=== mac_bias_seq ===
[config.mk]
export PLATFORM = sky130hd
export DESIGN_NAME = mac_bias_seq
export DESIGN_NICKNAME = d
export VERILOG_FILES = /design/src/rtl/mac_bias_seq.sv
export SDC_FILE = /design/constraint.sdc
export NUM_CORES = 1
export LEC_CHECK = 0
export CORE_MARGIN = 2
export CORE_UTILIZATION = 39
export CTS_CLUSTER_DIAMETER = 120
export DETAILED_ROUTE_END_ITERATION = 10
export PLACE_DENSITY = 0.63
export REMOVE_ABC_BUFFERS = 1
export SLEW_MARGIN = 25
export SYNTH_ARGS = -nofsm -noshare
export SYNTH_HDL_FRONTEND = slang
export SYNTH_SLANG_ARGS = --single-unit
[constraint.sdc]
create_clock -name clk -period 13 [get_ports clk]
set_input_delay 3.25 -clock clk [delete_from_list [all_inputs] [get_ports clk]]
set_output_delay 3.25 -clock clk [all_outputs]
set_load 0.02 [all_outputs]
[src/rtl/mac_bias_seq.sv]
// Time-multiplexed spike-gated MAC with bias and output saturation.
// Optional build macro MAC_BIAS_RELU_EN clamps negative results to zero.

module mac_bias_lane #(
  parameter int WIDTH = 8,
  parameter int ACC_W = 16
) (
  input  logic             pix,
  input  logic [WIDTH-1:0] w,
  output logic [ACC_W-1:0] val
);
  assign val = pix ? {{(ACC_W-WIDTH){w[WIDTH-1]}}, w} : '0;
endmodule

module mac_bias_seq #(
  parameter int WIDTH = 8,
  parameter int S     = 25,
  parameter int LANES = 5,
  parameter int ACC_W = 16,
  parameter int OUT_W = 8
) (
  input  logic                 clk,
  input  logic                 rst,
  input  logic                 in_valid,
  output logic                 in_ready,
  input  logic [S-1:0]         pixels,
  input  logic [S*WIDTH-1:0]   weights,
  input  logic [WIDTH-1:0]     bias,
  output logic                 out_valid,
  input  logic                 out_ready,
  output logic [OUT_W-1:0]     final_out,
  output logic                 busy
);
  localparam int BEATS = (S + LANES - 1) / LANES;
  localparam int PADS  = BEATS * LANES;
  localparam int WPAD  = PADS * WIDTH;
  localparam int BW    = (BEATS > 1) ? $clog2(BEATS) : 1;

  localparam logic signed [ACC_W-1:0] MAX_V = {{(ACC_W-OUT_W+1){1'b0}}, {(OUT_W-1){1'b1}}};
  localparam logic signed [ACC_W-1:0] MIN_V = {{(ACC_W-OUT_W+1){1'b1}}, {(OUT_W-1){1'b0}}};

  if (ACC_W < WIDTH + $clog2(S+1) + 1) begin : g_acc_chk
    $error("mac_bias_seq: ACC_W too narrow for WIDTH and S");
  end
  if (LANES < 1 || LANES > S) begin : g_lane_chk
    $error("mac_bias_seq: LANES must be in 1..S");
  end
  if (OUT_W > ACC_W || OUT_W < 2) begin : g_out_chk
    $error("mac_bias_seq: OUT_W must be in 2..ACC_W");
  end

  typedef enum logic [1:0] {IDLE, ACCUM, BIAS, OUT} state_t;

  state_t             state_q, state_d;
  logic [ACC_W-1:0]   acc_q, acc_d;
  logic [BW-1:0]      beat_q, beat_d;
  logic [PADS-1:0]    pix_q, pix_d;
  logic [WPAD-1:0]    w_q, w_d;
  logic [WIDTH-1:0]   bias_q, bias_d;
  logic               in_ready_q, in_ready_d;
  logic               out_valid_q, out_valid_d;
  logic               busy_q, busy_d;
  logic [OUT_W-1:0]   final_out_q, final_out_d;

  // Operands are zero-padded to a whole number of beats and shifted down one
  // beat per cycle, so the lanes always read the low slice and pad lanes add 0.
  logic [LANES-1:0][ACC_W-1:0] lane_val;
  logic [ACC_W-1:0]            beat_sum;

  for (genvar j = 0; j < LANES; j++) begin : g_lane
    mac_bias_lane #(.WIDTH(WIDTH), .ACC_W(ACC_W)) u_lane (
      .pix (pix_q[j]),
      .w   (w_q[j*WIDTH +: WIDTH]),
      .val (lane_val[j])
    );
  end

  always_comb begin
    beat_sum = '0;
    for (int j = 0; j < LANES; j++) beat_sum = beat_sum + lane_val[j];
  end

  logic signed [ACC_W-1:0] biased;
  logic [OUT_W-1:0]        sat;

  always_comb begin
    biased = $signed(acc_q) + $signed({{(ACC_W-WIDTH){bias_q[WIDTH-1]}}, bias_q});
    if (biased > MAX_V)      sat = MAX_V[OUT_W-1:0];
    else if (biased < MIN_V) sat = MIN_V[OUT_W-1:0];
    else                     sat = biased[OUT_W-1:0];
`ifdef MAC_BIAS_RELU_EN
    if (sat[OUT_W-1]) sat = '0;
`endif
  end

  always_comb begin
    state_d     = state_q;
    acc_d       = acc_q;
    beat_d      = beat_q;
    pix_d       = pix_q;
    w_d         = w_q;
    bias_d      = bias_q;
    out_valid_d = out_valid_q;
    final_out_d = final_out_q;
    case (state_q)
      IDLE: if (in_valid) begin
        pix_d   = PADS'(pixels);
        w_d     = WPAD'(weights);
        bias_d  = bias;
        acc_d   = '0;
        beat_d  = '0;
        state_d = ACCUM;
      end
      ACCUM: begin
        acc_d  = acc_q + beat_sum;
        pix_d  = pix_q >> LANES;
        w_d    = w_q >> (LANES * WIDTH);
        beat_d = beat_q + 1'b1;
        if (beat_q == BW'(BEATS - 1)) state_d = BIAS;
      end
      BIAS: begin
        final_out_d = sat;
        out_valid_d = 1'b1;
        state_d     = OUT;
      end
      OUT: if (out_ready) begin
        out_valid_d = 1'b0;
        state_d     = IDLE;
      end
      default: state_d = IDLE;
    endcase
    in_ready_d = (state_d == IDLE);
    busy_d     = (state_d != IDLE);
  end

  always_ff @(posedge clk or posedge rst) begin
    if (rst) begin
      state_q     <= IDLE;
      acc_q       <= '0;
      beat_q      <= '0;
      pix_q       <= '0;
      w_q         <= '0;
      bias_q      <= '0;
      in_ready_q  <= 1'b1;
      out_valid_q <= 1'b0;
      busy_q      <= 1'b0;
      final_out_q <= '0;
    end else begin
      state_q     <= state_d;
      acc_q       <= acc_d;
      beat_q      <= beat_d;
      pix_q       <= pix_d;
      w_q         <= w_d;
      bias_q      <= bias_d;
      in_ready_q  <= in_ready_d;
      out_valid_q <= out_valid_d;
      busy_q      <= busy_d;
      final_out_q <= final_out_d;
    end
  end

  assign in_ready  = in_ready_q;
  assign out_valid = out_valid_q;
  assign busy      = busy_q;
  assign final_out = final_out_q;
endmodule

=== alu_control_muldiv ===
<file path="src/rtl/alu_control_muldiv_pkg.sv">
// Shared constants for the ALU control decoder and the iterative mul/div unit.
package alu_ctrl_pkg;

  // Main-control ALU op classes
  localparam logic [1:0] ALUOP_MEM    = 2'b00;
  localparam logic [1:0] ALUOP_BRANCH = 2'b01;
  localparam logic [1:0] ALUOP_RTYPE  = 2'b10;
  localparam logic [1:0] ALUOP_RSVD   = 2'b11;

  // R-type function codes
  localparam logic [5:0] F_ADD   = 6'b100000;
  localparam logic [5:0] F_SUB   = 6'b100010;
  localparam logic [5:0] F_AND   = 6'b100100;
  localparam logic [5:0] F_OR    = 6'b100101;
  localparam logic [5:0] F_NOR   = 6'b100110;
  localparam logic [5:0] F_NAND  = 6'b100111;
  localparam logic [5:0] F_SLT   = 6'b101010;
  localparam logic [5:0] F_MULT  = 6'b011000;
  localparam logic [5:0] F_MULTU = 6'b011001;
  localparam logic [5:0] F_DIV   = 6'b011010;
  localparam logic [5:0] F_DIVU  = 6'b011011;
  localparam logic [5:0] F_MFHI  = 6'b010000;
  localparam logic [5:0] F_MFLO  = 6'b010010;

  // alu_select = {AINV, BINV, OP[1:0]}
  localparam logic [3:0] SEL_AND  = 4'b0000;
  localparam logic [3:0] SEL_OR   = 4'b0001;
  localparam logic [3:0] SEL_ADD  = 4'b0010;
  localparam logic [3:0] SEL_SUB  = 4'b0110;
  localparam logic [3:0] SEL_SLT  = 4'b0111;
  localparam logic [3:0] SEL_NOR  = 4'b1100;
  localparam logic [3:0] SEL_NAND = 4'b1101;

  typedef enum logic [1:0] {
    IDLE = 2'd0,
    RUN  = 2'd1,
    FIX  = 2'd2
  } md_state_t;

  function automatic logic is_muldiv(input logic [5:0] func);
    return (func == F_MULT) || (func == F_MULTU) || (func == F_DIV) || (func == F_DIVU);
  endfunction

  // Combinational aluop/func decode; unknown codes fall back to AND.
  function automatic logic [3:0] alu_decode(input logic [1:0] aluop, input logic [5:0] func);
    logic [3:0] sel;
    sel = SEL_AND;
    case (aluop)
      ALUOP_MEM:    sel = SEL_ADD;
      ALUOP_BRANCH: sel = SEL_SUB;
      ALUOP_RTYPE: begin
        case (func)
          F_ADD:   sel = SEL_ADD;
          F_SUB:   sel = SEL_SUB;
          F_AND:   sel = SEL_AND;
          F_OR:    sel = SEL_OR;
          F_NOR:   sel = SEL_NOR;
          F_NAND:  sel = SEL_NAND;
          F_SLT:   sel = SEL_SLT;
          default: sel = SEL_AND;
        endcase
      end
      default:      sel = SEL_AND;
    endcase
    return sel;
  endfunction

endpackage

</file>
<file path="src/rtl/alu_control_muldiv_muldiv_iter.sv">
// Radix-2 iterative multiply (shift-add) / divide (restoring) engine.
// Works on operand magnitudes and applies the sign fix-up in the FIX state.
module muldiv_iter
  import alu_ctrl_pkg::*;
#(
  parameter int WIDTH = 32,
  parameter int CNT_W = $clog2(WIDTH) + 1
) (
  input  logic             clk,
  input  logic             rst,
  input  logic             start,
  input  logic             op_signed,
  input  logic             op_div,
  input  logic [WIDTH-1:0] rs_val,
  input  logic [WIDTH-1:0] rt_val,
  output md_state_t        state,
  output logic [WIDTH-1:0] res_hi,
  output logic [WIDTH-1:0] res_lo
);

  md_state_t        state_q;
  logic [CNT_W-1:0] cnt_q;
  logic [WIDTH:0]   acc_q;   // partial product high half / remainder
  logic [WIDTH-1:0] lo_q;    // multiplier being consumed / quotient being built
  logic [WIDTH-1:0] b_q;     // multiplicand / divisor magnitude
  logic             div_q;
  logic             dz_q;
  logic             neg_lo_q;
  logic             neg_hi_q;

  logic [WIDTH-1:0]   mag_a;
  logic [WIDTH-1:0]   mag_b;
  logic [WIDTH:0]     mul_sum;
  logic [WIDTH:0]     div_shift;
  logic [WIDTH:0]     div_diff;
  logic [2*WIDTH-1:0] product;
  logic [2*WIDTH-1:0] prod_fix;

  assign state = state_q;

  // Operand magnitudes; the most-negative value maps to 2^(WIDTH-1) unsigned.
  always_comb begin
    mag_a = rs_val;
    mag_b = rt_val;
    if (op_signed && rs_val[WIDTH-1]) mag_a = -rs_val;
    if (op_signed && rt_val[WIDTH-1]) mag_b = -rt_val;
  end

  // One iteration step for each operation, plus the final signed results.
  always_comb begin
    mul_sum   = acc_q + {1'b0, (lo_q[0] ? b_q : '0)};
    div_shift = {acc_q[WIDTH-1:0], lo_q[WIDTH-1]};
    div_diff  = div_shift - {1'b0, b_q};
    product   = {acc_q[WIDTH-1:0], lo_q};
    prod_fix  = neg_lo_q ? -product : product;
    if (dz_q) begin
      res_hi = acc_q[WIDTH-1:0];
      res_lo = lo_q;
    end else if (div_q) begin
      res_hi = neg_hi_q ? -acc_q[WIDTH-1:0] : acc_q[WIDTH-1:0];
      res_lo = neg_lo_q ? -lo_q : lo_q;
    end else begin
      res_hi = prod_fix[2*WIDTH-1:WIDTH];
      res_lo = prod_fix[WIDTH-1:0];
    end
  end

  // FSM and datapath registers: IDLE -> RUN (WIDTH steps) -> FIX -> IDLE.
  always_ff @(posedge clk or posedge rst) begin
    if (rst) begin
      state_q  <= IDLE;
      cnt_q    <= '0;
      acc_q    <= '0;
      lo_q     <= '0;
      b_q      <= '0;
      div_q    <= 1'b0;
      dz_q     <= 1'b0;
      neg_lo_q <= 1'b0;
      neg_hi_q <= 1'b0;
    end else begin
      case (state_q)
        IDLE: begin
          if (start) begin
            div_q    <= op_div;
            cnt_q    <= '0;
            neg_lo_q <= op_signed && (rs_val[WIDTH-1] ^ rt_val[WIDTH-1]);
            neg_hi_q <= op_signed && (op_div ? rs_val[WIDTH-1] : (rs_val[WIDTH-1] ^ rt_val[WIDTH-1]));
            if (op_div && (rt_val == '0)) begin
              // Divide by zero bypasses iteration with a fixed result.
              dz_q    <= 1'b1;
              acc_q   <= {1'b0, rs_val};
              lo_q    <= '1;
              state_q <= FIX;
            end else begin
              dz_q    <= 1'b0;
              acc_q   <= '0;
              lo_q    <= op_div ? mag_a : mag_b;
              b_q     <= op_div ? mag_b : mag_a;
              state_q <= RUN;
            end
          end
        end
        RUN: begin
          if (div_q) begin
            if (div_shift >= {1'b0, b_q}) begin
              acc_q <= div_diff;
              lo_q  <= {lo_q[WIDTH-2:0], 1'b1};
            end else begin
              acc_q <= div_shift;
              lo_q  <= {lo_q[WIDTH-2:0], 1'b0};
            end
          end else begin
            acc_q <= {1'b0, mul_sum[WIDTH:1]};
            lo_q  <= {mul_sum[0], lo_q[WIDTH-1:1]};
          end
          cnt_q <= cnt_q + 1'b1;
          if (cnt_q == CNT_W'(WIDTH - 1)) state_q <= FIX;
        end
        FIX:     state_q <= IDLE;
        default: state_q <= IDLE;
      endcase
    end
  end

endmodule

</file>
<file path="src/rtl/alu_control_muldiv.sv">
// ALU control decoder with an attached multi-cycle multiply/divide unit,
// HI/LO registers, MFHI/MFLO read path and decode-stage stall.
//
// Handshake: the core presents an instruction with issue=1. If stall=1 in
// that cycle the instruction is not consumed and the core re-presents it the
// next cycle; with stall=0 it is consumed at the rising edge. A mul/div start
// is accepted exactly when issue=1, aluop=R-type, func is mul/div and stall=0.
module alu_control_muldiv
  import alu_ctrl_pkg::*;
#(
  parameter int WIDTH = 32,
  parameter int CNT_W = $clog2(WIDTH) + 1
) (
  input  logic             clk,
  input  logic             reset,
  input  logic [1:0]       aluop,
  input  logic [5:0]       func,
  input  logic             issue,
  input  logic [WIDTH-1:0] rs_val,
  input  logic [WIDTH-1:0] rt_val,
  output logic [3:0]       alu_select,
  output logic             hilo_sel,
  output logic [WIDTH-1:0] hilo_data,
  output logic             busy,
  output logic             done,
  output logic             stall
);

  md_state_t        md_state;
  logic [WIDTH-1:0] res_hi;
  logic [WIDTH-1:0] res_lo;
  logic [WIDTH-1:0] hi_q;
  logic [WIDTH-1:0] lo_q;
  logic             done_q;
  logic             rtype;
  logic             is_mf;
  logic             is_md;
  logic             start;
  logic             fix;

  // Decode, result-mux select and stall generation.
  always_comb begin
    rtype      = (aluop == ALUOP_RTYPE);
    is_mf      = (func == F_MFHI) || (func == F_MFLO);
    is_md      = is_muldiv(func);
    alu_select = alu_decode(aluop, func);
    busy       = (md_state != IDLE);
    fix        = (md_state == FIX);
    hilo_sel   = rtype && is_mf;
    hilo_data  = (func == F_MFHI) ? hi_q : lo_q;
    stall      = issue && rtype && busy && (is_mf || is_md);
    start      = issue && rtype && is_md && !stall;
  end

  assign done = done_q;

  muldiv_iter #(
    .WIDTH (WIDTH),
    .CNT_W (CNT_W)
  ) u_muldiv (
    .clk       (clk),
    .rst       (reset),
    .start     (start),
    .op_signed ((func == F_MULT) || (func == F_DIV)),
    .op_div    ((func == F_DIV) || (func == F_DIVU)),
    .rs_val    (rs_val),
    .rt_val    (rt_val),
    .state     (md_state),
    .res_hi    (res_hi),
    .res_lo    (res_lo)
  );

  // HI/LO are written in the FIX state; done follows one cycle later with the new values visible.
  always_ff @(posedge clk or posedge reset) begin
    if (reset) begin
      hi_q   <= '0;
      lo_q   <= '0;
      done_q <= 1'b0;
    end else begin
      done_q <= fix;
      if (fix) begin
        hi_q <= res_hi;
        lo_q <= res_lo;
      end
    end
  end

endmodule
</file>
<file path="config.mk">
export PLATFORM = sky130hd
export DESIGN_NAME = alu_control_muldiv
export DESIGN_NICKNAME = d
export VERILOG_FILES = /design/src/rtl/alu_control_muldiv_pkg.sv /design/src/rtl/alu_control_muldiv_muldiv_iter.sv /design/src/rtl/alu_control_muldiv.sv
export SDC_FILE = /design/constraint.sdc
export NUM_CORES = 1
export LEC_CHECK = 0
export CAP_MARGIN = 20
export CORE_AREA = 10 10 225 227
export DETAILED_ROUTE_END_ITERATION = 8
export DIE_AREA = 0 0 235 237
export SETUP_SLACK_MARGIN = 0.1
export SLEW_MARGIN = 20
export SYNTH_ARGS = -nofsm -noshare
export SYNTH_HDL_FRONTEND = slang
export SYNTH_HIERARCHICAL = 1
export SYNTH_SLANG_ARGS = --single-unit
export TNS_END_PERCENT = 30
</file>
<file path="constraint.sdc">
create_clock -name clk -period 7.95 [get_ports clk]
set_input_delay 1.1925 -clock clk [delete_from_list [all_inputs] [get_ports clk]]
set_output_delay 1.1925 -clock clk [all_outputs]
set_load 0.01 [all_outputs]
</file>
=== x_uart_hex_fmt ===
<file path="src/rtl/x_uart_hex_fmt.sv">
// Feeds a UART transmitter with a binary word as uppercase ASCII hex, MSB nibble first,
// optionally terminated by CR LF. One character per valid/accept handshake.
module x_uart_hex_fmt #(
  parameter int p_width = 32,
  parameter bit p_crlf  = 1'b1
) (
  input  logic               i_clk,
  input  logic               i_rst_n,
  input  logic [p_width-1:0] i_word,
  input  logic               i_word_valid,
  output logic               o_word_ready,
  output logic [7:0]         o_data,
  output logic               o_valid,
  input  logic               i_accept
);

  localparam int nibbles = p_width / 4;
  localparam int cnt_w   = (nibbles > 1) ? $clog2(nibbles) : 1;

  typedef enum logic [1:0] {
    IDLE,
    HEX,
    CR,
    LF
  } state_t;

  state_t             state;
  logic [p_width-1:0] shift;
  logic [p_width-1:0] shift_next;
  logic [cnt_w-1:0]   count;

  assign shift_next = shift << 4;

  function automatic logic [7:0] ascii(input logic [3:0] n);
    return (n <= 4'd9) ? (8'h30 + {4'h0, n}) : (8'h37 + {4'h0, n});
  endfunction

  // Outputs are registered and computed one cycle ahead, so nothing reaches
  // o_data/o_valid combinationally from i_accept.
  always_ff @(posedge i_clk or negedge i_rst_n) begin
    if (!i_rst_n) begin
      state        <= IDLE;
      shift        <= '0;
      count        <= '0;
      o_valid      <= 1'b0;
      o_data       <= 8'h00;
      o_word_ready <= 1'b1;
    end else begin
      case (state)
        IDLE: begin
          if (i_word_valid) begin
            shift        <= i_word;
            count        <= cnt_w'(nibbles - 1);
            state        <= HEX;
            o_valid      <= 1'b1;
            o_word_ready <= 1'b0;
            o_data       <= ascii(i_word[p_width-1 -: 4]);
          end
        end
        HEX: begin
          if (i_accept) begin
            if (count != '0) begin
              shift  <= shift_next;
              count  <= count - 1'b1;
              o_data <= ascii(shift_next[p_width-1 -: 4]);
            end else if (p_crlf) begin
              state  <= CR;
              o_data <= 8'h0D;
            end else begin
              state        <= IDLE;
              o_valid      <= 1'b0;
              o_data       <= 8'h00;
              o_word_ready <= 1'b1;
            end
          end
        end
        CR: begin
          if (i_accept) begin
            state  <= LF;
            o_data <= 8'h0A;
          end
        end
        LF: begin
          if (i_accept) begin
            state        <= IDLE;
            o_valid      <= 1'b0;
            o_data       <= 8'h00;
            o_word_ready <= 1'b1;
          end
        end
        default: begin
          state        <= IDLE;
          o_valid      <= 1'b0;
          o_data       <= 8'h00;
          o_word_ready <= 1'b1;
        end
      endcase
    end
  end

endmodule

</file>
<file path="config.mk">
export PLATFORM = sky130hd
export DESIGN_NAME = x_uart_hex_fmt
export DESIGN_NICKNAME = d
export VERILOG_FILES = /design/src/rtl/x_uart_hex_fmt.sv
export SDC_FILE = /design/constraint.sdc
export NUM_CORES = 1
export LEC_CHECK = 0
export CORE_MARGIN = 3
export CORE_UTILIZATION = 52
export DETAILED_ROUTE_END_ITERATION = 10
export GPL_ROUTABILITY_DRIVEN = 0
export GPL_TIMING_DRIVEN = 1
export HOLD_SLACK_MARGIN = 0.15
export MAX_ROUTING_LAYER = met4
export PLACE_DENSITY = 0.8
export SYNTH_ARGS = -nofsm -noshare
export SYNTH_HDL_FRONTEND = slang
export SYNTH_SLANG_ARGS = --single-unit
</file>
<file path="constraint.sdc">
create_clock -name i_clk -period 2.3 [get_ports i_clk]
set_input_delay 0.575 -clock i_clk [delete_from_list [all_inputs] [get_ports i_clk]]
set_output_delay 0.575 -clock i_clk [all_outputs]
set_load 0.01 [all_outputs]
</file>
=== tsu_queue_reader ===
## src/rtl/tsu_pkg.sv

```systemverilog
// Shared constants for the PTP time-stamp queue read side: register map, STAT bit
// positions, entry width and the drain FSM state encoding.
package tsu_pkg;

  localparam logic [1:0] TSU_REG_STAT    = 2'd0;
  localparam logic [1:0] TSU_REG_DATA_LO = 2'd1;
  localparam logic [1:0] TSU_REG_DATA_HI = 2'd2;
  localparam logic [1:0] TSU_REG_COUNT   = 2'd3;

  // Write-side STAT bits
  localparam int unsigned TSU_STAT_FLUSH     = 0;
  localparam int unsigned TSU_STAT_IRQ_EN_WR = 1;
  // Read-side STAT bits
  localparam int unsigned TSU_STAT_IRQ_EN    = 9;
  localparam int unsigned TSU_STAT_HOLD_VLD  = 16;
  localparam int unsigned TSU_STAT_UNDERRUN  = 17;

  localparam int unsigned TSU_ENTRY_W = 56;

  typedef enum logic [1:0] {
    StIdle,
    StPop,
    StWait,
    StFlush
  } tsu_rd_state_e;

endpackage

```

## src/rtl/tsu_queue_reader.sv

```systemverilog
// Drains the PTP time-stamp queue one entry at a time into a holding register for the host.
// Optional interrupt output is built when TSU_RD_IRQ_EN is defined.
module tsu_queue_reader
  import tsu_pkg::*;
#(
  parameter int unsigned RD_LATENCY  = 1,
  parameter int unsigned QRST_CYCLES = 4,
  parameter int unsigned CNT_W       = 16
) (
  input  logic                   q_rd_clk,
  input  logic                   rst,
  input  logic [1:0]             bus_addr,
  input  logic                   bus_rd,
  input  logic                   bus_wr,
  input  logic [31:0]            bus_wdata,
  output logic [31:0]            bus_rdata,
  output logic                   bus_rack,
  output logic                   q_rd_en,
  input  logic [7:0]             q_rd_stat,
  input  logic [TSU_ENTRY_W-1:0] q_rd_data,
  output logic                   q_rst
`ifdef TSU_RD_IRQ_EN
  ,
  output logic                   irq
`endif
);

  localparam logic [7:0] LatLast   = 8'(RD_LATENCY - 1);
  localparam logic [7:0] QrstLen   = 8'(QRST_CYCLES);
  localparam logic [7:0] FlushLast = 8'(QRST_CYCLES + 1);

  tsu_rd_state_e          state_q, state_d;
  logic [7:0]             wait_cnt_q, wait_cnt_d;
  logic [7:0]             flush_cnt_q, flush_cnt_d;
  logic [TSU_ENTRY_W-1:0] hold_q, hold_d;
  logic                   hold_vld_q, hold_vld_d;
  logic                   underrun_q, underrun_d;
  logic [CNT_W-1:0]       count_q, count_d;
  logic [31:0]            rdata_q, rdata_d;
  logic                   rack_q;
  logic                   q_rst_q, q_rst_d;
  logic                   irq_en;
  logic                   flush_req;
  logic                   unused_wdata;

  // STAT is the only writable register, so a write needs no address decode.
  assign flush_req    = bus_wr & bus_wdata[TSU_STAT_FLUSH];
  assign unused_wdata = ^bus_wdata[31:1];

  always_comb begin
    state_d     = state_q;
    wait_cnt_d  = wait_cnt_q;
    flush_cnt_d = flush_cnt_q;
    hold_d      = hold_q;
    hold_vld_d  = hold_vld_q;
    underrun_d  = underrun_q;
    count_d     = count_q;
    rdata_d     = '0;
    q_rd_en     = 1'b0;

    unique case (state_q)
      StIdle: begin
        if (!hold_vld_q && (q_rd_stat[3:0] != 4'd0)) state_d = StPop;
      end
      StPop: begin
        q_rd_en    = 1'b1;
        wait_cnt_d = '0;
        state_d    = StWait;
      end
      StWait: begin
        if (wait_cnt_q == LatLast) begin
          hold_d     = q_rd_data;
          hold_vld_d = 1'b1;
          state_d    = StIdle;
        end else begin
          wait_cnt_d = wait_cnt_q + 8'd1;
        end
      end
      StFlush: begin
        if (flush_cnt_q == FlushLast) state_d = StIdle;
        else flush_cnt_d = flush_cnt_q + 8'd1;
      end
      default: state_d = StIdle;
    endcase

    // Reads always return the values in effect before any same-cycle write.
    if (bus_rd) begin
      unique case (bus_addr)
        TSU_REG_STAT: begin
          rdata_d                    = 32'(q_rd_stat);
          rdata_d[TSU_STAT_IRQ_EN]   = irq_en;
          rdata_d[TSU_STAT_HOLD_VLD] = hold_vld_q;
          rdata_d[TSU_STAT_UNDERRUN] = underrun_q;
          underrun_d                 = 1'b0;
        end
        TSU_REG_DATA_LO: begin
          if (hold_vld_q) rdata_d = hold_q[31:0];
          else underrun_d = 1'b1;
        end
        TSU_REG_DATA_HI: begin
          if (hold_vld_q) begin
            rdata_d = {8'd0, hold_q[TSU_ENTRY_W-1:32]};
            if (!flush_req) begin
              hold_vld_d = 1'b0;
              count_d    = count_q + 1'b1;
            end
          end else begin
            underrun_d = 1'b1;
          end
        end
        TSU_REG_COUNT: rdata_d = 32'(count_q);
        default: rdata_d = '0;
      endcase
    end

    // A flush overrides everything, including a latch in the last WAIT cycle.
    if (flush_req) begin
      state_d     = StFlush;
      flush_cnt_d = '0;
      hold_d      = hold_q;
      hold_vld_d  = 1'b0;
    end

    q_rst_d = (state_d == StFlush) && (flush_cnt_d < QrstLen);
  end

  always_ff @(posedge q_rd_clk) begin
    if (rst) begin
      state_q     <= StIdle;
      wait_cnt_q  <= '0;
      flush_cnt_q <= '0;
      hold_q      <= '0;
      hold_vld_q  <= 1'b0;
      underrun_q  <= 1'b0;
      count_q     <= '0;
      rdata_q     <= '0;
      rack_q      <= 1'b0;
      q_rst_q     <= 1'b0;
    end else begin
      state_q     <= state_d;
      wait_cnt_q  <= wait_cnt_d;
      flush_cnt_q <= flush_cnt_d;
      hold_q      <= hold_d;
      hold_vld_q  <= hold_vld_d;
      underrun_q  <= underrun_d;
      count_q     <= count_d;
      rdata_q     <= rdata_d;
      rack_q      <= bus_rd;
      q_rst_q     <= q_rst_d;
    end
  end

`ifdef TSU_RD_IRQ_EN
  logic irq_en_q;
  logic irq_q;

  // hold_vld_d drops on a consuming DATA_HI read or a flush, clearing irq one cycle later.
  always_ff @(posedge q_rd_clk) begin
    if (rst) begin
      irq_en_q <= 1'b0;
      irq_q    <= 1'b0;
    end else begin
      if (bus_wr) irq_en_q <= bus_wdata[TSU_STAT_IRQ_EN_WR];
      irq_q <= irq_en_q & hold_vld_q & hold_vld_d;
    end
  end

  assign irq_en = irq_en_q;
  assign irq    = irq_q;
`else
  assign irq_en = 1'b0;
`endif

  assign bus_rdata = rdata_q;
  assign bus_rack  = rack_q;
  assign q_rst     = q_rst_q;

endmodule

```

## config.mk

```make
export PLATFORM = sky130hd
export DESIGN_NAME = tsu_queue_reader
export DESIGN_NICKNAME = d
export VERILOG_FILES = /design/src/rtl/tsu_pkg.sv /design/src/rtl/tsu_queue_reader.sv
export SDC_FILE = /design/constraint.sdc
export NUM_CORES = 1
export LEC_CHECK = 0
export ABC_AREA = 1
export CORE_MARGIN = 2
export CORE_UTILIZATION = 30
export CTS_BUF_LIST = sky130_fd_sc_hd__clkbuf_4
export CTS_CLUSTER_DIAMETER = 30
export DETAILED_ROUTE_END_ITERATION = 10
export DONT_BUFFER_PORTS = 1
export GPL_TIMING_DRIVEN = 0
export MAX_ROUTING_LAYER = met4
export PLACE_DENSITY_LB_ADDON = 0.2
export SLEW_MARGIN = 25
export SYNTH_ARGS = -nofsm -noshare
export SYNTH_HDL_FRONTEND = slang
export SYNTH_SLANG_ARGS = --single-unit
export TNS_END_PERCENT = 30
```

## constraint.sdc

```tcl
create_clock -name q_rd_clk -period 3 [get_ports q_rd_clk]
set_input_delay 0.6 -clock q_rd_clk [delete_from_list [all_inputs] [get_ports q_rd_clk]]
set_output_delay 0.6 -clock q_rd_clk [all_outputs]
set_load 0.05 [all_outputs]
```

### Cell area per tile, tsu_queue_reader

(3 px per micron) 14 x 14 tiles, from white (low) to dark blue (high), 0 to 100% covered.
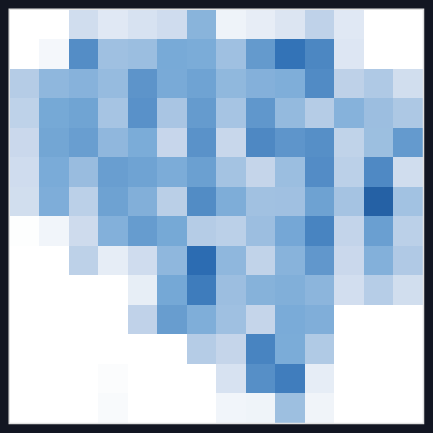
The fullest tile reaches 80%. 1.0% of the tiles are over 75% full. The emptiest ninth of the die: bottom left. The mean over all tiles is 30%. 25% of the tiles are nearly empty.

==> results.toml, tsu_queue_reader <==
# synthesis and place-and-route metrics
[outcome]
run_status = "complete, no violations"

[routing]
route.vias.total = 4580
routedLengthMet1_microns = 6640
maxUsedRoutingLayer = "met4"
remaining_drc_errors = 0

[grt]
met2_track_demand_over_resource_in_global_routing = 0.248
met1_usage = 0.202
grtUsageMet3 = 0.0556
grt_max_degree = 17
global_route.peak_usage_layer = "met2"
grt_overflow_total = 0
number_of_global_route_vias_before_repair = 4353

[timing]
final_hold_violation_count = 0
final.min_clock_period_ns = 2.42
tns_setup_ns = 0
timing.final.setup_violations = 0
max-slew-margin-rel = 0.333
actual_transition_at_the_worst_max_transition_pin_ns = 0.997
hold_slack_ns = 0.238

[critical_path]
setup.worst_path.start = "state_q[0]"
setup.worst_path.end_class = "output pin"
worst_r2r_endpoint = "wait_cnt_q[4]"
worst_setup_path_start_kind = "flip-flop"
category_of_the_most_critical_setup_path = "flip-flop to output pin"
crit_required_ns = 2.40

[floorplan]
io-pin-count = 137
die-height_microns = 138
tap-cell-count = 225
fp-row-count = 48
floorplan.die_area_sq_um = 18900

[cts]
cts_buffer_depth = 2
tritoncts.num_buffers = 17
post_cts_resized = 0
cts_hold_repair.buffers = 0
cts_sinks = 126
clkTransAtPathRegs_ns = 0.12

[hold_path]
worstHoldStart = "q_rd_stat[4]"

[synth]
ys_async_sr_fraction = 0
synthAdderAreaFrac = 0.0234
synth.largest_area_cell = "dfxtp_1"
syn_nets = 821
synth_xor_xnor_area_share = 0.00164
topCellsByArea = "dfxtp_1, a21oi_1, inv_1"
post_synth_ao_oa_area_fraction = 0.206
number_of_synthesis_warnings = 0
synth.cells.most_frequent = "dfxtp_1, inv_1, a21oi_1"
synth_simple_gate_area_share = 0.178
netlist_area_sq_um = 5350

[pwr]
top_power_group = "registers"
leakage_uw = 0.00228
flop_pwr_share = 0.564

[finish]
final_layout_top_logic_cell = "dfxtp_1"
non_clock_buffer_area_fraction = 0.0311
ff_count = 126
num-multi-input-gates = 432
layout.cells.largest_class = "flip-flops and latches"
syn_to_final_growth_pct = 10.4
## tsu_queue_reader: worst max-delay path, stage by stage, from the launching register on
cell and delay, ns:
dfxtp_1 0.47, inv_1 0.07, nor2_1 0.75
## tsu_queue_reader: per-stage QoR
step                      total power [uW]  cell area, sq um  utilization  cells  setup WS (ns)
after detailed placement              2170              5640        0.325    934          0.871
after global placement                2170              5640        0.325    934          0.874
final                                 3230              5910        0.340    971          0.578
after global routing                  3400              5910        0.340    971          0.460
after CTS                             3270              5900        0.340    966          0.513
after floorplan                       2080              5350            -    709           1.19
### Cell area per tile, mac_bias_seq

(2 px per micron) 19 x 19 tiles, from white (low) to dark blue (high), 0 to 100% covered.
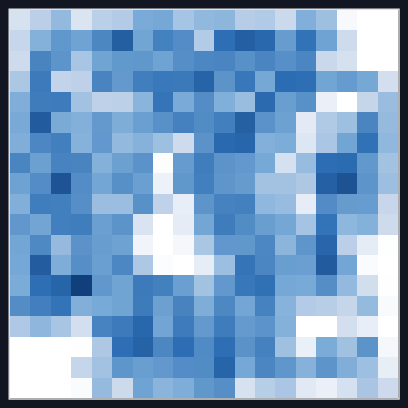
The mean over all tiles is 46%. The fullest tile reaches 94%. The emptiest ninth of the die: bottom right. 7.2% of the tiles are over 75% full.
Final Core Density: 0.508
area of the core: 35600 sq um

### The clock network, mac_bias_seq

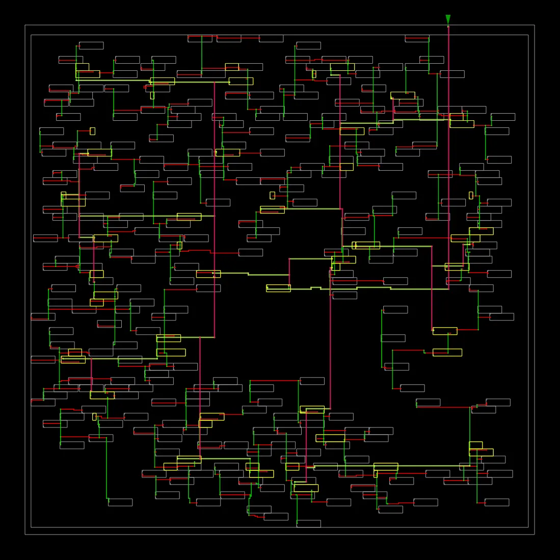
number of sequential storage elements: 265
clkbuf count: 49

==> results.toml, mac_bias_seq <==
# synthesis and place-and-route metrics
[pwr]
switching_share = 0.421
internal_power_uw = 3160
net-switching-power_uw = 2300
powerClk_uw = 931
top_power_group = "combinational cells"

[synth]
synth_top_flop_cell = "dfrtp_1"
netlist_area_sq_um = 14100
ys_async_sr_fraction = 1.00

[placement]
placed_cell_area_sq_um = 17000

[timing]
actual_transition_at_the_worst_max_transition_pin_ns = 1.04
setup_slack_ns = 7.88
final-max-slew-violation-count = 0

[routing]
route.vias.total = 10100
first_pass_iters = 4
drt_iter0_markers = 517
met2_length_microns = 15700

[finish]
filler_cell_count = 3326
layout.non_clock_buffers = 256
antennaDiodeCount = 1
finish.cell_count_without_fillers = 2049
clockNetworkAreaShare = 0.0615
layout.cell_area.non_filler_sq_um = 18100
final-comb-area_sq_um = 6850

[cts]
tritoncts.num_buffers = 31
tritoncts = "yes"
cts_sinks = 265
cts_buffer_depth = 3
clock-root-buffer = "clkbuf_16"

[grt]
grt_overflow_total = 0
antenna_found_initial = 3

[critical_path]
timing.critical_path.fanout_max = 226
setup.reg_to_reg.worst_slack_ns = 8.43
crit_family = "buffers and inverters"
path_depth = 5
timing.reg2reg.worst_path_depth = 16
setup.worst_path.end_class = "flip-flop"
category_of_the_most_critical_setup_path = "primary input to flip-flop"

[outcome]
run_status = "complete, no violations"
==> mac_bias_seq: state kept, by name, indices dropped and copies added (netlist names) <==
name       flops
acc_q         16
beat_q         3
bias_q         8
busy           1
final_out      8
in_ready       1
out_valid      1
pix_q         25
state_q        2
w_q          200
==> mac_bias_seq: worst min-delay path: cells and delay by family, from the launching register on <==
kind	cells	cell delay [ns]
and+or+nand+nor	1	0.04
DFF	1	0.34
AOI/OAI and AO/OA	1	0.06
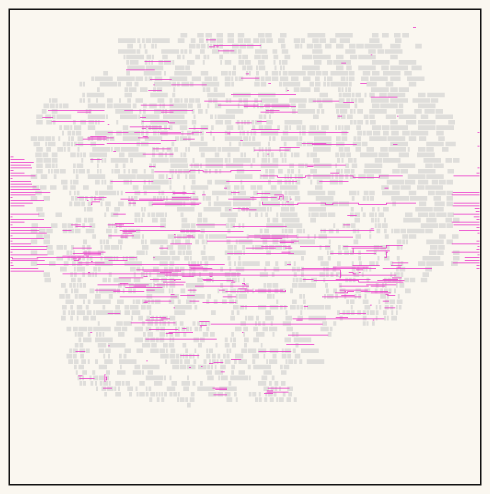
*Signal wires on met3, alu_control_muldiv*
(2 px per micron) Cells faint in the background.
The longest straight run is 102 microns. 262 nets have wire on it. The wires run mostly horizontal.

### Cell area per tile, alu_control_muldiv

(1.5 px per micron) 24 x 24 tiles, from white (low) to dark blue (high), 0 to 100% covered.
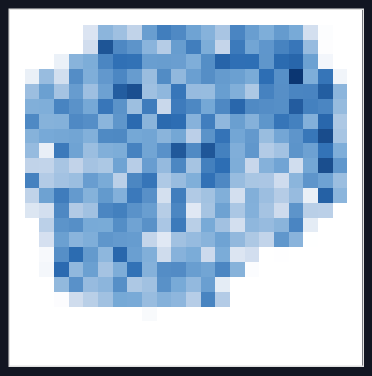
The mean over all tiles is 31%. The fullest tile reaches 98%. The emptiest ninth of the die: bottom right. 38% of the tiles are nearly empty.
Initial Utilization: 0.344
Final Core Density: 0.391
area of the core: 46200 sq um

==> results.toml, alu_control_muldiv <==
# synthesis and place-and-route metrics
[outcome]
run_status = "complete, no violations"

[finish]
ff_count = 174
layout.cell_area.non_filler_sq_um = 18000
share_of_post_route_cells_with_drive_strength_above_1 = 0.108
filler_cell_count = 4687
largest-register = "u_muldiv/acc_q"
seq_share = 0.241
final_layout_top_logic_cell = "nand2_1"
layout.non_clock_buffers = 131

[critical_path]
setup.worst_path.start = "rt_val[0]"
crit_family = "simple AND/OR/NAND/NOR gates"
timing.critical_path.fanout_max = 49

[pwr]
powerClk_uw = 866
flop_pwr_share = 0.337
powerDensity_nw_per_um2 = 230

[routing]
postRouteAntennaNets = 0
post_drt_wl_per_cell_microns = 23.6
routedLengthMet1_microns = 27400

[floorplan]
die_w_microns = 235

[placement]
placed_cells = 2550
dp_hpwl_microns = 47200

[timing]
grt_setup_unrepaired = "false"
clock_skew_ns = 0.0179
clock.fmax_mhz = 187
setup_slack_ns = 2.62
timing.final.setup_violations = 0
actual_transition_at_the_worst_max_transition_pin_ns = 1.04
final_hold_violation_count = 0

[hold_path]
worstHoldStart = "u_muldiv/b_q[25]"

[cts]
postCtsSetupRepairBufs = 0
clk_latency_worst_skew_pair_ns = 0.45
post_cts_resized = 0

[grt]
global_route.peak_usage_layer = "met2"
grt_max_degree = 87

[synth]
yosys.stat.chipArea_sq_um = 15900
alu_control_muldiv: cell families (layout without fill, tap and decap cells):
kind of cell | Yosys count | count (layout) | synth area share
and+or+nand+nor | 593 | 593 | 0.184
DFF | 174 | 174 | 0.274
xor gates and xnor gates | 177 | 177 | 0.0976
AOI/OAI and AO/OA | 578 | 578 | 0.227
buffers and inverters | 175 | 228 | 0.0469
adders and majority gates | 71 | 71 | 0.0569
muxes | 154 | 154 | 0.113
### M1 wires, x_uart_hex_fmt

(4 px per micron) Supply wires on this layer in grey.
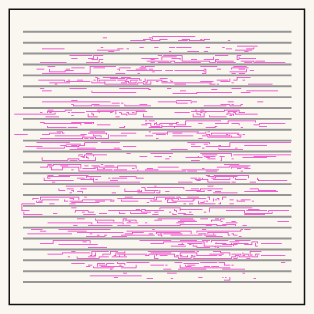
The layer holds 46% of the routed length. The layer carries 2220 microns of wire. 283 nets have wire on it.

### Routed clock nets over the placement, x_uart_hex_fmt

(4 px per micron)
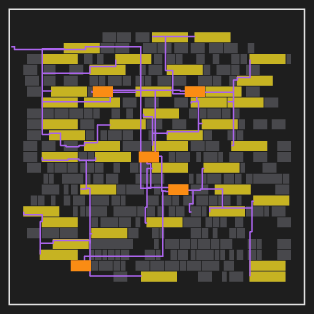
Key: clock wires = purple [length 563 microns]; flip-flops = yellow [count 42]; cells driving clock nets = orange [count 5]
There are 6 routed clock nets. Position of the flops: widely spread.

==> results.toml, x_uart_hex_fmt <==
# synthesis and place-and-route metrics
[outcome]
run_status = "complete, no violations"

[timing]
final-max-slew-violation-count = 0

[synth]
number_of_synthesis_warnings = 0
topCellsByArea = "dfrtp_1, mux2i_1, a31oi_1"
ys_async_sr_fraction = 1.00
synth.cells.most_frequent = "dfrtp_1, a21oi_1, mux2i_1"
yosysUniqueCellTypes = 45
syn-mean-instance-area_sq_um = 9.98
synth.yosys.seq_area_share = 0.445

[finish]
non_clock_buffer_area_fraction = 0.180
seq_share = 0.355
largest-register = "shift"

[routing]
detail_route.vias_per_cell = 5.75
postRouteAntennaNets = 0
remaining_drc_errors = 0
finalWirelength_microns = 4860

[run]
total_tool_warning_count = 32

[pwr]
top_power_group = "combinational cells"
switching_share = 0.395

[cts]
clk_latency_worst_skew_pair_ns = 0.30

[floorplan]
tap-cell-count = 50
io-pin-count = 46

[critical_path]
crit_family = "AND-OR/OR-AND gates"
[x_uart_hex_fmt: worst paths after layout]
path / startpoint / endpoint / slack (ns) / cells past startpoint
worst max register to register: state[1] / count[2] / 0.30 / 7
worst max-delay path: i_word[29] / o_data[0] / 0.29 / 7
worst min register to register: o_data[1] / o_data[1] / 0.49 / 2
min in group i_clk: o_data[1] / o_data[1] / 0.49 / 2
max in group asynchronous: i_rst_n / o_word_ready / 1.79 / 2
worst min-delay path: i_rst_n / o_data[3] / 0.24 / 2

=== vga_sync_receiver ===
### Signal wires on met3, vga_sync_receiver

(4 px per micron) Cells faint in the background.
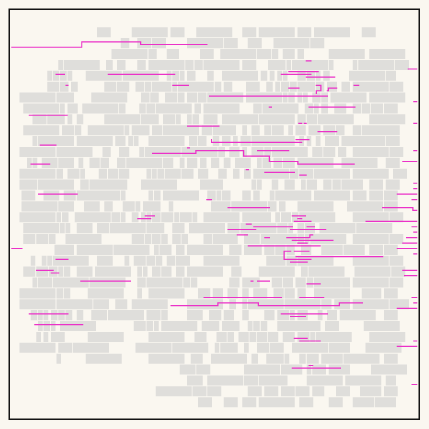

--- src/rtl/vga_sync_receiver.sv ---
// Receive side of the Breakout VGA path. Recovers pixel coordinates from the
// sync stream, qualifies lock to the line/frame timing and checksums each visible frame.
module vga_sync_receiver #(
  parameter int H_VISIBLE    = 640,
  parameter int H_SYNC_START = 656,
  parameter int H_SYNC_LEN   = 96,
  parameter int H_TOTAL      = 800,
  parameter int V_VISIBLE    = 480,
  parameter int V_SYNC_START = 490,
  parameter int V_TOTAL      = 525,
  parameter int LOCK_LINES   = 4
) (
  input  logic        CLK_25MH,
  input  logic        reset_n,
  input  logic [5:0]  RGB,
  input  logic        hsync,
  input  logic        vsync,
  output logic [9:0]  pix_x,
  output logic [9:0]  pix_y,
  output logic [5:0]  pix_rgb,
  output logic        pix_valid,
  output logic        locked,
  output logic        sync_err,
  output logic [15:0] frame_sum,
  output logic        frame_done
);

  localparam logic [9:0] H_VIS  = 10'(H_VISIBLE);
  localparam logic [9:0] H_SS   = 10'(H_SYNC_START);
  localparam logic [9:0] H_LEN  = 10'(H_SYNC_LEN);
  localparam logic [9:0] H_TOT  = 10'(H_TOTAL);
  localparam logic [9:0] H_LAST = 10'(H_TOTAL - 1);
  localparam logic [9:0] V_VIS  = 10'(V_VISIBLE);
  localparam logic [9:0] V_SS   = 10'(V_SYNC_START);
  localparam logic [9:0] V_LAST = 10'(V_TOTAL - 1);
  localparam logic [2:0] LOCK_N = 3'(LOCK_LINES);
  localparam logic [9:0] SAT    = 10'd1023;

  typedef enum logic [1:0] {UNLOCKED, H_LOCK, LOCKED} state_t;

  state_t      state, state_next;
  logic        hs_q, vs_q;
  logic [9:0]  x_cnt, y_cnt, per_cnt, low_cnt, low_w;
  logic [2:0]  good_cnt;
  logic        meas_on;
  logic [15:0] acc;
  logic        frame_armed;

  logic        hs_fall, hs_rise, vs_fall;
  logic [9:0]  x_cur, y_cur;
  logic        x_wrap, visible;
  logic        line_good, line_bad, vs_bad, hs_stuck, lock_err;

  assign hs_fall   = hs_q & ~hsync;
  assign hs_rise   = ~hs_q & hsync;
  assign vs_fall   = vs_q & ~vsync;
  assign x_cur     = hs_fall ? H_SS : x_cnt;
  assign y_cur     = vs_fall ? V_SS : y_cnt;
  assign x_wrap    = (x_cur == H_LAST);
  assign visible   = (x_cur < H_VIS) && (y_cur < V_VIS);
  // The first hs_fall after reset has no preceding period, so meas_on gates it out.
  assign line_good = meas_on && (per_cnt == H_LAST) && (low_w == H_LEN);
  assign line_bad  = hs_fall && !line_good;
  assign vs_bad    = vs_fall && ((x_cur != 10'd0) || (y_cnt != V_SS));
  assign hs_stuck  = (per_cnt == H_TOT) && !hs_fall;
  assign locked    = (state == LOCKED);

  always_comb begin
    state_next = state;
    lock_err   = 1'b0;
    case (state)
      UNLOCKED: if (good_cnt == LOCK_N && !line_bad) state_next = H_LOCK;
      H_LOCK: begin
        if (line_bad)                          state_next = UNLOCKED;
        else if (vs_fall && x_cur == 10'd0)    state_next = LOCKED;
      end
      LOCKED: begin
        if (line_bad || vs_bad || hs_stuck) begin
          state_next = UNLOCKED;
          lock_err   = 1'b1;
        end
      end
      default: state_next = UNLOCKED;
    endcase
  end

  always_ff @(posedge CLK_25MH or negedge reset_n) begin
    if (!reset_n) begin
      state    <= UNLOCKED;
      hs_q     <= 1'b1;
      vs_q     <= 1'b1;
      x_cnt    <= '0;
      y_cnt    <= '0;
      per_cnt  <= '0;
      low_cnt  <= '0;
      low_w    <= '0;
      good_cnt <= '0;
      meas_on  <= 1'b0;
    end else begin
      state <= state_next;
      hs_q  <= hsync;
      vs_q  <= vsync;
      x_cnt <= x_wrap ? 10'd0 : x_cur + 10'd1;
      if (x_wrap) y_cnt <= (y_cur == V_LAST) ? 10'd0 : y_cur + 10'd1;
      else        y_cnt <= y_cur;

      if (hs_fall)             per_cnt <= '0;
      else if (per_cnt != SAT) per_cnt <= per_cnt + 10'd1;
      if (hs_fall) meas_on <= 1'b1;

      if (!hsync) begin
        if (hs_fall)             low_cnt <= 10'd1;
        else if (low_cnt != SAT) low_cnt <= low_cnt + 10'd1;
      end else begin
        low_cnt <= '0;
        if (hs_rise) low_w <= low_cnt;
      end

      if (hs_fall) begin
        if (!line_good)              good_cnt <= '0;
        else if (good_cnt != LOCK_N) good_cnt <= good_cnt + 3'd1;
      end
    end
  end

  // A frame is only reported when lock held across both of its bounding vs_falls.
  always_ff @(posedge CLK_25MH or negedge reset_n) begin
    if (!reset_n) begin
      acc         <= '0;
      frame_armed <= 1'b0;
      frame_sum   <= '0;
      frame_done  <= 1'b0;
      sync_err    <= 1'b0;
      pix_x       <= '0;
      pix_y       <= '0;
      pix_rgb     <= '0;
      pix_valid   <= 1'b0;
    end else begin
      if (vs_fall)      acc <= '0;
      else if (visible) acc <= acc + {10'd0, RGB};

      if (state == UNLOCKED) frame_armed <= 1'b0;
      else if (vs_fall)      frame_armed <= (state_next == LOCKED);

      frame_done <= 1'b0;
      if (vs_fall && frame_armed && state == LOCKED && state_next == LOCKED) begin
        frame_sum  <= acc;
        frame_done <= 1'b1;
      end

      sync_err  <= lock_err;
      pix_x     <= x_cur;
      pix_y     <= y_cur;
      pix_rgb   <= RGB;
      pix_valid <= locked & visible;
    end
  end

endmodule

--- config.mk ---
export PLATFORM = sky130hd
export DESIGN_NAME = vga_sync_receiver
export DESIGN_NICKNAME = d
export VERILOG_FILES = /design/src/rtl/vga_sync_receiver.sv
export SDC_FILE = /design/constraint.sdc
export NUM_CORES = 1
export LEC_CHECK = 0
export CORE_MARGIN = 2
export CORE_UTILIZATION = 57
export CTS_BUF_LIST = sky130_fd_sc_hd__clkbuf_8 sky130_fd_sc_hd__clkbuf_16
export DETAILED_ROUTE_END_ITERATION = 8
export PLACE_DENSITY_LB_ADDON = 0.3
export SLEW_MARGIN = 20
export SYNTH_ARGS = -nofsm -noshare
export SYNTH_HDL_FRONTEND = slang
export SYNTH_SLANG_ARGS = --single-unit
--- constraint.sdc ---
create_clock -name CLK_25MH -period 3.05 [get_ports CLK_25MH]
set_input_delay 0.61 -clock CLK_25MH [delete_from_list [all_inputs] [get_ports CLK_25MH]]
set_output_delay 0.61 -clock CLK_25MH [all_outputs]
set_load 0.01 [all_outputs]
=== branch_resolve_unit ===
==> src/rtl/branch_resolve_unit_pkg.sv <==
// Shared constants and types for the branch resolve unit.
package branch_resolve_unit_pkg;

    localparam logic [6:0] OPC_BRANCH = 7'b1100011;
    localparam logic [6:0] OPC_JAL    = 7'b1101111;
    localparam logic [6:0] OPC_JALR   = 7'b1100111;

    localparam logic [2:0] F3_BEQ  = 3'b000;
    localparam logic [2:0] F3_BNE  = 3'b001;
    localparam logic [2:0] F3_BLT  = 3'b100;
    localparam logic [2:0] F3_BGE  = 3'b101;
    localparam logic [2:0] F3_BLTU = 3'b110;
    localparam logic [2:0] F3_BGEU = 3'b111;

    // Squash counter width; holds FLUSH_DEPTH up to 7.
    localparam int unsigned CNT_W = 3;

    typedef enum logic [0:0] {
        RESOLVE = 1'b0,
        SQUASH  = 1'b1
    } br_state_t;

endpackage

==> src/rtl/branch_decide.sv <==
// Combinational taken / illegal / target fix-up decision for one instruction.
module branch_decide
    import branch_resolve_unit_pkg::*;
#(
    parameter int unsigned XLEN = 32
) (
    input  logic [6:0]      opcode_i,
    input  logic [2:0]      funct3_i,
    input  logic            br_eq_i,
    input  logic            br_lt_i,
    input  logic            br_ltu_i,
    input  logic [XLEN-1:0] target_i,
    output logic            is_branch_o,
    output logic            taken_o,
    output logic            illegal_o,
    output logic            misalign_o,
    output logic [XLEN-1:0] target_o
);

    // Decode opcode/funct3 into taken and illegal, clear bit 0 for JALR.
    always_comb begin
        is_branch_o = 1'b0;
        taken_o     = 1'b0;
        illegal_o   = 1'b0;
        target_o    = target_i;
        case (opcode_i)
            OPC_BRANCH: begin
                is_branch_o = 1'b1;
                case (funct3_i)
                    F3_BEQ:  taken_o = br_eq_i;
                    F3_BNE:  taken_o = !br_eq_i;
                    F3_BLT:  taken_o = br_lt_i;
                    F3_BGE:  taken_o = !br_lt_i;
                    F3_BLTU: taken_o = br_ltu_i;
                    F3_BGEU: taken_o = !br_ltu_i;
                    default: illegal_o = 1'b1;
                endcase
            end
            OPC_JAL: begin
                taken_o = 1'b1;
            end
            OPC_JALR: begin
                taken_o  = 1'b1;
                target_o = {target_i[XLEN-1:1], 1'b0};
            end
            default: begin
                taken_o = 1'b0;
            end
        endcase
    end

    // A taken target must be word aligned to redirect.
    assign misalign_o = taken_o && (target_o[1:0] != 2'b00);

endmodule

==> src/rtl/branch_resolve_unit.sv <==
// Branch resolve unit: registered PC redirect plus wrong-path squash window.
// Optional macro BRANCH_STATS_EN adds stat_branches / stat_taken counters.
module branch_resolve_unit
    import branch_resolve_unit_pkg::*;
#(
    parameter int unsigned FLUSH_DEPTH = 2,
    parameter int unsigned XLEN        = 32
) (
    input  logic            clk,
    input  logic            rst_n,
    input  logic            flush_in,
    input  logic            in_valid,
    output logic            in_ready,
    input  logic [6:0]      opcode,
    input  logic [2:0]      funct3,
    input  logic            br_eq,
    input  logic            br_lt,
    input  logic            br_ltu,
    input  logic [XLEN-1:0] target,
    output logic            redirect_valid,
    output logic [XLEN-1:0] redirect_pc,
    output logic            squash,
    output logic            illegal_br,
    output logic            misalign
`ifdef BRANCH_STATS_EN
    ,
    output logic [31:0]     stat_branches,
    output logic [31:0]     stat_taken
`endif
);

    br_state_t       state_q, state_d;
    logic [CNT_W-1:0] cnt_q, cnt_d;
    logic            redirect_valid_q, redirect_valid_d;
    logic [XLEN-1:0] redirect_pc_q, redirect_pc_d;
    logic            illegal_q, illegal_d;
    logic            misalign_q, misalign_d;

    logic            is_branch_c;
    logic            taken_c;
    logic            illegal_c;
    logic            misalign_c;
    logic [XLEN-1:0] target_c;

`ifdef BRANCH_STATS_EN
    logic [31:0] stat_branches_q, stat_branches_d;
    logic [31:0] stat_taken_q, stat_taken_d;
`endif

    branch_decide #(
        .XLEN (XLEN)
    ) u_decide (
        .opcode_i    (opcode),
        .funct3_i    (funct3),
        .br_eq_i     (br_eq),
        .br_lt_i     (br_lt),
        .br_ltu_i    (br_ltu),
        .target_i    (target),
        .is_branch_o (is_branch_c),
        .taken_o     (taken_c),
        .illegal_o   (illegal_c),
        .misalign_o  (misalign_c),
        .target_o    (target_c)
    );

    // Next-state, squash counter and pulse generation.
    always_comb begin
        state_d          = state_q;
        cnt_d            = cnt_q;
        redirect_valid_d = 1'b0;
        redirect_pc_d    = redirect_pc_q;
        illegal_d        = 1'b0;
        misalign_d       = 1'b0;
`ifdef BRANCH_STATS_EN
        stat_branches_d  = stat_branches_q;
        stat_taken_d     = stat_taken_q;
`endif
        if (flush_in) begin
            state_d = RESOLVE;
            cnt_d   = '0;
        end else if (in_valid) begin
            case (state_q)
                RESOLVE: begin
                    illegal_d = illegal_c;
                    if (taken_c && !misalign_c) begin
                        redirect_valid_d = 1'b1;
                        redirect_pc_d    = target_c;
                        state_d          = SQUASH;
                        cnt_d            = CNT_W'(FLUSH_DEPTH);
                    end else if (taken_c) begin
                        misalign_d = 1'b1;
                    end
`ifdef BRANCH_STATS_EN
                    if (is_branch_c) begin
                        stat_branches_d = stat_branches_q + 32'd1;
                    end
                    if (taken_c && !misalign_c) begin
                        stat_taken_d = stat_taken_q + 32'd1;
                    end
`endif
                end
                SQUASH: begin
                    cnt_d = cnt_q - CNT_W'(1);
                    if (cnt_q == CNT_W'(1)) begin
                        state_d = RESOLVE;
                    end
                end
                default: begin
                    state_d = RESOLVE;
                end
            endcase
        end
    end

    // State and output registers with synchronous active-low reset.
    always_ff @(posedge clk) begin
        if (!rst_n) begin
            state_q          <= RESOLVE;
            cnt_q            <= '0;
            redirect_valid_q <= 1'b0;
            redirect_pc_q    <= '0;
            illegal_q        <= 1'b0;
            misalign_q       <= 1'b0;
        end else begin
            state_q          <= state_d;
            cnt_q            <= cnt_d;
            redirect_valid_q <= redirect_valid_d;
            redirect_pc_q    <= redirect_pc_d;
            illegal_q        <= illegal_d;
            misalign_q       <= misalign_d;
        end
    end

`ifdef BRANCH_STATS_EN
    // Statistics counters; cleared by reset only.
    always_ff @(posedge clk) begin
        if (!rst_n) begin
            stat_branches_q <= '0;
            stat_taken_q    <= '0;
        end else begin
            stat_branches_q <= stat_branches_d;
            stat_taken_q    <= stat_taken_d;
        end
    end

    assign stat_branches = stat_branches_q;
    assign stat_taken    = stat_taken_q;
`else
    logic unused_is_branch;
    assign unused_is_branch = is_branch_c;
`endif

    assign in_ready       = 1'b1;
    assign squash         = (state_q == SQUASH) && in_valid;
    assign redirect_valid = redirect_valid_q;
    assign redirect_pc    = redirect_pc_q;
    assign illegal_br     = illegal_q;
    assign misalign       = misalign_q;

endmodule

==> config.mk <==
export PLATFORM = sky130hd
export DESIGN_NAME = branch_resolve_unit
export DESIGN_NICKNAME = d
export VERILOG_FILES = /design/src/rtl/branch_resolve_unit_pkg.sv /design/src/rtl/branch_decide.sv /design/src/rtl/branch_resolve_unit.sv
export SDC_FILE = /design/constraint.sdc
export NUM_CORES = 1
export LEC_CHECK = 0
export ABC_AREA = 1
export CORE_ASPECT_RATIO = 1.25
export CORE_MARGIN = 4
export CORE_UTILIZATION = 40
export CTS_CLUSTER_DIAMETER = 80
export DETAILED_ROUTE_END_ITERATION = 6
export PLACE_DENSITY_LB_ADDON = 0.15
export SKIP_CTS_REPAIR_TIMING = 1
export SYNTH_ARGS = -nofsm -noshare
export SYNTH_HDL_FRONTEND = slang
export SYNTH_SLANG_ARGS = --single-unit
export TNS_END_PERCENT = 50
==> constraint.sdc <==
create_clock -name clk -period 1.5 [get_ports clk]
set_clock_uncertainty 0.05 [all_clocks]
set_input_delay 0.225 -clock clk [delete_from_list [all_inputs] [get_ports clk]]
set_output_delay 0.225 -clock clk [all_outputs]
set_load 0.1 [all_outputs]
=== enemy_wave_ctrl ===
[config.mk]
export PLATFORM = sky130hd
export DESIGN_NAME = enemy_wave_ctrl
export DESIGN_NICKNAME = d
export VERILOG_FILES = /design/src/rtl/tank_pkg.sv /design/src/rtl/lfsr16.sv /design/src/rtl/enemy_wave_ctrl.sv
export SDC_FILE = /design/constraint.sdc
export NUM_CORES = 1
export LEC_CHECK = 0
export ABC_CLOCK_PERIOD_IN_PS = 4390
export CORE_MARGIN = 8
export CORE_UTILIZATION = 45
export CTS_CLUSTER_DIAMETER = 30
export DETAILED_ROUTE_END_ITERATION = 16
export PLACE_DENSITY = 0.78
export REMOVE_ABC_BUFFERS = 1
export SYNTH_ARGS = -nofsm -noshare
export SYNTH_HDL_FRONTEND = slang
export SYNTH_SLANG_ARGS = --single-unit
[constraint.sdc]
create_clock -name frame_clk -period 4.39 [get_ports frame_clk]
set_clock_uncertainty 0.05 [all_clocks]
set_input_delay 0.878 -clock frame_clk [delete_from_list [all_inputs] [get_ports frame_clk]]
set_output_delay 0.878 -clock frame_clk [all_outputs]
set_load 0.01 [all_outputs]
[src/rtl/tank_pkg.sv]
// Shared tank types: one-hot direction encodings, enemy slot states and
// direction helpers used by the enemy scheduler.
package tank_pkg;

    localparam logic [3:0] DIR_UP    = 4'b0001;
    localparam logic [3:0] DIR_DOWN  = 4'b0010;
    localparam logic [3:0] DIR_LEFT  = 4'b0100;
    localparam logic [3:0] DIR_RIGHT = 4'b1000;

    typedef enum logic [1:0] {
        ACTIVE = 2'd0,
        WAIT   = 2'd1,
        OUT    = 2'd2
    } slot_state_e;

    // 00 UP, 01 DOWN, 10 LEFT, 11 RIGHT
    function automatic logic [3:0] dir_from_bits(input logic [1:0] bits);
        logic [3:0] d;
        case (bits)
            2'b00:   d = DIR_UP;
            2'b01:   d = DIR_DOWN;
            2'b10:   d = DIR_LEFT;
            default: d = DIR_RIGHT;
        endcase
        return d;
    endfunction

    // Steer along the axis with the larger distance to the target; ties go vertical.
    function automatic logic [3:0] aim_dir(input logic [9:0] px, input logic [9:0] py,
                                           input logic [9:0] ex, input logic [9:0] ey);
        logic [9:0] adx;
        logic [9:0] ady;
        logic [3:0] d;
        adx = (px >= ex) ? (px - ex) : (ex - px);
        ady = (py >= ey) ? (py - ey) : (ey - py);
        if (adx > ady)
            d = (px > ex) ? DIR_RIGHT : DIR_LEFT;
        else
            d = (py > ey) ? DIR_DOWN : DIR_UP;
        return d;
    endfunction

endpackage

[src/rtl/lfsr16.sv]
// 16-bit Galois LFSR (x^16+x^14+x^13+x^11+1), advances once per enabled clock.
module lfsr16 #(
    parameter logic [15:0] SEED = 16'hACE1
) (
    input  logic        frame_clk,
    input  logic        Reset,
    input  logic        en,
    output logic [15:0] q
);

    localparam logic [15:0] TAPS = 16'hB400;

    always_ff @(posedge frame_clk or posedge Reset) begin
        if (Reset)
            q <= SEED;
        else if (en)
            q <= (q >> 1) ^ (q[0] ? TAPS : 16'h0000);
    end

endmodule

[src/rtl/enemy_wave_ctrl.sv]
// Enemy wave scheduler: per-slot move/fire commands, death/respawn sequencing
// and reserve accounting. Define ENEMY_AIM_EN to let tanks steer toward the player.
module enemy_wave_ctrl
    import tank_pkg::*;
#(
    parameter int unsigned NUM_ENEMY      = 3,
    parameter int unsigned TOTAL_ENEMIES  = 20,
    parameter int unsigned RESPAWN_FRAMES = 120,
    parameter int unsigned MIN_HOLD       = 16,
    parameter int unsigned FIRE_COOLDOWN  = 45,
    parameter logic [15:0] LFSR_SEED      = 16'hACE1
) (
    input  logic                    frame_clk,
    input  logic                    Reset,
    input  logic                    game_active,
    input  logic [NUM_ENEMY-1:0]    blocked,
    input  logic [NUM_ENEMY-1:0]    got_hit,
    input  logic [NUM_ENEMY-1:0]    bullet_active,
    input  logic [9:0]              player_x,
    input  logic [9:0]              player_y,
    input  logic [NUM_ENEMY*10-1:0] enemy_x,
    input  logic [NUM_ENEMY*10-1:0] enemy_y,
    output logic [NUM_ENEMY-1:0]    move_up,
    output logic [NUM_ENEMY-1:0]    move_down,
    output logic [NUM_ENEMY-1:0]    move_left,
    output logic [NUM_ENEMY-1:0]    move_right,
    output logic [NUM_ENEMY-1:0]    fire,
    output logic [NUM_ENEMY-1:0]    dead,
    output logic [5:0]              enemies_left,
    output logic                    wave_clear
);

    localparam int unsigned TIMER_W = $clog2(RESPAWN_FRAMES + 1);
    localparam int unsigned HOLD_W  = $clog2(MIN_HOLD + 16);
    localparam int unsigned CD_W    = $clog2(FIRE_COOLDOWN + 1);
    localparam int unsigned IDX_W   = $clog2(NUM_ENEMY);
    localparam int unsigned CNT_W   = 6;

    slot_state_e          st_q    [NUM_ENEMY];
    slot_state_e          st_d    [NUM_ENEMY];
    logic [3:0]           dir_q   [NUM_ENEMY];
    logic [3:0]           dir_d   [NUM_ENEMY];
    logic [HOLD_W-1:0]    hold_q  [NUM_ENEMY];
    logic [HOLD_W-1:0]    hold_d  [NUM_ENEMY];
    logic [CD_W-1:0]      cd_q    [NUM_ENEMY];
    logic [CD_W-1:0]      cd_d    [NUM_ENEMY];
    logic [TIMER_W-1:0]   timer_q [NUM_ENEMY];
    logic [TIMER_W-1:0]   timer_d [NUM_ENEMY];

    logic [CNT_W-1:0]     reserve_q, reserve_d;
    logic [CNT_W-1:0]     left_d;
    logic [CNT_W-1:0]     alive_cnt;
    logic [IDX_W-1:0]     last_q, last_d;

    logic [NUM_ENEMY-1:0] mv_up_d, mv_down_d, mv_left_d, mv_right_d;
    logic [NUM_ENEMY-1:0] fire_d, dead_d;
    logic                 wave_d;

    logic [NUM_ENEMY-1:0] cand;
    logic                 grant_vld;
    logic                 grant_en;
    logic [IDX_W-1:0]     grant_idx;
    logic [15:0]          lfsr_q;
    logic                 unused_inputs;

    lfsr16 #(.SEED(LFSR_SEED)) u_lfsr (
        .frame_clk (frame_clk),
        .Reset     (Reset),
        .en        (game_active),
        .q         (lfsr_q)
    );

    // Aim inputs only feed logic when ENEMY_AIM_EN is defined.
    assign unused_inputs = ^{player_x, player_y, enemy_x, enemy_y, lfsr_q};

    // Respawn candidates and round-robin pick starting after the last grant.
    always_comb begin
        int unsigned j;
        j         = 0;
        cand      = '0;
        grant_vld = 1'b0;
        grant_idx = '0;
        for (int i = 0; i < NUM_ENEMY; i++)
            cand[i] = (st_q[i] == WAIT) && (timer_q[i] == '0);
        for (int unsigned k = 1; k <= NUM_ENEMY; k++) begin
            j = 32'(last_q) + k;
            if (j >= NUM_ENEMY)
                j = j - NUM_ENEMY;
            if (!grant_vld && cand[IDX_W'(j)]) begin
                grant_vld = 1'b1;
                grant_idx = IDX_W'(j);
            end
        end
    end

    assign grant_en = grant_vld && (reserve_q != '0);

    // Slot sequencing, movement, fire and wave accounting.
    always_comb begin
        for (int i = 0; i < NUM_ENEMY; i++) begin
            st_d[i]    = st_q[i];
            dir_d[i]   = dir_q[i];
            hold_d[i]  = hold_q[i];
            cd_d[i]    = cd_q[i];
            timer_d[i] = timer_q[i];
        end
        reserve_d  = reserve_q;
        last_d     = last_q;
        mv_up_d    = '0;
        mv_down_d  = '0;
        mv_left_d  = '0;
        mv_right_d = '0;
        fire_d     = '0;
        dead_d     = dead;
        wave_d     = 1'b0;
        left_d     = enemies_left;
        alive_cnt  = '0;

        if (game_active) begin
            for (int i = 0; i < NUM_ENEMY; i++) begin
                case (st_q[i])
                    ACTIVE: begin
                        if (got_hit[i]) begin
                            st_d[i]    = WAIT;
                            timer_d[i] = TIMER_W'(RESPAWN_FRAMES);
                        end else begin
                            if (blocked[i] || (hold_q[i] == '0)) begin
`ifdef ENEMY_AIM_EN
                                if (lfsr_q[15])
                                    dir_d[i] = aim_dir(player_x, player_y,
                                                       enemy_x[10*i +: 10], enemy_y[10*i +: 10]);
                                else
                                    dir_d[i] = dir_from_bits(lfsr_q[2*i +: 2]);
`else
                                dir_d[i] = dir_from_bits(lfsr_q[2*i +: 2]);
`endif
                                hold_d[i] = HOLD_W'(MIN_HOLD) + HOLD_W'(lfsr_q[11:8]);
                            end else begin
                                hold_d[i] = hold_q[i] - HOLD_W'(1);
                            end
                            if (cd_q[i] != '0) begin
                                cd_d[i] = cd_q[i] - CD_W'(1);
                            end else if (!bullet_active[i]) begin
                                fire_d[i] = 1'b1;
                                cd_d[i]   = CD_W'(FIRE_COOLDOWN);
                            end
                        end
                    end
                    WAIT: begin
                        if (timer_q[i] != '0) begin
                            timer_d[i] = timer_q[i] - TIMER_W'(1);
                        end else if (reserve_q == '0) begin
                            st_d[i] = OUT;
                        end else if (grant_en && (grant_idx == IDX_W'(i))) begin
                            st_d[i]   = ACTIVE;
                            hold_d[i] = HOLD_W'(MIN_HOLD);
                            cd_d[i]   = CD_W'(FIRE_COOLDOWN);
                        end
                    end
                    default: ;
                endcase

                if (st_d[i] == ACTIVE) begin
                    mv_up_d[i]    = dir_d[i][0];
                    mv_down_d[i]  = dir_d[i][1];
                    mv_left_d[i]  = dir_d[i][2];
                    mv_right_d[i] = dir_d[i][3];
                end
                dead_d[i] = (st_d[i] != ACTIVE);
                if (st_d[i] != OUT)
                    alive_cnt = alive_cnt + CNT_W'(1);
            end

            if (grant_en) begin
                reserve_d = reserve_q - CNT_W'(1);
                last_d    = grant_idx;
            end
            left_d = reserve_d + alive_cnt;
            wave_d = (enemies_left != '0) && (left_d == '0);
        end
    end

    // State and registered outputs.
    always_ff @(posedge frame_clk or posedge Reset) begin
        if (Reset) begin
            for (int i = 0; i < NUM_ENEMY; i++) begin
                st_q[i]    <= ACTIVE;
                dir_q[i]   <= DIR_UP;
                hold_q[i]  <= HOLD_W'(MIN_HOLD);
                cd_q[i]    <= CD_W'(FIRE_COOLDOWN);
                timer_q[i] <= '0;
            end
            reserve_q    <= CNT_W'(TOTAL_ENEMIES - NUM_ENEMY);
            last_q       <= IDX_W'(NUM_ENEMY - 1);
            move_up      <= '0;
            move_down    <= '0;
            move_left    <= '0;
            move_right   <= '0;
            fire         <= '0;
            dead         <= '0;
            enemies_left <= CNT_W'(TOTAL_ENEMIES);
            wave_clear   <= 1'b0;
        end else begin
            for (int i = 0; i < NUM_ENEMY; i++) begin
                st_q[i]    <= st_d[i];
                dir_q[i]   <= dir_d[i];
                hold_q[i]  <= hold_d[i];
                cd_q[i]    <= cd_d[i];
                timer_q[i] <= timer_d[i];
            end
            reserve_q    <= reserve_d;
            last_q       <= last_d;
            move_up      <= mv_up_d;
            move_down    <= mv_down_d;
            move_left    <= mv_left_d;
            move_right   <= mv_right_d;
            fire         <= fire_d;
            dead         <= dead_d;
            enemies_left <= left_d;
            wave_clear   <= wave_d;
        end
    end

endmodule
### M1 wires, enemy_wave_ctrl

(2 px per micron) Supply wires on this layer in grey.
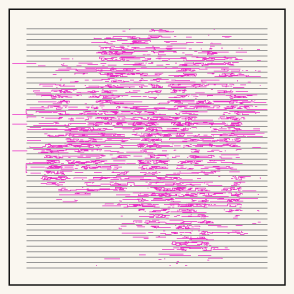
The wires run mostly horizontal. 714 nets have wire on it. The longest straight run is 51.5 microns. The layer holds 46% of the routed length. The layer carries 6510 microns of wire.

==> results.toml, enemy_wave_ctrl <==
# synthesis and place-and-route metrics
[pwr]
leakage_uw = 0.00322
clkPwrFrac = 0.279
seq-power_uw = 2030
switching_share = 0.349
net-switching-power_uw = 1750

[synth]
muxShareOfSynthArea = 0.0665
synth.yosys.seq_area_share = 0.464
synth.logic.top_family = "simple AND/OR/NAND/NOR gates"
ys_async_sr_fraction = 1.00
yosys.stat.chipArea_sq_um = 6610
yosys_cells = 699
synth.cells.most_frequent = "dfrtp_1, nand2_1, o21ai_0"
post_synth_ao_oa_area_fraction = 0.161
synth_top_cell_by_count = "dfrtp_1"
synth.ff_latch_count = 121
netlist_area_sq_um = 6610

[finish]
filler_cell_count = 1257
share_of_post_route_cells_with_drive_strength_above_1 = 0.158
layout.cells.largest_class = "logic gates"
seq_share = 0.391
postLayoutCoreUtil = 0.544
final_layout_top_logic_cell = "dfrtp_1"
seq_area_sq_um = 3070
layout.cell_area.non_filler_sq_um = 7850

[outcome]
run_status = "complete, no violations"

[routing]
routedLengthMet1_microns = 6510
route.vias.total = 5291
met2_length_microns = 6730
drt_iter0_markers = 464

[floorplan]
initial_utilization = 0.458
die_w_microns = 137

[grt]
antenna_found_initial = 0
grtUsageMet3 = 0.0470

[placement]
dp_slack_ns = 0.205

[cts]
cts_buffer_depth = 2
postCtsSetupRepairBufs = 0
clk_latency_worst_skew_pair_ns = 0.42
clock-root-buffer = "clkbuf_16"

[critical_path]
path_depth = 15
setup.worst_path.start = "reserve_q[0]"
critical-path-top-cell-by-count = "ha_1"

[timing]
actual_transition_at_the_worst_max_transition_pin_ns = 0.832

[hold_path]
hold_path.class = "flip-flop to flip-flop"
## enemy_wave_ctrl: sequential cells by signal, indices dropped and copies added (netlist names), 6 cells and up
register / flops
hold_q: 15
u_lfsr.q: 16
timer_q: 21
dir_q: 12
enemies_left: 6
reserve_q: 6
st_q: 6
cd_q: 18
## enemy_wave_ctrl: repair_timing
action | 4_1_cts | 5_1_grt
hold buffers | 0 | 0
resized | 0 | 3
setup endpoints to repair | 0 | 1
### Cell area per tile, vga_sync_receiver

(4 px per micron) 10 x 10 tiles, from white (low) to dark blue (high), 0 to 100% covered.
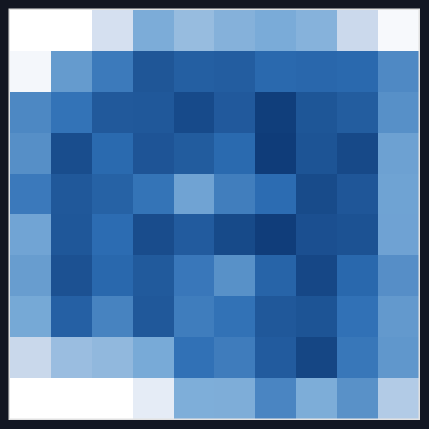
The mean over all tiles is 65%. The emptiest ninth of the die: bottom left. 46% of the tiles are over 75% full. The fullest tile reaches 95%.
Final Core Density: 0.742
Initial Utilization: 0.591
area of the core: 9280 sq um

### Routed clock nets over the placement, vga_sync_receiver

(4 px per micron)
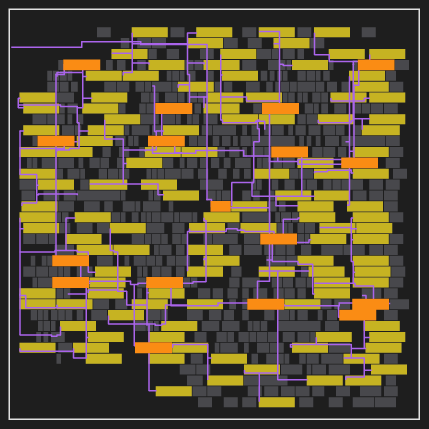
Key: cells driving clock nets = orange [count 17]; clock wires = purple [length 1540 microns]; flip-flops = yellow [count 120]
There are 18 routed clock nets.
power share of the clock group: 0.510
reported clock group power: 2120 uW
Clk Latency, worst-skew pair: 0.53 ns

About 'Signal wires on met3' of vga_sync_receiver:
The layer carries 656 microns of wire. 68 nets have wire on it. The longest straight run is 29.4 microns. The wires run mostly horizontal.

==> results.toml, vga_sync_receiver <==
# synthesis and place-and-route metrics
[finish]
final-comb-area_sq_um = 2350
area.share.combinational = 0.341
layout.cell_area.non_filler_sq_um = 6890
num-multi-input-gates = 336
top_regs = "acc x16, frame_sum x16"
seq_share = 0.436
num-nets-final = 589
finish.cell_count_without_fillers = 705

[synth]
netlist_area_sq_um = 5490
post_synth_ao_oa_area_fraction = 0.0889
number_of_synthesis_warnings = 0
syn_nets = 516
synth.largest_area_cell = "dfrtp_1"
yosys_cells = 490
synth.ff_latch_count = 120
ys_async_sr_fraction = 1.00
top_cell_area_share = 0.538
synth.yosys.seq_area_share = 0.548
yosysUniqueCellTypes = 52
muxShareOfSynthArea = 0.0750

[timing]
final.min_clock_period_ns = 2.46
setup_slack_ns = 0.589
clock_skew_ns = 0.00603
actual_transition_at_the_worst_max_transition_pin_ns = 0.862

[routing]
post_drt_wl_per_cell_microns = 17.4
met2_length_microns = 6250
finalWirelength_microns = 12300
maxUsedRoutingLayer = "met4"
remaining_drc_errors = 0
first_pass_iters = 5
drt_iter0_markers = 232
detail_route.vias_per_cell = 5.89
routedLengthMet1_microns = 5130

[pwr]
flop_pwr_share = 0.420
top_power_group = "the clock network"
seq-power_uw = 1740
ir_worst_vdd_uv = 542
switching_share = 0.223

[critical_path]
timing.reg2reg.worst_path_depth = 8
timing.critical_path.fanout_max = 7
crit_family = "simple AND/OR/NAND/NOR gates"
setup.reg_to_reg.worst_slack_ns = 0.70
critical-path-top-cell-by-count = "nand2_1"
cp_capture_point = "y_cnt[9]"
worst_r2r_endpoint = "frame_sum[14]"

[outcome]
run_status = "complete, no violations"

[cts]
cts_sinks = 120
postCtsSetupRepairBufs = 0

[grt]
number_of_global_route_vias_before_repair = 4246
grtUsageMet3 = 0.0609
grt_first_pass_wirelength_microns = 20700

[floorplan]
fp-row-count = 35

[placement]
dp_hpwl_microns = 8200
placed_cells = 673

[run]
maxCapViolCount = 0
[vga_sync_receiver: Yosys cell counts (7+ instances only)]
master,number
dfrtp_1,118
and2_1,13
mux2_4,10
a31oi_1,8
ha_1,15
a21oi_1,16
nand2b_1,12
mux2_2,17
o21ai_0,17
nor2_1,46
xor2_1,14
nand4_1,14
nand3_1,16
mux2i_1,7
clkbuf_1,15
inv_1,16
nand2_1,25
nor3_1,19
o31ai_1,9
### M1 wires, branch_resolve_unit

(3 px per micron) Supply wires on this layer in grey.
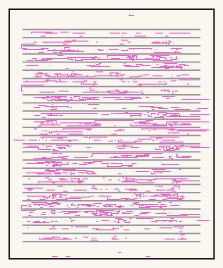
The longest straight run is 23.9 microns. The wires run mostly horizontal.

==> results.toml, branch_resolve_unit <==
# synthesis and place-and-route metrics
[outcome]
run_status = "complete, no violations"

[critical_path]
timing.critical_path.fanout_max = 8
category_of_the_most_critical_setup_path = "primary input to flip-flop"
setup.worst_path.end_class = "flip-flop"
crit_required_ns = 1.64

[synth]
yosysUniqueCellTypes = 24
syn-mean-instance-area_sq_um = 6.58
synth.yosys.seq_area_share = 0.438
number_of_synthesis_warnings = 0

[placement]
placed_cells = 413
dp_hpwl_microns = 3640

[routing]
route.vias.total = 1914
post_drt_wl_per_cell_microns = 12.4
finalWirelength_microns = 5320
met3RoutedLength_microns = 321

[cts]
clkTransAtPathRegs_ns = 0.08
tritoncts.num_buffers = 5

[floorplan]
floorplan.die_area_sq_um = 5600

[finish]
area.share.combinational = 0.205
layout.non_clock_buffers = 103
seq_area_sq_um = 781
ff_count = 39

[timing]
timing.final.setup_violations = 0
setup_slack_ns = 0.0292

[pwr]
powerDensity_nw_per_um2 = 633

[grt]
total_routing_usage_reported_by_global_routing = 0.175
==> branch_resolve_unit: state kept, by name (all words and copies together) (netlist names) <==
register and count:
redirect_pc 32, misalign 1, redirect_valid 1, state_q 1, illegal_br 1, cnt_q 3
==> branch_resolve_unit: kinds of logic after synthesis <==
kind of cell / synth area share
AND-OR/OR-AND: 0.101
other: 0.00210
AND/OR/NAND/NOR: 0.244
flip-flops: 0.438
adder cells (fa/ha/maj): 0.0140
XOR/XNOR: 0.00491
buffers and inverters: 0.196
==> branch_resolve_unit: power by group <==
group          switching (uW)  internal, uW
sequential               1.44          1040
clock                     397           496
combinational             103           147
total                     501          1680

=== if_fetch_stage ===
### Routed clock nets over the placement, if_fetch_stage

(3 px per micron)
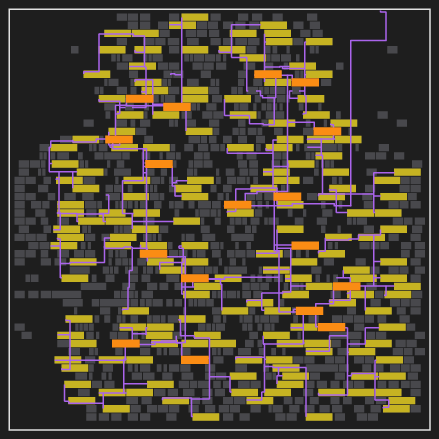

$ cat src/rtl/if_fetch_stage.sv
// Instruction-fetch stage: owns the PC, runs the imem request/ready handshake,
// and loads the IF/ID register with redirect, flush, stall and interrupt handling.
module if_fetch_stage #(
    parameter logic [31:0] RESET_VECTOR = 32'h0000_0000,
    parameter logic [31:0] ISR_VECTOR   = 32'h0000_0080,
    parameter logic [31:0] NOP_WORD     = 32'h0000_0000
) (
    input  logic        clk,
    input  logic        rst,
    input  logic        Stall,
    input  logic        Flush,
    input  logic        Branch_s,
    input  logic [31:0] PC_in,
    input  logic        IE,
    input  logic        intr,
    input  logic        rfe,
    input  logic [31:0] imem_rdata,
    input  logic        imem_ready,
    output logic        imem_req,
    output logic [31:0] imem_addr,
    output logic [31:0] IFID_IR,
    output logic [31:0] PC_out,
    output logic        ISR,
    output logic [31:0] EPC
);

    typedef enum logic [1:0] {
        FETCH   = 2'd0,
        WAIT    = 2'd1,
        DISCARD = 2'd2
    } state_t;

    state_t      state;
    logic [31:0] pc;
    logic [31:0] pending;
    logic [31:0] pc_plus4;
    logic        redirect;
    logic [31:0] redirect_target;
    logic        take_intr;

    assign pc_plus4        = pc + 32'd4;
    assign redirect        = Branch_s || rfe;
    assign redirect_target = Branch_s ? PC_in : EPC;
    assign take_intr       = IE && intr && !ISR && (state == FETCH) && !Stall;

    // The request is live in every state once reset is released.
    assign imem_req  = !rst;
    // PC is never moved while a request is outstanding, so it doubles as the held address.
    assign imem_addr = pc;

    always_ff @(posedge clk or posedge rst) begin
        if (rst) begin
            state   <= FETCH;
            pc      <= RESET_VECTOR;
            pending <= 32'd0;
            IFID_IR <= NOP_WORD;
            PC_out  <= 32'd0;
            ISR     <= 1'b0;
            EPC     <= 32'd0;
        end else if (redirect) begin
            IFID_IR <= NOP_WORD;
            if (!Branch_s) begin
                ISR <= 1'b0;
            end
            if (state == FETCH || imem_ready) begin
                pc    <= redirect_target;
                state <= FETCH;
            end else begin
                pending <= redirect_target;
                state   <= DISCARD;
            end
        end else if (state == DISCARD) begin
            // Returning data belongs to the abandoned path; drop it and jump.
            IFID_IR <= NOP_WORD;
            if (imem_ready) begin
                pc    <= pending;
                state <= FETCH;
            end
        end else if (Flush) begin
            IFID_IR <= NOP_WORD;
            if (imem_ready) begin
                pc    <= pc_plus4;
                state <= FETCH;
            end else begin
                state <= WAIT;
            end
        end else if (take_intr) begin
            EPC     <= pc;
            pc      <= ISR_VECTOR;
            ISR     <= 1'b1;
            IFID_IR <= NOP_WORD;
            state   <= FETCH;
        end else if (Stall) begin
            state <= imem_ready ? FETCH : WAIT;
        end else if (imem_ready) begin
            IFID_IR <= imem_rdata;
            PC_out  <= pc_plus4;
            pc      <= pc_plus4;
            state   <= FETCH;
        end else begin
            IFID_IR <= NOP_WORD;
            state   <= WAIT;
        end
    end

endmodule

$ cat config.mk
export PLATFORM = sky130hd
export DESIGN_NAME = if_fetch_stage
export DESIGN_NICKNAME = d
export VERILOG_FILES = /design/src/rtl/if_fetch_stage.sv
export SDC_FILE = /design/constraint.sdc
export NUM_CORES = 1
export LEC_CHECK = 0
export ABC_CLOCK_PERIOD_IN_PS = 13000
export CAP_MARGIN = 20
export CELL_PAD_IN_SITES_DETAIL_PLACEMENT = 0
export CELL_PAD_IN_SITES_GLOBAL_PLACEMENT = 1
export CORE_UTILIZATION = 41
export CTS_CLUSTER_SIZE = 28
export DETAILED_ROUTE_END_ITERATION = 8
export GPL_ROUTABILITY_DRIVEN = 0
export HOLD_SLACK_MARGIN = 0.02
export PLACE_DENSITY = 0.89
export SYNTH_ARGS = -nofsm -noshare
export SYNTH_HDL_FRONTEND = slang
export SYNTH_SLANG_ARGS = --single-unit
export TNS_END_PERCENT = 50
$ cat constraint.sdc
create_clock -name clk -period 13 [get_ports clk]
set_clock_uncertainty 0.05 [all_clocks]
set_input_delay 2.6 -clock clk [delete_from_list [all_inputs] [get_ports clk]]
set_output_delay 2.6 -clock clk [all_outputs]
set_load 0.02 [all_outputs]
=== mem_bus_controller ===
[config.mk]
export PLATFORM = sky130hd
export DESIGN_NAME = mem_bus_controller
export DESIGN_NICKNAME = d
export VERILOG_FILES = /design/src/rtl/mem_bus_pkg.sv /design/src/rtl/bus_wait_timer.sv /design/src/rtl/mem_bus_controller.sv
export SDC_FILE = /design/constraint.sdc
export NUM_CORES = 1
export LEC_CHECK = 0
export CAP_MARGIN = 30
export CORE_MARGIN = 2
export CORE_UTILIZATION = 45
export CTS_CLUSTER_SIZE = 10
export DETAILED_ROUTE_END_ITERATION = 7
export PLACE_DENSITY = 0.92
export SKIP_LAST_GASP = 1
export SLEW_MARGIN = 10
export SYNTH_ARGS = -nofsm -noshare
export SYNTH_HDL_FRONTEND = slang
export SYNTH_HIERARCHICAL = 1
export SYNTH_SLANG_ARGS = --single-unit
[constraint.sdc]
create_clock -name clk -period 3.25 [get_ports clk]
set_input_delay 0.8125 -clock clk [delete_from_list [all_inputs] [get_ports clk]]
set_output_delay 0.8125 -clock clk [all_outputs]
set_load 0.005 [all_outputs]
[src/rtl/mem_bus_pkg.sv]
// Shared types and constants for the memory-bus controller.
// Optional feature macro used by the controller: MEM_BUS_POSTED_WRITE_EN.
package mem_bus_pkg;

    typedef enum logic [1:0] {
        IDLE,
        ACCESS,
        DONE,
        FAULT
    } bus_state_t;

    // Width of the ACCESS-cycle wait counter.
    localparam int unsigned CNT_WIDTH = 8;

    // Read data returned to the core on a faulted read (sliced to DATA_WIDTH).
    localparam logic [63:0] FAULT_DATA = '1;

endpackage

[src/rtl/bus_wait_timer.sv]
// Clearable ACCESS-cycle counter with minimum-wait and timeout flags.
module bus_wait_timer
    import mem_bus_pkg::*;
#(
    parameter int unsigned MIN_WAIT = 0,
    parameter int unsigned TIMEOUT  = 255
) (
    input  logic clk,
    input  logic clear,
    output logic min_met,
    output logic expired
);

    localparam logic [CNT_WIDTH-1:0] MIN_CNT = CNT_WIDTH'(MIN_WAIT);
    localparam logic [CNT_WIDTH-1:0] EXP_CNT = CNT_WIDTH'(TIMEOUT - 1);

    logic [CNT_WIDTH-1:0] count;

    // Count ACCESS cycles, saturating at the top; cleared whenever not accessing.
    always_ff @(posedge clk) begin
        if (clear) begin
            count <= '0;
        end else if (count != '1) begin
            count <= count + 1'b1;
        end
    end

    // Threshold comparisons against the current count.
    always_comb begin
        min_met = (count >= MIN_CNT);
        expired = (count == EXP_CNT);
    end

endmodule

[src/rtl/mem_bus_controller.sv]
// Memory-bus front end: stall handshake with minimum wait states, mem_ready
// completion and a sticky bus-timeout fault.
// Optional feature macro: MEM_BUS_POSTED_WRITE_EN (posted writes do not stall the core).
module mem_bus_controller
    import mem_bus_pkg::*;
#(
    parameter int unsigned DATA_WIDTH = 16,
    parameter int unsigned ADDR_WIDTH = 16,
    parameter int unsigned MIN_WAIT   = 0,
    parameter int unsigned TIMEOUT    = 255
) (
    input  logic                  clk,
    input  logic                  reset,
    input  logic [ADDR_WIDTH-1:0] core_addr,
    input  logic [DATA_WIDTH-1:0] core_wdata,
    input  logic                  core_read,
    input  logic                  core_write,
    output logic [DATA_WIDTH-1:0] core_rdata,
    output logic                  core_rdata_oe,
    output logic                  core_stall,
    output logic                  fault,
    input  logic                  fault_clear,
    output logic [ADDR_WIDTH-1:0] mem_addr,
    output logic [DATA_WIDTH-1:0] mem_wdata,
    input  logic [DATA_WIDTH-1:0] mem_rdata,
    output logic                  mem_re,
    output logic                  mem_we,
    input  logic                  mem_ready
);

    bus_state_t state;
    logic       op_write;
    logic       min_met;
    logic       expired;
    logic       timer_clear;
`ifdef MEM_BUS_POSTED_WRITE_EN
    logic       posted;
`endif

    assign timer_clear = reset || (state != ACCESS);

    bus_wait_timer #(
        .MIN_WAIT (MIN_WAIT),
        .TIMEOUT  (TIMEOUT)
    ) u_timer (
        .clk     (clk),
        .clear   (timer_clear),
        .min_met (min_met),
        .expired (expired)
    );

    // Access sequencer with registered strobes, read data and sticky fault.
    always_ff @(posedge clk) begin
        if (reset) begin
            state         <= IDLE;
            op_write      <= 1'b0;
            mem_re        <= 1'b0;
            mem_we        <= 1'b0;
            core_rdata_oe <= 1'b0;
            fault         <= 1'b0;
            mem_addr      <= '0;
            mem_wdata     <= '0;
            core_rdata    <= '0;
`ifdef MEM_BUS_POSTED_WRITE_EN
            posted        <= 1'b0;
`endif
        end else begin
            core_rdata_oe <= 1'b0;
            // Clear first so a fault raised on this same edge overrides it.
            if (fault_clear) begin
                fault <= 1'b0;
            end
            case (state)
                IDLE: begin
                    if (core_read && core_write) begin
                        state <= FAULT;
                        fault <= 1'b1;
                    end else if (core_read || core_write) begin
                        state     <= ACCESS;
                        op_write  <= core_write;
                        mem_re    <= core_read;
                        mem_we    <= core_write;
                        mem_addr  <= core_addr;
                        mem_wdata <= core_wdata;
`ifdef MEM_BUS_POSTED_WRITE_EN
                        posted    <= core_write;
`endif
                    end
                end
                ACCESS: begin
                    if (mem_ready && min_met) begin
                        state  <= DONE;
                        mem_re <= 1'b0;
                        mem_we <= 1'b0;
                        if (!op_write) begin
                            core_rdata    <= mem_rdata;
                            core_rdata_oe <= 1'b1;
                        end
                    end else if (expired) begin
                        state  <= FAULT;
                        mem_re <= 1'b0;
                        mem_we <= 1'b0;
                        fault  <= 1'b1;
                        if (!op_write) begin
                            core_rdata    <= FAULT_DATA[DATA_WIDTH-1:0];
                            core_rdata_oe <= 1'b1;
                        end
                    end
                end
                default: begin
                    state <= IDLE;
`ifdef MEM_BUS_POSTED_WRITE_EN
                    posted <= 1'b0;
`endif
                end
            endcase
        end
    end

    // Combinational stall back to the core.
    always_comb begin
        core_stall = 1'b0;
        if (!reset) begin
`ifdef MEM_BUS_POSTED_WRITE_EN
            // While a posted write is in flight only an actual new request stalls.
            case (state)
                IDLE:    core_stall = core_read;
                ACCESS:  core_stall = posted ? (core_read || core_write) : 1'b1;
                default: core_stall = posted && (core_read || core_write);
            endcase
`else
            case (state)
                IDLE:    core_stall = core_read || core_write;
                ACCESS:  core_stall = 1'b1;
                default: core_stall = 1'b0;
            endcase
`endif
        end
    end

endmodule

=== mvu_act_feeder ===
## src/rtl/mvu_act_feeder.sv

```systemverilog
// Activation feeder for an MVU PE array: streams each input vector once (FILL) and replays it NF-1 times (REPLAY).
// Optional macro MVU_ACT_FEEDER_PASSCNT_EN adds out_nf_cnt, the pass index registered alongside each word.
module mvu_act_feeder #(
    parameter int SIMD    = 2,
    parameter int TI      = 4,
    parameter int MATRIXW = 8,
    parameter int MATRIXH = 4,
    parameter int PE      = 2,
    localparam int W      = SIMD * TI,
    localparam int SF     = MATRIXW / SIMD,
    localparam int NF     = MATRIXH / PE,
    localparam int SF_W   = (SF > 1) ? $clog2(SF) : 1,
    localparam int NF_W   = (NF > 1) ? $clog2(NF) : 1
) (
    input  logic            clk,
    input  logic            rst_n,
    input  logic            in_v,
    input  logic [W-1:0]    in_act,
    output logic            in_rdy,
    output logic            out_v,
    output logic [W-1:0]    out_act,
    input  logic            out_rdy,
    output logic            out_sf_first,
    output logic            out_sf_last
`ifdef MVU_ACT_FEEDER_PASSCNT_EN
    ,
    output logic [NF_W-1:0] out_nf_cnt
`endif
);

    localparam logic [SF_W-1:0] SF_LAST = SF_W'(SF - 1);
    localparam logic [NF_W-1:0] NF_LAST = NF_W'(NF - 1);

    typedef enum logic {FILL, REPLAY} state_t;

    state_t            state_q, state_d;
    logic [SF_W-1:0]   sf_cnt_q, sf_cnt_d;
    logic [NF_W-1:0]   nf_cnt_q, nf_cnt_d;
    logic              out_v_q, out_v_d;
    logic [W-1:0]      out_act_q, out_act_d;
    logic              first_q, first_d;
    logic              last_q, last_d;
    logic [W-1:0]      buf_q [SF];
    logic              buf_we;
    logic              load_slot;
    logic              advance;
`ifdef MVU_ACT_FEEDER_PASSCNT_EN
    logic [NF_W-1:0]   nf_out_q, nf_out_d;
`endif

    // In FILL the buffer is only written and in REPLAY only read, so no same-entry write/read overlap.
    always_comb begin
        state_d   = state_q;
        sf_cnt_d  = sf_cnt_q;
        nf_cnt_d  = nf_cnt_q;
        out_v_d   = out_v_q;
        out_act_d = out_act_q;
        first_d   = first_q;
        last_d    = last_q;
        buf_we    = 1'b0;
        advance   = 1'b0;
        load_slot = !out_v_q || out_rdy;
        in_rdy    = (state_q == FILL) && load_slot;
`ifdef MVU_ACT_FEEDER_PASSCNT_EN
        nf_out_d  = nf_out_q;
`endif
        if (load_slot) begin
            if (state_q == FILL) begin
                if (in_v) begin
                    buf_we    = 1'b1;
                    out_v_d   = 1'b1;
                    out_act_d = in_act;
                    advance   = 1'b1;
                end else begin
                    out_v_d = 1'b0;
                end
            end else begin
                out_v_d   = 1'b1;
                out_act_d = buf_q[sf_cnt_q];
                advance   = 1'b1;
            end
        end

        if (advance) begin
            first_d = (sf_cnt_q == '0);
            last_d  = (sf_cnt_q == SF_LAST);
`ifdef MVU_ACT_FEEDER_PASSCNT_EN
            nf_out_d = nf_cnt_q;
`endif
            if (sf_cnt_q == SF_LAST) begin
                sf_cnt_d = '0;
                if (state_q == FILL) begin
                    // With a single pass the feeder never leaves FILL.
                    if (NF > 1) begin
                        state_d  = REPLAY;
                        nf_cnt_d = NF_W'(1);
                    end
                end else if (nf_cnt_q == NF_LAST) begin
                    state_d  = FILL;
                    nf_cnt_d = '0;
                end else begin
                    nf_cnt_d = nf_cnt_q + NF_W'(1);
                end
            end else begin
                sf_cnt_d = sf_cnt_q + SF_W'(1);
            end
        end
    end

    always_ff @(posedge clk) begin
        if (!rst_n) begin
            state_q   <= FILL;
            sf_cnt_q  <= '0;
            nf_cnt_q  <= '0;
            out_v_q   <= 1'b0;
            out_act_q <= '0;
            first_q   <= 1'b0;
            last_q    <= 1'b0;
`ifdef MVU_ACT_FEEDER_PASSCNT_EN
            nf_out_q  <= '0;
`endif
        end else begin
            state_q   <= state_d;
            sf_cnt_q  <= sf_cnt_d;
            nf_cnt_q  <= nf_cnt_d;
            out_v_q   <= out_v_d;
            out_act_q <= out_act_d;
            first_q   <= first_d;
            last_q    <= last_d;
`ifdef MVU_ACT_FEEDER_PASSCNT_EN
            nf_out_q  <= nf_out_d;
`endif
        end
    end

    // Vector storage holds no control state, so it is left out of reset.
    always_ff @(posedge clk) begin
        if (buf_we) begin
            buf_q[sf_cnt_q] <= in_act;
        end
    end

    assign out_v        = out_v_q;
    assign out_act      = out_act_q;
    assign out_sf_first = first_q;
    assign out_sf_last  = last_q;
`ifdef MVU_ACT_FEEDER_PASSCNT_EN
    assign out_nf_cnt   = nf_out_q;
`endif

endmodule

```

## config.mk

```make
export PLATFORM = sky130hd
export DESIGN_NAME = mvu_act_feeder
export DESIGN_NICKNAME = d
export VERILOG_FILES = /design/src/rtl/mvu_act_feeder.sv
export SDC_FILE = /design/constraint.sdc
export NUM_CORES = 1
export LEC_CHECK = 0
export CAP_MARGIN = 20
export CORE_MARGIN = 3
export CORE_UTILIZATION = 30
export CTS_CLUSTER_SIZE = 12
export DETAILED_ROUTE_END_ITERATION = 10
export HOLD_SLACK_MARGIN = 0.15
export SLEW_MARGIN = 40
export SYNTH_ARGS = -nofsm -noshare
export SYNTH_HDL_FRONTEND = slang
export SYNTH_SLANG_ARGS = --single-unit
```

## constraint.sdc

```tcl
create_clock -name clk -period 2.85 [get_ports clk]
set_input_delay 0.7125 -clock clk [delete_from_list [all_inputs] [get_ports clk]]
set_output_delay 0.7125 -clock clk [all_outputs]
set_load 0.02 [all_outputs]
```

=== shift_sequencer_flat ===
<file path="config.mk">
export PLATFORM = sky130hd
export DESIGN_NAME = shift_sequencer_flat
export DESIGN_NICKNAME = d
export VERILOG_FILES = /design/src/rtl/shift_sequencer_pkg.sv /design/src/rtl/shift_sequencer_if.sv /design/src/rtl/shift_sequencer_counter.sv /design/src/rtl/shift_sequencer.sv /design/src/flat_wrapper.sv
export SDC_FILE = /design/constraint.sdc
export NUM_CORES = 1
export LEC_CHECK = 0
export ABC_AREA = 0
export CORE_UTILIZATION = 25
export CTS_BUF_LIST = sky130_fd_sc_hd__clkbuf_4 sky130_fd_sc_hd__clkbuf_8
export DETAILED_ROUTE_END_ITERATION = 8
export GPL_TIMING_DRIVEN = 1
export MAX_ROUTING_LAYER = met4
export PLACE_DENSITY = 0.53
export SYNTH_ARGS = -nofsm -noshare
export SYNTH_HDL_FRONTEND = slang
export SYNTH_SLANG_ARGS = --single-unit
</file>
<file path="constraint.sdc">
create_clock -name CLOCK -period 1.6 [get_ports CLOCK]
set_clock_uncertainty 0.1 [all_clocks]
set_input_delay 0.32 -clock CLOCK [delete_from_list [all_inputs] [get_ports CLOCK]]
set_output_delay 0.32 -clock CLOCK [all_outputs]
set_load 0.02 [all_outputs]
</file>
<file path="src/rtl/shift_sequencer_pkg.sv">
// Package: shift_seq_pkg
// Shared encodings for the shift_sequencer slice:
//   op_t    - command operation (rotate / serial-fill, left / right)
//   state_t - sequencer FSM state, also exported on the debug STATE port
//   MODE_*  - S1:S0 mode codes of the 4-bit universal shift register
package shift_seq_pkg;

  typedef enum logic [1:0] {
    OP_ROTL = 2'd0,  // rotate toward MSB, MSB wraps into bit 0
    OP_ROTR = 2'd1,  // rotate toward LSB, bit 0 wraps into MSB
    OP_SERL = 2'd2,  // shift toward MSB, SER_IN enters bit 0
    OP_SERR = 2'd3   // shift toward LSB, SER_IN enters MSB
  } op_t;

  typedef enum logic [1:0] {
    ST_IDLE  = 2'd0,
    ST_LOAD  = 2'd1,
    ST_SHIFT = 2'd2,
    ST_FIN   = 2'd3
  } state_t;

  localparam logic [1:0] MODE_HOLD = 2'b00;
  localparam logic [1:0] MODE_SHL  = 2'b01;
  localparam logic [1:0] MODE_SHR  = 2'b10;
  localparam logic [1:0] MODE_LOAD = 2'b11;

endpackage

</file>
<file path="src/rtl/shift_sequencer_if.sv">
// Interface: shift_sequencer_if
// Command channel between the host FSM and shift_sequencer.
//   CMD_VALID/CMD_READY - handshake; a command transfers on a CLOCK posedge
//                         where both are high. VALID may be asserted at any
//                         time; READY is only high while the sequencer is IDLE,
//                         so a VALID held across a busy period is not taken
//                         until the sequencer returns to IDLE.
//   CMD_OP, CMD_LOAD, CMD_DATA, CMD_COUNT - command payload, sampled on transfer
//   BUSY  - sequencer is not IDLE
//   DONE  - one-cycle completion pulse
// Modports: master = host side, slave = sequencer side.
interface shift_sequencer_if #(
  parameter int LENGTH = 4,
  parameter int CW     = 3
);
  logic              CMD_VALID;
  logic              CMD_READY;
  logic [1:0]        CMD_OP;
  logic              CMD_LOAD;
  logic [LENGTH-1:0] CMD_DATA;
  logic [CW-1:0]     CMD_COUNT;
  logic              BUSY;
  logic              DONE;

  modport master (
    output CMD_VALID, CMD_OP, CMD_LOAD, CMD_DATA, CMD_COUNT,
    input  CMD_READY, BUSY, DONE
  );

  modport slave (
    input  CMD_VALID, CMD_OP, CMD_LOAD, CMD_DATA, CMD_COUNT,
    output CMD_READY, BUSY, DONE
  );
endinterface

</file>
<file path="src/rtl/shift_sequencer_counter.sv">
// Module: shift_seq_counter
// CW-bit loadable down-counter that tracks the remaining shift cycles.
//   CLOCK  - clock
//   _MR    - synchronous active-low reset, clears the count
//   load   - load din (has priority over dec)
//   dec    - decrement by one; saturates at zero
//   din    - load value
//   count  - current value
//   is_one - count == 1, i.e. the current shift is the last one
module shift_seq_counter #(
  parameter int CW = 3
) (
  input  logic          CLOCK,
  input  logic          _MR,
  input  logic          load,
  input  logic          dec,
  input  logic [CW-1:0] din,
  output logic [CW-1:0] count,
  output logic          is_one
);

  logic [CW-1:0] cnt;

  always_ff @(posedge CLOCK) begin
    if (!_MR) begin
      cnt <= '0;
    end else if (load) begin
      cnt <= din;
    end else if (dec && (cnt != '0)) begin
      cnt <= cnt - CW'(1);
    end
  end

  assign count  = cnt;
  assign is_one = (cnt == CW'(1));

endmodule

</file>
<file path="src/rtl/shift_sequencer.sv">
// Module: shift_sequencer
// Command-driven controller for a 4-bit universal bidirectional shift
// register. Accepts one command at a time, optionally parallel-loads the
// register, drives COUNT shift/rotate cycles, then pulses DONE.
// Ports:
//   CLOCK     - clock, all state changes on posedge
//   _MR       - synchronous active-low reset
//   cmd       - command channel (shift_sequencer_if.slave)
//   SER_IN    - serial data for SERL/SERR, used live in each shift cycle
//   Q_IN      - register output, fed back for rotation
//   S1, S0    - register mode
//   DSR, DSL  - register serial inputs (bit 0 side / MSB side)
//   P         - register parallel input
//   STATE     - current FSM state (debug)
// Register-side outputs are decoded combinationally from the registered
// state so the register acts on the same edge that advances the FSM.
module shift_sequencer
  import shift_seq_pkg::*;
#(
  parameter int LENGTH = 4,
  parameter int CW     = 3
) (
  input  logic              CLOCK,
  input  logic              _MR,
  shift_sequencer_if.slave  cmd,
  input  logic              SER_IN,
  input  logic [LENGTH-1:0] Q_IN,
  output logic              S1,
  output logic              S0,
  output logic              DSR,
  output logic              DSL,
  output logic [LENGTH-1:0] P,
  output state_t            STATE
);

  state_t            state, state_nxt;
  op_t               op_q;
  logic [LENGTH-1:0] data_q;
  logic [CW-1:0]     cnt;
  logic              cnt_is_one;
  logic              accept;
  logic [1:0]        mode;
  logic              dsr, dsl, done, ready;
  logic [LENGTH-1:0] p_drv;

  // Only the end bits of Q are needed to close the rotation loop.
  logic              unused_q_mid;
  assign unused_q_mid = ^Q_IN[LENGTH-2:1];

  // Counter is loaded on acceptance so LOAD can already see whether any
  // shifts follow; it steps once per SHIFT cycle.
  shift_seq_counter #(.CW(CW)) u_counter (
    .CLOCK  (CLOCK),
    ._MR    (_MR),
    .load   (accept),
    .dec    (state == ST_SHIFT),
    .din    (cmd.CMD_COUNT),
    .count  (cnt),
    .is_one (cnt_is_one)
  );

  always_ff @(posedge CLOCK) begin
    if (!_MR) begin
      state  <= ST_IDLE;
      op_q   <= OP_ROTL;
      data_q <= '0;
    end else begin
      state <= state_nxt;
      if (accept) begin
        op_q   <= op_t'(cmd.CMD_OP);
        data_q <= cmd.CMD_DATA;
      end
    end
  end

  always_comb begin
    state_nxt = state;
    accept    = 1'b0;
    ready     = 1'b0;
    done      = 1'b0;
    mode      = MODE_HOLD;
    dsr       = 1'b0;
    dsl       = 1'b0;
    p_drv     = '0;
    case (state)
      ST_IDLE: begin
        ready = 1'b1;
        if (cmd.CMD_VALID) begin
          accept = 1'b1;
          if (cmd.CMD_LOAD)              state_nxt = ST_LOAD;
          else if (cmd.CMD_COUNT != '0)  state_nxt = ST_SHIFT;
          else                           state_nxt = ST_FIN;
        end
      end
      ST_LOAD: begin
        mode      = MODE_LOAD;
        p_drv     = data_q;
        state_nxt = (cnt != '0) ? ST_SHIFT : ST_FIN;
      end
      ST_SHIFT: begin
        case (op_q)
          OP_ROTL: begin mode = MODE_SHL; dsr = Q_IN[LENGTH-1]; end
          OP_ROTR: begin mode = MODE_SHR; dsl = Q_IN[0];        end
          OP_SERL: begin mode = MODE_SHL; dsr = SER_IN;         end
          OP_SERR: begin mode = MODE_SHR; dsl = SER_IN;         end
          default: mode = MODE_HOLD;
        endcase
        // Last shift happens in this cycle; FIN follows directly.
        if (cnt_is_one) state_nxt = ST_FIN;
      end
      ST_FIN: begin
        done      = 1'b1;
        state_nxt = ST_IDLE;
      end
      default: state_nxt = ST_IDLE;
    endcase
  end

  assign S1            = mode[1];
  assign S0            = mode[0];
  assign DSR           = dsr;
  assign DSL           = dsl;
  assign P             = p_drv;
  assign STATE         = state;
  assign cmd.CMD_READY = ready;
  assign cmd.DONE      = done;
  assign cmd.BUSY      = (state != ST_IDLE);

endmodule
</file>
<file path="src/flat_wrapper.sv">
// flat-port wrapper written by rule: the top's interface ports become plain ports
module shift_sequencer_flat import shift_seq_pkg::*;
#(
  parameter int LENGTH = 4,
  parameter int CW     = 3
)
  (CLOCK, _MR, SER_IN, Q_IN, S1, S0, DSR, DSL, P, STATE, cmd_CMD_VALID, cmd_CMD_OP, cmd_CMD_LOAD, cmd_CMD_DATA, cmd_CMD_COUNT, cmd_CMD_READY, cmd_BUSY, cmd_DONE);
  shift_sequencer_if #(.LENGTH(LENGTH), .CW(CW)) cmd_i ();
  input  logic CLOCK;
  input  logic _MR;
  input  logic SER_IN;
  input  logic [LENGTH-1:0] Q_IN;
  output logic S1;
  output logic S0;
  output logic DSR;
  output logic DSL;
  output logic [LENGTH-1:0] P;
  output state_t STATE;
  input wire logic [$bits(cmd_i.CMD_VALID)-1:0] cmd_CMD_VALID;
  input wire logic [$bits(cmd_i.CMD_OP)-1:0] cmd_CMD_OP;
  input wire logic [$bits(cmd_i.CMD_LOAD)-1:0] cmd_CMD_LOAD;
  input wire logic [$bits(cmd_i.CMD_DATA)-1:0] cmd_CMD_DATA;
  input wire logic [$bits(cmd_i.CMD_COUNT)-1:0] cmd_CMD_COUNT;
  output wire logic [$bits(cmd_i.CMD_READY)-1:0] cmd_CMD_READY;
  output wire logic [$bits(cmd_i.BUSY)-1:0] cmd_BUSY;
  output wire logic [$bits(cmd_i.DONE)-1:0] cmd_DONE;
  assign cmd_i.CMD_VALID = cmd_CMD_VALID;
  assign cmd_i.CMD_OP = cmd_CMD_OP;
  assign cmd_i.CMD_LOAD = cmd_CMD_LOAD;
  assign cmd_i.CMD_DATA = cmd_CMD_DATA;
  assign cmd_i.CMD_COUNT = cmd_CMD_COUNT;
  assign cmd_CMD_READY = cmd_i.CMD_READY;
  assign cmd_BUSY = cmd_i.BUSY;
  assign cmd_DONE = cmd_i.DONE;
  shift_sequencer #(.LENGTH(LENGTH), .CW(CW)) u_core (.CLOCK(CLOCK), ._MR(_MR), .cmd(cmd_i), .SER_IN(SER_IN), .Q_IN(Q_IN), .S1(S1), .S0(S0), .DSR(DSR), .DSL(DSL), .P(P), .STATE(STATE));
endmodule
</file>

==> notes/layouts.md <==
Pictures saved along the way, in no particular order.

Routed clock nets over the placement.
(a)
(4 px per micron)
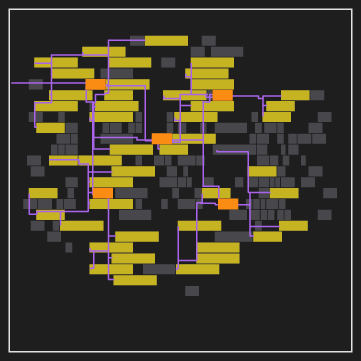
(b)
(6 px per micron)
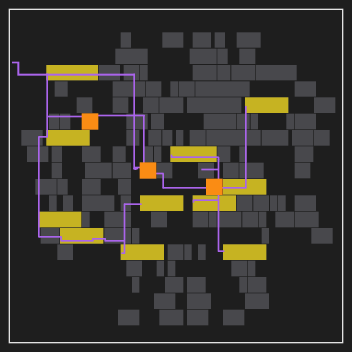
(c)
(4 px per micron)
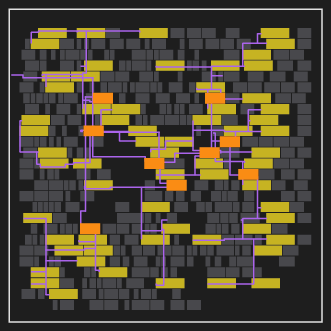
(b) -> shift_sequencer_flat
(a) -> mvu_act_feeder
(c) -> mem_bus_controller
The one with the largest die is (a).

Key to (c):
Key: flip-flops = yellow [count 63]; cells driving clock nets = orange [count 9]; clock wires = purple [length 685 microns]
Position of the flops: widely spread. There are 10 routed clock nets.

### The clock network, shift_sequencer_flat

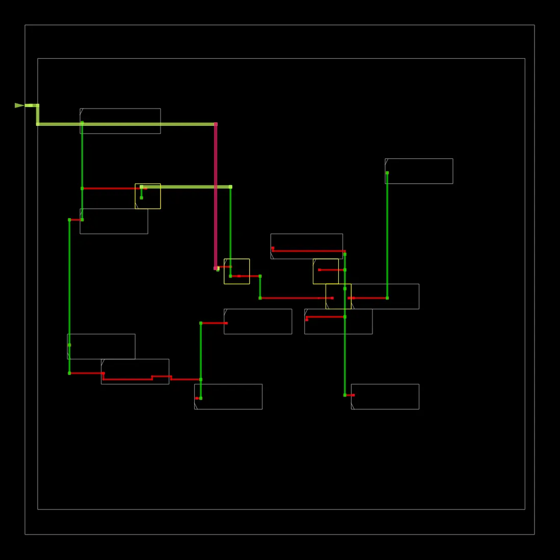
Clk Latency, worst-skew pair: 0.27 ns
clkbuf count: 4

==> results.toml, shift_sequencer_flat <==
# synthesis and place-and-route metrics
[outcome]
violations = "setup timing"
run_status = "finished with violations"

[finish]
clockNetworkAreaShare = 0.0245
layout.non_clock_buffers = 42
num-nets-final = 156
layout.cells.largest_class = "logic gates"
finish.cell_count_without_fillers = 159

[synth]
synth.largest_area_cell = "dfxtp_1"
synth_top_flop_cell = "dfxtp_1"
synthAdderAreaFrac = 0.141
synth_top_cell_by_count = "nand2_1"
synth_xor_xnor_area_share = 0.0246

[critical_path]
setup.worst_path.end_class = "output pin"
timing.critical_path.slowest_stage_cell = "dfxtp_4"
reg2reg_launch_point = "u_core.STATE[1]"
worst_setup_path_start_kind = "flip-flop"

[floorplan]
die_w_microns = 55.3
floorplan.die_area_sq_um = 3060
core_area_sq_um = 2590
die-height_microns = 55.3

[timing]
actual_transition_at_the_worst_max_transition_pin_ns = 0.180
setup_slack_ns = -0.0722
timing.final.setup_violations = 9

[placement]
placed_cell_area_sq_um = 1130
port_buffers = 28

[routing]
maxUsedRoutingLayer = "met4"
met3RoutedLength_microns = 88
met2_length_microns = 962

[grt]
total_routing_usage_reported_by_global_routing = 0.140

[cts]
tritoncts = "yes"
-- shift_sequencer_flat: tightest hold or removal path, cell delays in order, from the launching register on --
cell	delay, ns
dfxtp_1	0.31
nand2_1	0.05
a21boi_0	0.06
-- shift_sequencer_flat: where the power goes --
part	switching [uW]	total, uW	internal (uW)
sequential	57.4	409	352
combinational	580	1210	635
clock	96.9	210	113
total	734	1830	1100
-- shift_sequencer_flat: worst paths after layout --
kind	to	slack, ns	cells past startpoint
setup / recovery	S0	-0.07	4
hold / removal	u_core.data_q[2]	0.37	2
setup reg to reg	u_core.STATE[0]	0.12	7
hold reg to reg	u_core.data_q[2]	0.37	2
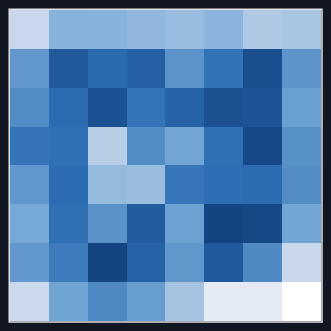
*Cell area per tile, mem_bus_controller*
(4 px per micron) 8 x 8 tiles, from white (low) to dark blue (high), 0 to 100% covered.
The mean over all tiles is 60%. The emptiest ninth of the die: bottom right. 1.6% of the tiles are nearly empty. The fullest tile reaches 92%.
area of the core: 5170 sq um
Final Core Density: 0.720
Initial Utilization: 0.474

==> results.toml, mem_bus_controller <==
# synthesis and place-and-route metrics
[outcome]
run_status = "complete, no violations"

[finish]
layout.cells.largest_class = "flip-flops and latches"
antennaDiodeCount = 0
non_clock_buffer_area_fraction = 0.295
final-comb-area_sq_um = 1070
seq_share = 0.338
n_all_inverters = 8
final_layout_top_logic_cells = "clkdlybuf4s50_1, nand2_1, dfxtp_1"
layout.cell_area.non_filler_sq_um = 3730

[grt]
total_routing_usage_reported_by_global_routing = 0.203
number_of_global_route_vias_before_repair = 2185

[synth]
syn-mean-instance-area_sq_um = 9.08
top_cell_area_share = 0.514
synth.ff_latch_count = 63
yosys_cells = 270
synth_top_flop_cell = "dfxtp_1"
synth_top_cell_by_count = "nand2_1"
post_synth_ao_oa_area_fraction = 0.203
number_of_synthesis_warnings = 6
edf_count = 0
synth.yosys.seq_area_share = 0.514
synth_xor_xnor_area_share = 0.00714
yosysUniqueCellTypes = 40
synth.cells.most_frequent = "nand2_1, dfxtp_1, a21oi_1"
muxShareOfSynthArea = 0

[timing]
tns_setup_ns = 0
final.min_clock_period_ns = 3.24
max-slew-margin-rel = 0.549
clock.fmax_mhz = 309
final_hold_violation_count = 0

[hold_path]
holdPathStages = 2
hold_path.class = "flip-flop to flip-flop"

[routing]
route.vias.total = 2311
first_pass_iters = 4
post_drt_wl_per_cell_microns = 13.8

[pwr]
leakage_uw = 0.00135
report.power.total_uw = 1780

[critical_path]
category_of_the_most_critical_setup_path = "primary input to output pin"
cp_capture_point = "core_stall"
setup.reg_to_reg.worst_slack_ns = 1.40
timing.critical_path.fanout_max = 3
timing.reg2reg.worst_path_depth = 3
setup.worst_path.end_class = "output pin"

[cts]
tritoncts.num_buffers = 9
postCtsSetupRepairBufs = 0
clkTransAtPathRegs_ns = 0.06
cts_hold_repair.buffers = 0

[floorplan]
tap-cell-count = 70

[placement]
placed_cells = 431
dp_slack_ns = 0.0518
gp_congestion = 0.837

[run]
maxCapViolCount = 0
mem_bus_controller: sequential cells by signal, indices dropped and copies added (netlist names), 2 cells and up:
name / cells
mem_addr: 16
u_timer/count: 8
mem_wdata: 16
core_rdata: 16
state: 2
mem_bus_controller: critical path, delay by kind of cell:
family                   cells  cell delay [ns]
buffers and inverters        3             1.11
adder cells (fa/ha/maj)      1             0.24
AND-OR/OR-AND                1             0.27
mem_bus_controller: power by group:
part	internal [uW]	leakage, uW	switching, uW
clock network	320	0.0000829	270
registers	826	0.000514	37.3
logic	194	0.000749	135
total	1340	0.00135	443
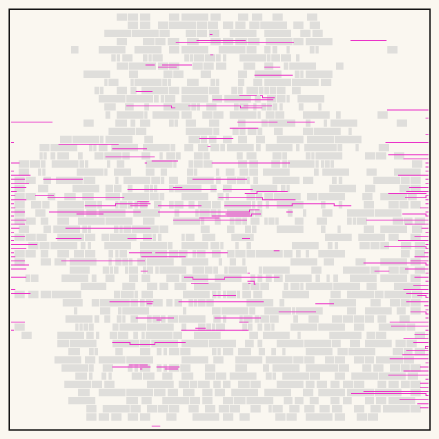
*Signal wires on met3, if_fetch_stage*
(3 px per micron) Cells faint in the background.
The layer carries 1580 microns of wire. The longest straight run is 39.1 microns. The layer holds 6.9% of the routed length. The wires run mostly horizontal. 151 nets have wire on it.

## Picture notes: 'Routed clock nets over the placement' of if_fetch_stage
Key: clock wires = purple [length 1940 microns]; cells driving clock nets = orange [count 17]; flip-flops = yellow [count 163]
There are 18 routed clock nets. Position of the flops: widely spread.

==> results.toml, if_fetch_stage <==
# synthesis and place-and-route metrics
[outcome]
run_status = "finished with violations"
violations = "DRC"

[synth]
post_synth_inst_count = 711
edf_count = 0
topCellsByArea = "dfrtp_1, a22o_1, mux2_2"

[placement]
dp_slack_ns = 6.03

[pwr]
leakage_uw = 0.00442
flop_pwr_share = 0.419
ir_worst_vdd_uv = 97.4
internal_power_uw = 1100

[finish]
num-multi-input-gates = 479
non_clock_buffer_area_fraction = 0.199
finish.cell_count_without_fillers = 1135

[routing]
maxUsedRoutingLayer = "met4"
route.vias.total = 6502
first_pass_iters = 7
remaining_drc_errors = 2

[critical_path]
timing.reg2reg.worst_path_depth = 5
critPathMaxStageDelay_ns = 0.72

[cts]
tritoncts = "yes"
tritoncts.num_buffers = 17

[run]
total_tool_warning_count = 26
[if_fetch_stage: kinds of logic after synthesis]
| kind of cell | synth area share |
|---|---|
| fa+ha+maj | 0.00161 |
| buf+inv | 0.0405 |
| compound gates | 0.209 |
| simple gates | 0.119 |
| flops | 0.524 |
| xor+xnor | 0.0293 |
| mux | 0.0764 |
[if_fetch_stage: cells in the final DEF, fill, tap and decap left out, drive strengths merged, types with 20 or more instances in the layout]
cell           count
clkdlybuf4s50    201
dfrtp            163
nand2             60
nor2              49
a21oi             41
inv               23
mux2              35
o21ai             48
mux2i             20
a22o              44
### The clock network, mvu_act_feeder

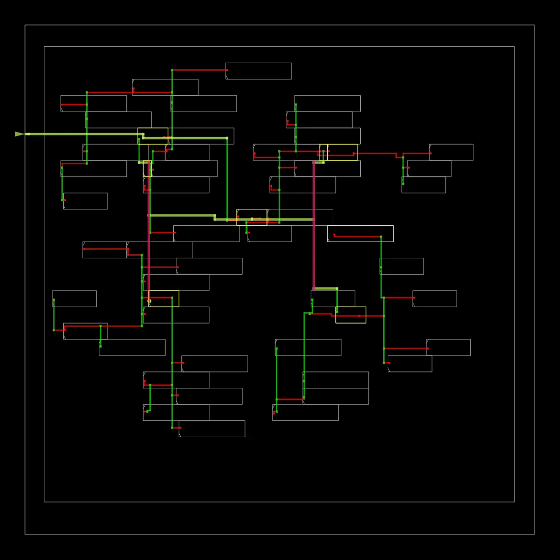
cts bufs inserted: 5
total number of clock tree sinks: 46
post-route clock skew: 0.00704 ns

==> results.toml, mvu_act_feeder <==
# synthesis and place-and-route metrics
[finish]
ff_count = 46
num-nets-final = 173
share_of_post_route_cells_with_drive_strength_above_1 = 0.133
final_layout_top_logic_cells = "edfxtp_1, clkdlybuf4s50_1, dfxtp_1"
seq_area_sq_um = 1240

[placement]
placed_cells = 225
port_buffers = 23

[cts]
clock-root-buffer = "clkbuf_8"
cts_hold_repair.buffers = 0
clk_latency_worst_skew_pair_ns = 0.30

[routing]
met3RoutedLength_microns = 184

[floorplan]
die_w_microns = 85.2

[pwr]
ir_worst_vdd_uv = 278
net-switching-power_uw = 313

[timing]
grt_setup_unrepaired = "false"

[synth]
syn-mean-instance-area_sq_um = 14.6
synth_top_flop_cell = "edfxtp_1"
ys_async_sr_fraction = 0

[critical_path]
reg2reg_launch_point = "sf_cnt_q[0]"

[grt]
met2_track_demand_over_resource_in_global_routing = 0.198
grt_overflow_total = 0

[outcome]
run_status = "complete, no violations"
mvu_act_feeder: sequential cells by signal, summed over array words and instances, names as in the netlist:
register and count:
buf_q 32, out_act 8, sf_cnt_q 2, out_sf_first 1, out_sf_last 1, out_v 1, state_q 1
mvu_act_feeder: per-stage QoR:
step	setup WS, ns	utilization
after floorplan	0.800	-
after detailed placement	0.0929	0.368
after global placement	0.103	0.368
final	0.0918	0.386
after CTS	0.0824	0.386
after global routing	0.0615	0.386
mvu_act_feeder: worst max-delay path, stage by stage:
cell and delay (ns):
clkdlybuf4s50_1 0.47, and2b_4 0.19, nor2_1 0.08, clkdlybuf4s50_1 0.60

=== input_command_queue ===
### Routed clock nets over the placement, input_command_queue

(6 px per micron)
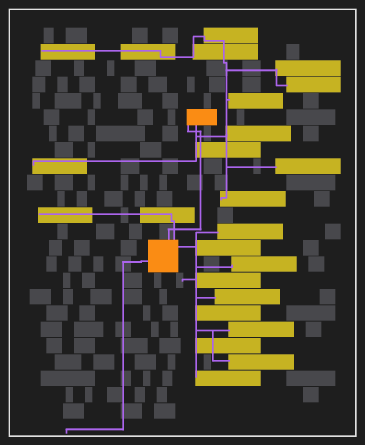
### The clock network, input_command_queue

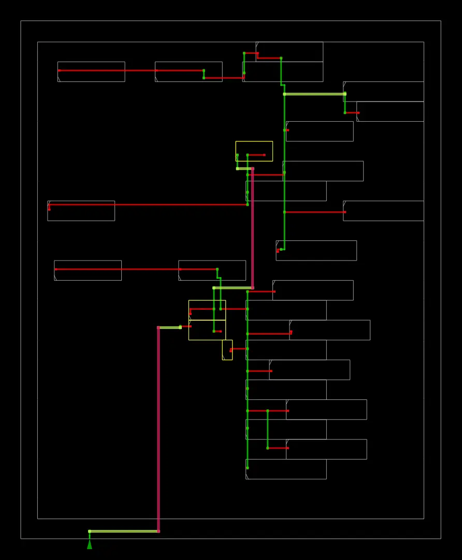
### config.mk
export PLATFORM = sky130hd
export DESIGN_NAME = input_command_queue
export DESIGN_NICKNAME = d
export VERILOG_FILES = /design/src/rtl/input_command_queue.sv
export SDC_FILE = /design/constraint.sdc
export NUM_CORES = 1
export LEC_CHECK = 0
export ABC_CLOCK_PERIOD_IN_PS = 3500
export CELL_PAD_IN_SITES_DETAIL_PLACEMENT = 2
export CELL_PAD_IN_SITES_GLOBAL_PLACEMENT = 2
export CORE_ASPECT_RATIO = 1.25
export CORE_MARGIN = 2
export CORE_UTILIZATION = 37
export DETAILED_ROUTE_END_ITERATION = 8
export GPL_TIMING_DRIVEN = 1
export PLACE_DENSITY_LB_ADDON = 0.2
export SYNTH_ARGS = -nofsm -noshare
export SYNTH_HDL_FRONTEND = slang
export SYNTH_SLANG_ARGS = --single-unit
export TNS_END_PERCENT = 1
### constraint.sdc
create_clock -name clk_in -period 3.5 [get_ports clk_in]
set_clock_uncertainty 0.1 [all_clocks]
set_input_delay 1.05 -clock clk_in [delete_from_list [all_inputs] [get_ports clk_in]]
set_output_delay 1.05 -clock clk_in [all_outputs]
set_load 0.1 [all_outputs]
### src/rtl/input_command_queue.sv
// Button-event command queue: filters and prioritises one command per cycle,
// then buffers it in a show-ahead FIFO with a sticky overflow flag.
module input_command_queue #(
  parameter int DEPTH = 4
) (
  input  logic                     clk_in,
  input  logic                     reset_in,
  input  logic                     game_active,
  input  logic                     reset_b,
  input  logic                     select_b,
  input  logic                     pause_b,
  input  logic                     left_b,
  input  logic                     right_b,
  input  logic                     rotate_b,
  input  logic                     hard_drop_b,
  input  logic                     soft_drop_b,
  input  logic                     hold_b,
  input  logic                     cmd_ready,
  output logic                     cmd_valid,
  output logic [3:0]               cmd_code,
  output logic [$clog2(DEPTH):0]   count,
  output logic                     overflow
);

  localparam int AW = $clog2(DEPTH);
  localparam logic [AW:0] CAP = DEPTH[AW:0];

  typedef enum logic [3:0] {
    C_NONE  = 4'd0,
    C_LEFT  = 4'd1,
    C_RIGHT = 4'd2,
    C_ROT   = 4'd3,
    C_SOFT  = 4'd4,
    C_HARD  = 4'd5,
    C_HOLD  = 4'd6,
    C_PAUSE = 4'd7,
    C_SEL   = 4'd8,
    C_GRST  = 4'd9
  } cmd_e;

  cmd_e          cand;
  logic [3:0]    mem [DEPTH];
  logic [AW-1:0] rd_ptr;
  logic [AW-1:0] wr_ptr;
  logic          full;
  logic          flush;
  logic          push;
  logic          pop;
  logic          accept;

  // Menu mode only listens to reset and select; left+right cancel out.
  always_comb begin
    cand = C_NONE;
    if (reset_b)                cand = C_GRST;
    else if (!game_active) begin
      if (select_b)             cand = C_SEL;
    end
    else if (pause_b)           cand = C_PAUSE;
    else if (hard_drop_b)       cand = C_HARD;
    else if (rotate_b)          cand = C_ROT;
    else if (hold_b)            cand = C_HOLD;
    else if (left_b ^ right_b)  cand = left_b ? C_LEFT : C_RIGHT;
    else if (soft_drop_b)       cand = C_SOFT;
  end

  assign full   = (count == CAP);
  assign flush  = (cand == C_GRST);
  assign push   = (cand != C_NONE) && !flush;
  assign pop    = cmd_valid && cmd_ready;
  assign accept = push && (!full || pop);

  always_ff @(posedge clk_in or posedge reset_in) begin
    if (reset_in) begin
      rd_ptr   <= '0;
      wr_ptr   <= '0;
      count    <= '0;
      overflow <= 1'b0;
    end else if (flush) begin
      rd_ptr   <= '0;
      wr_ptr   <= AW'(1);
      count    <= (AW+1)'(1);
      overflow <= 1'b0;
    end else begin
      if (pop)
        rd_ptr <= rd_ptr + AW'(1);
      if (accept)
        wr_ptr <= wr_ptr + AW'(1);
      if (accept && !pop)
        count <= count + (AW+1)'(1);
      else if (pop && !accept)
        count <= count - (AW+1)'(1);
      if (push && !accept)
        overflow <= 1'b1;
    end
  end

  // Storage needs no reset: count gates every read.
  always_ff @(posedge clk_in) begin
    if (flush)
      mem[0] <= C_GRST;
    else if (accept)
      mem[wr_ptr] <= cand;
  end

  assign cmd_valid = (count != '0);
  assign cmd_code  = cmd_valid ? mem[rd_ptr] : 4'd0;

endmodule

==> results.toml <==
# synthesis and place-and-route metrics
[outcome]
run_status = "complete, no violations"

[critical_path]
category_of_the_most_critical_setup_path = "primary input to flip-flop"

[finish]
layout.cells.largest_class = "flip-flops and latches"
n_all_inverters = 6

[floorplan]
fp-row-count = 24
floorplan.die_area_sq_um = 4080

[pwr]
switching_share = 0.392

[hold_path]
worstHoldStart = "overflow"

[routing]
maxUsedRoutingLayer = "met4"
finalWirelength_microns = 3440
route.vias.total = 994

[grt]
global_route.peak_usage_layer = "met2"
antenna_found_initial = 0

[synth]
synth.cells.most_frequent = "edfxtp_1, nor2_1, dfrtp_1, nand2_1, nor3_1"
synth.logic.top_family = "simple AND/OR/NAND/NOR gates"

[cts]
postCtsSetupRepairBufs = 0
post_cts_resized = 1
## Picture notes: 'Routed clock nets over the placement' of input_command_queue
Key: cells driving clock nets = orange [count 3]; flip-flops = yellow [count 24]; clock wires = purple [length 291 microns]
There are 4 routed clock nets.
reported clock group power: 167 uW
Clk Latency, worst-skew pair: 0.27 ns
power share of the clock group: 0.196

## Picture notes: 'The clock network' of input_command_queue
clkbuf count: 4
total number of clock tree sinks: 24
number of sequential storage elements: 24
cts bufs inserted: 3

==> through the flow <==
stage | utilization | hold WS [ns] | cell area (sq um) | worst slack [ns]
after CTS | 0.479 | 0.431 | 1650 | 0.0164
final | 0.493 | 0.441 | 1700 | 0.197
after detailed placement | 0.464 | 0.402 | 1600 | -0.313
after floorplan | - | 0.454 | 1330 | 0.186
after global placement | 0.464 | 0.402 | 1600 | -0.206
after global routing | 0.493 | 0.455 | 1700 | -0.0317
==> flip-flops by register name (all words and copies together), names as in the netlist <==
| name | count |
|---|---|
| overflow | 1 |
| rd_ptr | 2 |
| mem | 16 |
| count | 3 |
| wr_ptr | 2 |


==> screenshots <==
Cell area per tile.
Plate I
(4 px per micron) 9 x 9 tiles, from white (low) to dark blue (high), 0 to 100% covered.
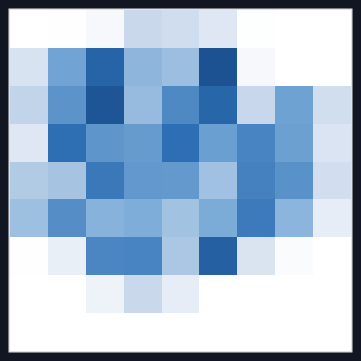
Plate II
(3 px per micron) 14 x 14 tiles, from white (low) to dark blue (high), 0 to 100% covered.
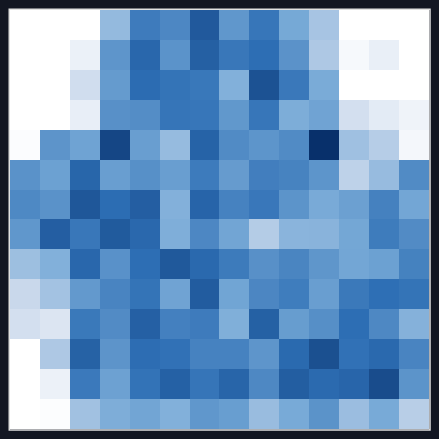
Plate III
(4 px per micron) 7 x 7 tiles, from white (low) to dark blue (high), 0 to 100% covered.
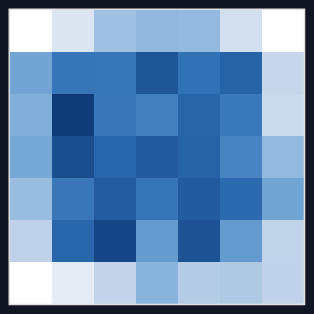
Plate IV
(6 px per micron) 11 x 11 tiles, from white (low) to dark blue (high), 0 to 100% covered.
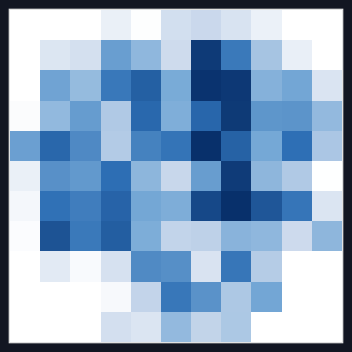
Plate V
(6 px per micron) 6 x 7 tiles, from white (low) to dark blue (high), 0 to 100% covered.
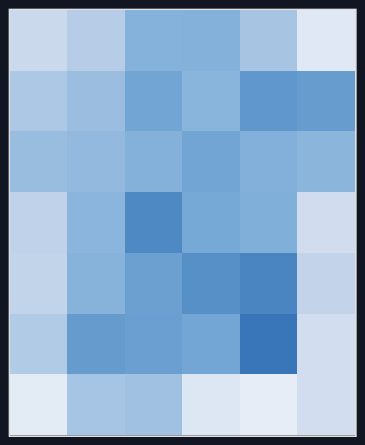
Plate VI
(3 px per micron) 14 x 14 tiles, from white (low) to dark blue (high), 0 to 100% covered.
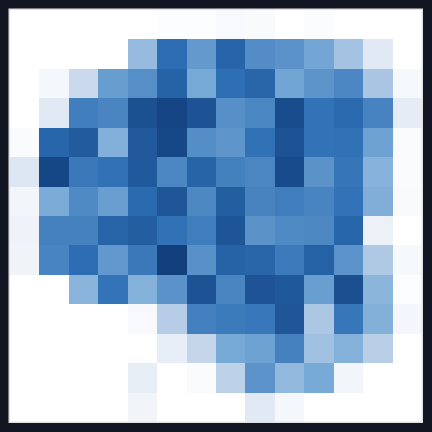
Plate II -> if_fetch_stage
Plate I -> mvu_act_feeder
Plate IV -> shift_sequencer_flat
Plate VI -> enemy_wave_ctrl
Plate V -> input_command_queue
Plate III -> x_uart_hex_fmt

Key to Plate III:
The fullest tile reaches 96%. 29% of the tiles are over 75% full. 6.1% of the tiles are nearly empty.


==> layout pictures side by side <==
Routed clock nets over the placement.
panel A
(4 px per micron)
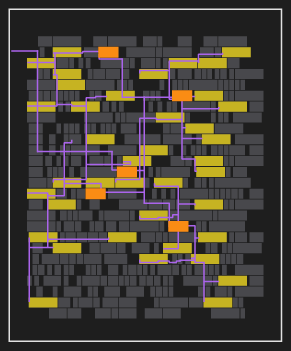
panel B
(1.5 px per micron)
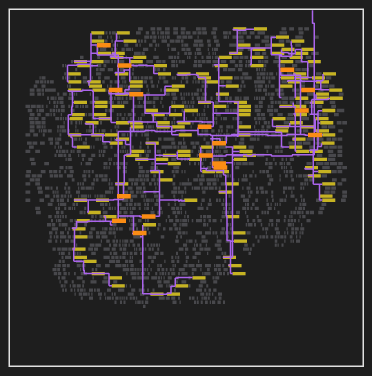
panel C
(3 px per micron)
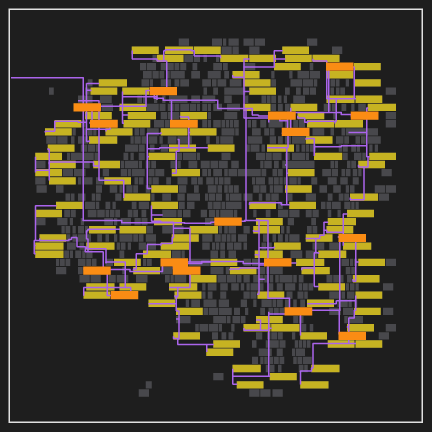
panel D
(3 px per micron)
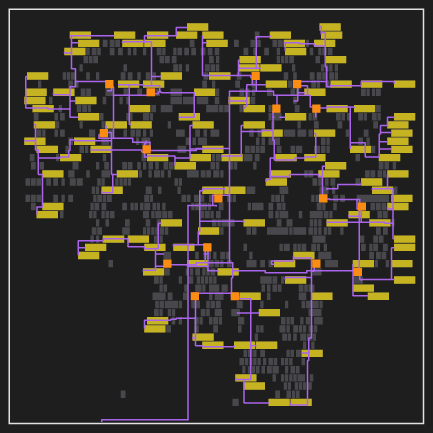
panel E
(2 px per micron)
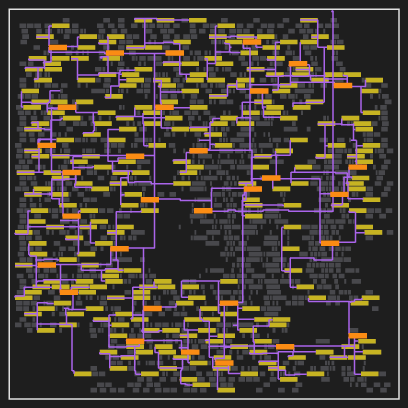
Panel D is tsu_queue_reader.
Panel B is alu_control_muldiv.
Panel C is enemy_wave_ctrl.
Panel E is mac_bias_seq.
Panel A is branch_resolve_unit.
Of these, smallest die: panel A

Power figures rest on the tool's default switching activity, not on a simulated workload.
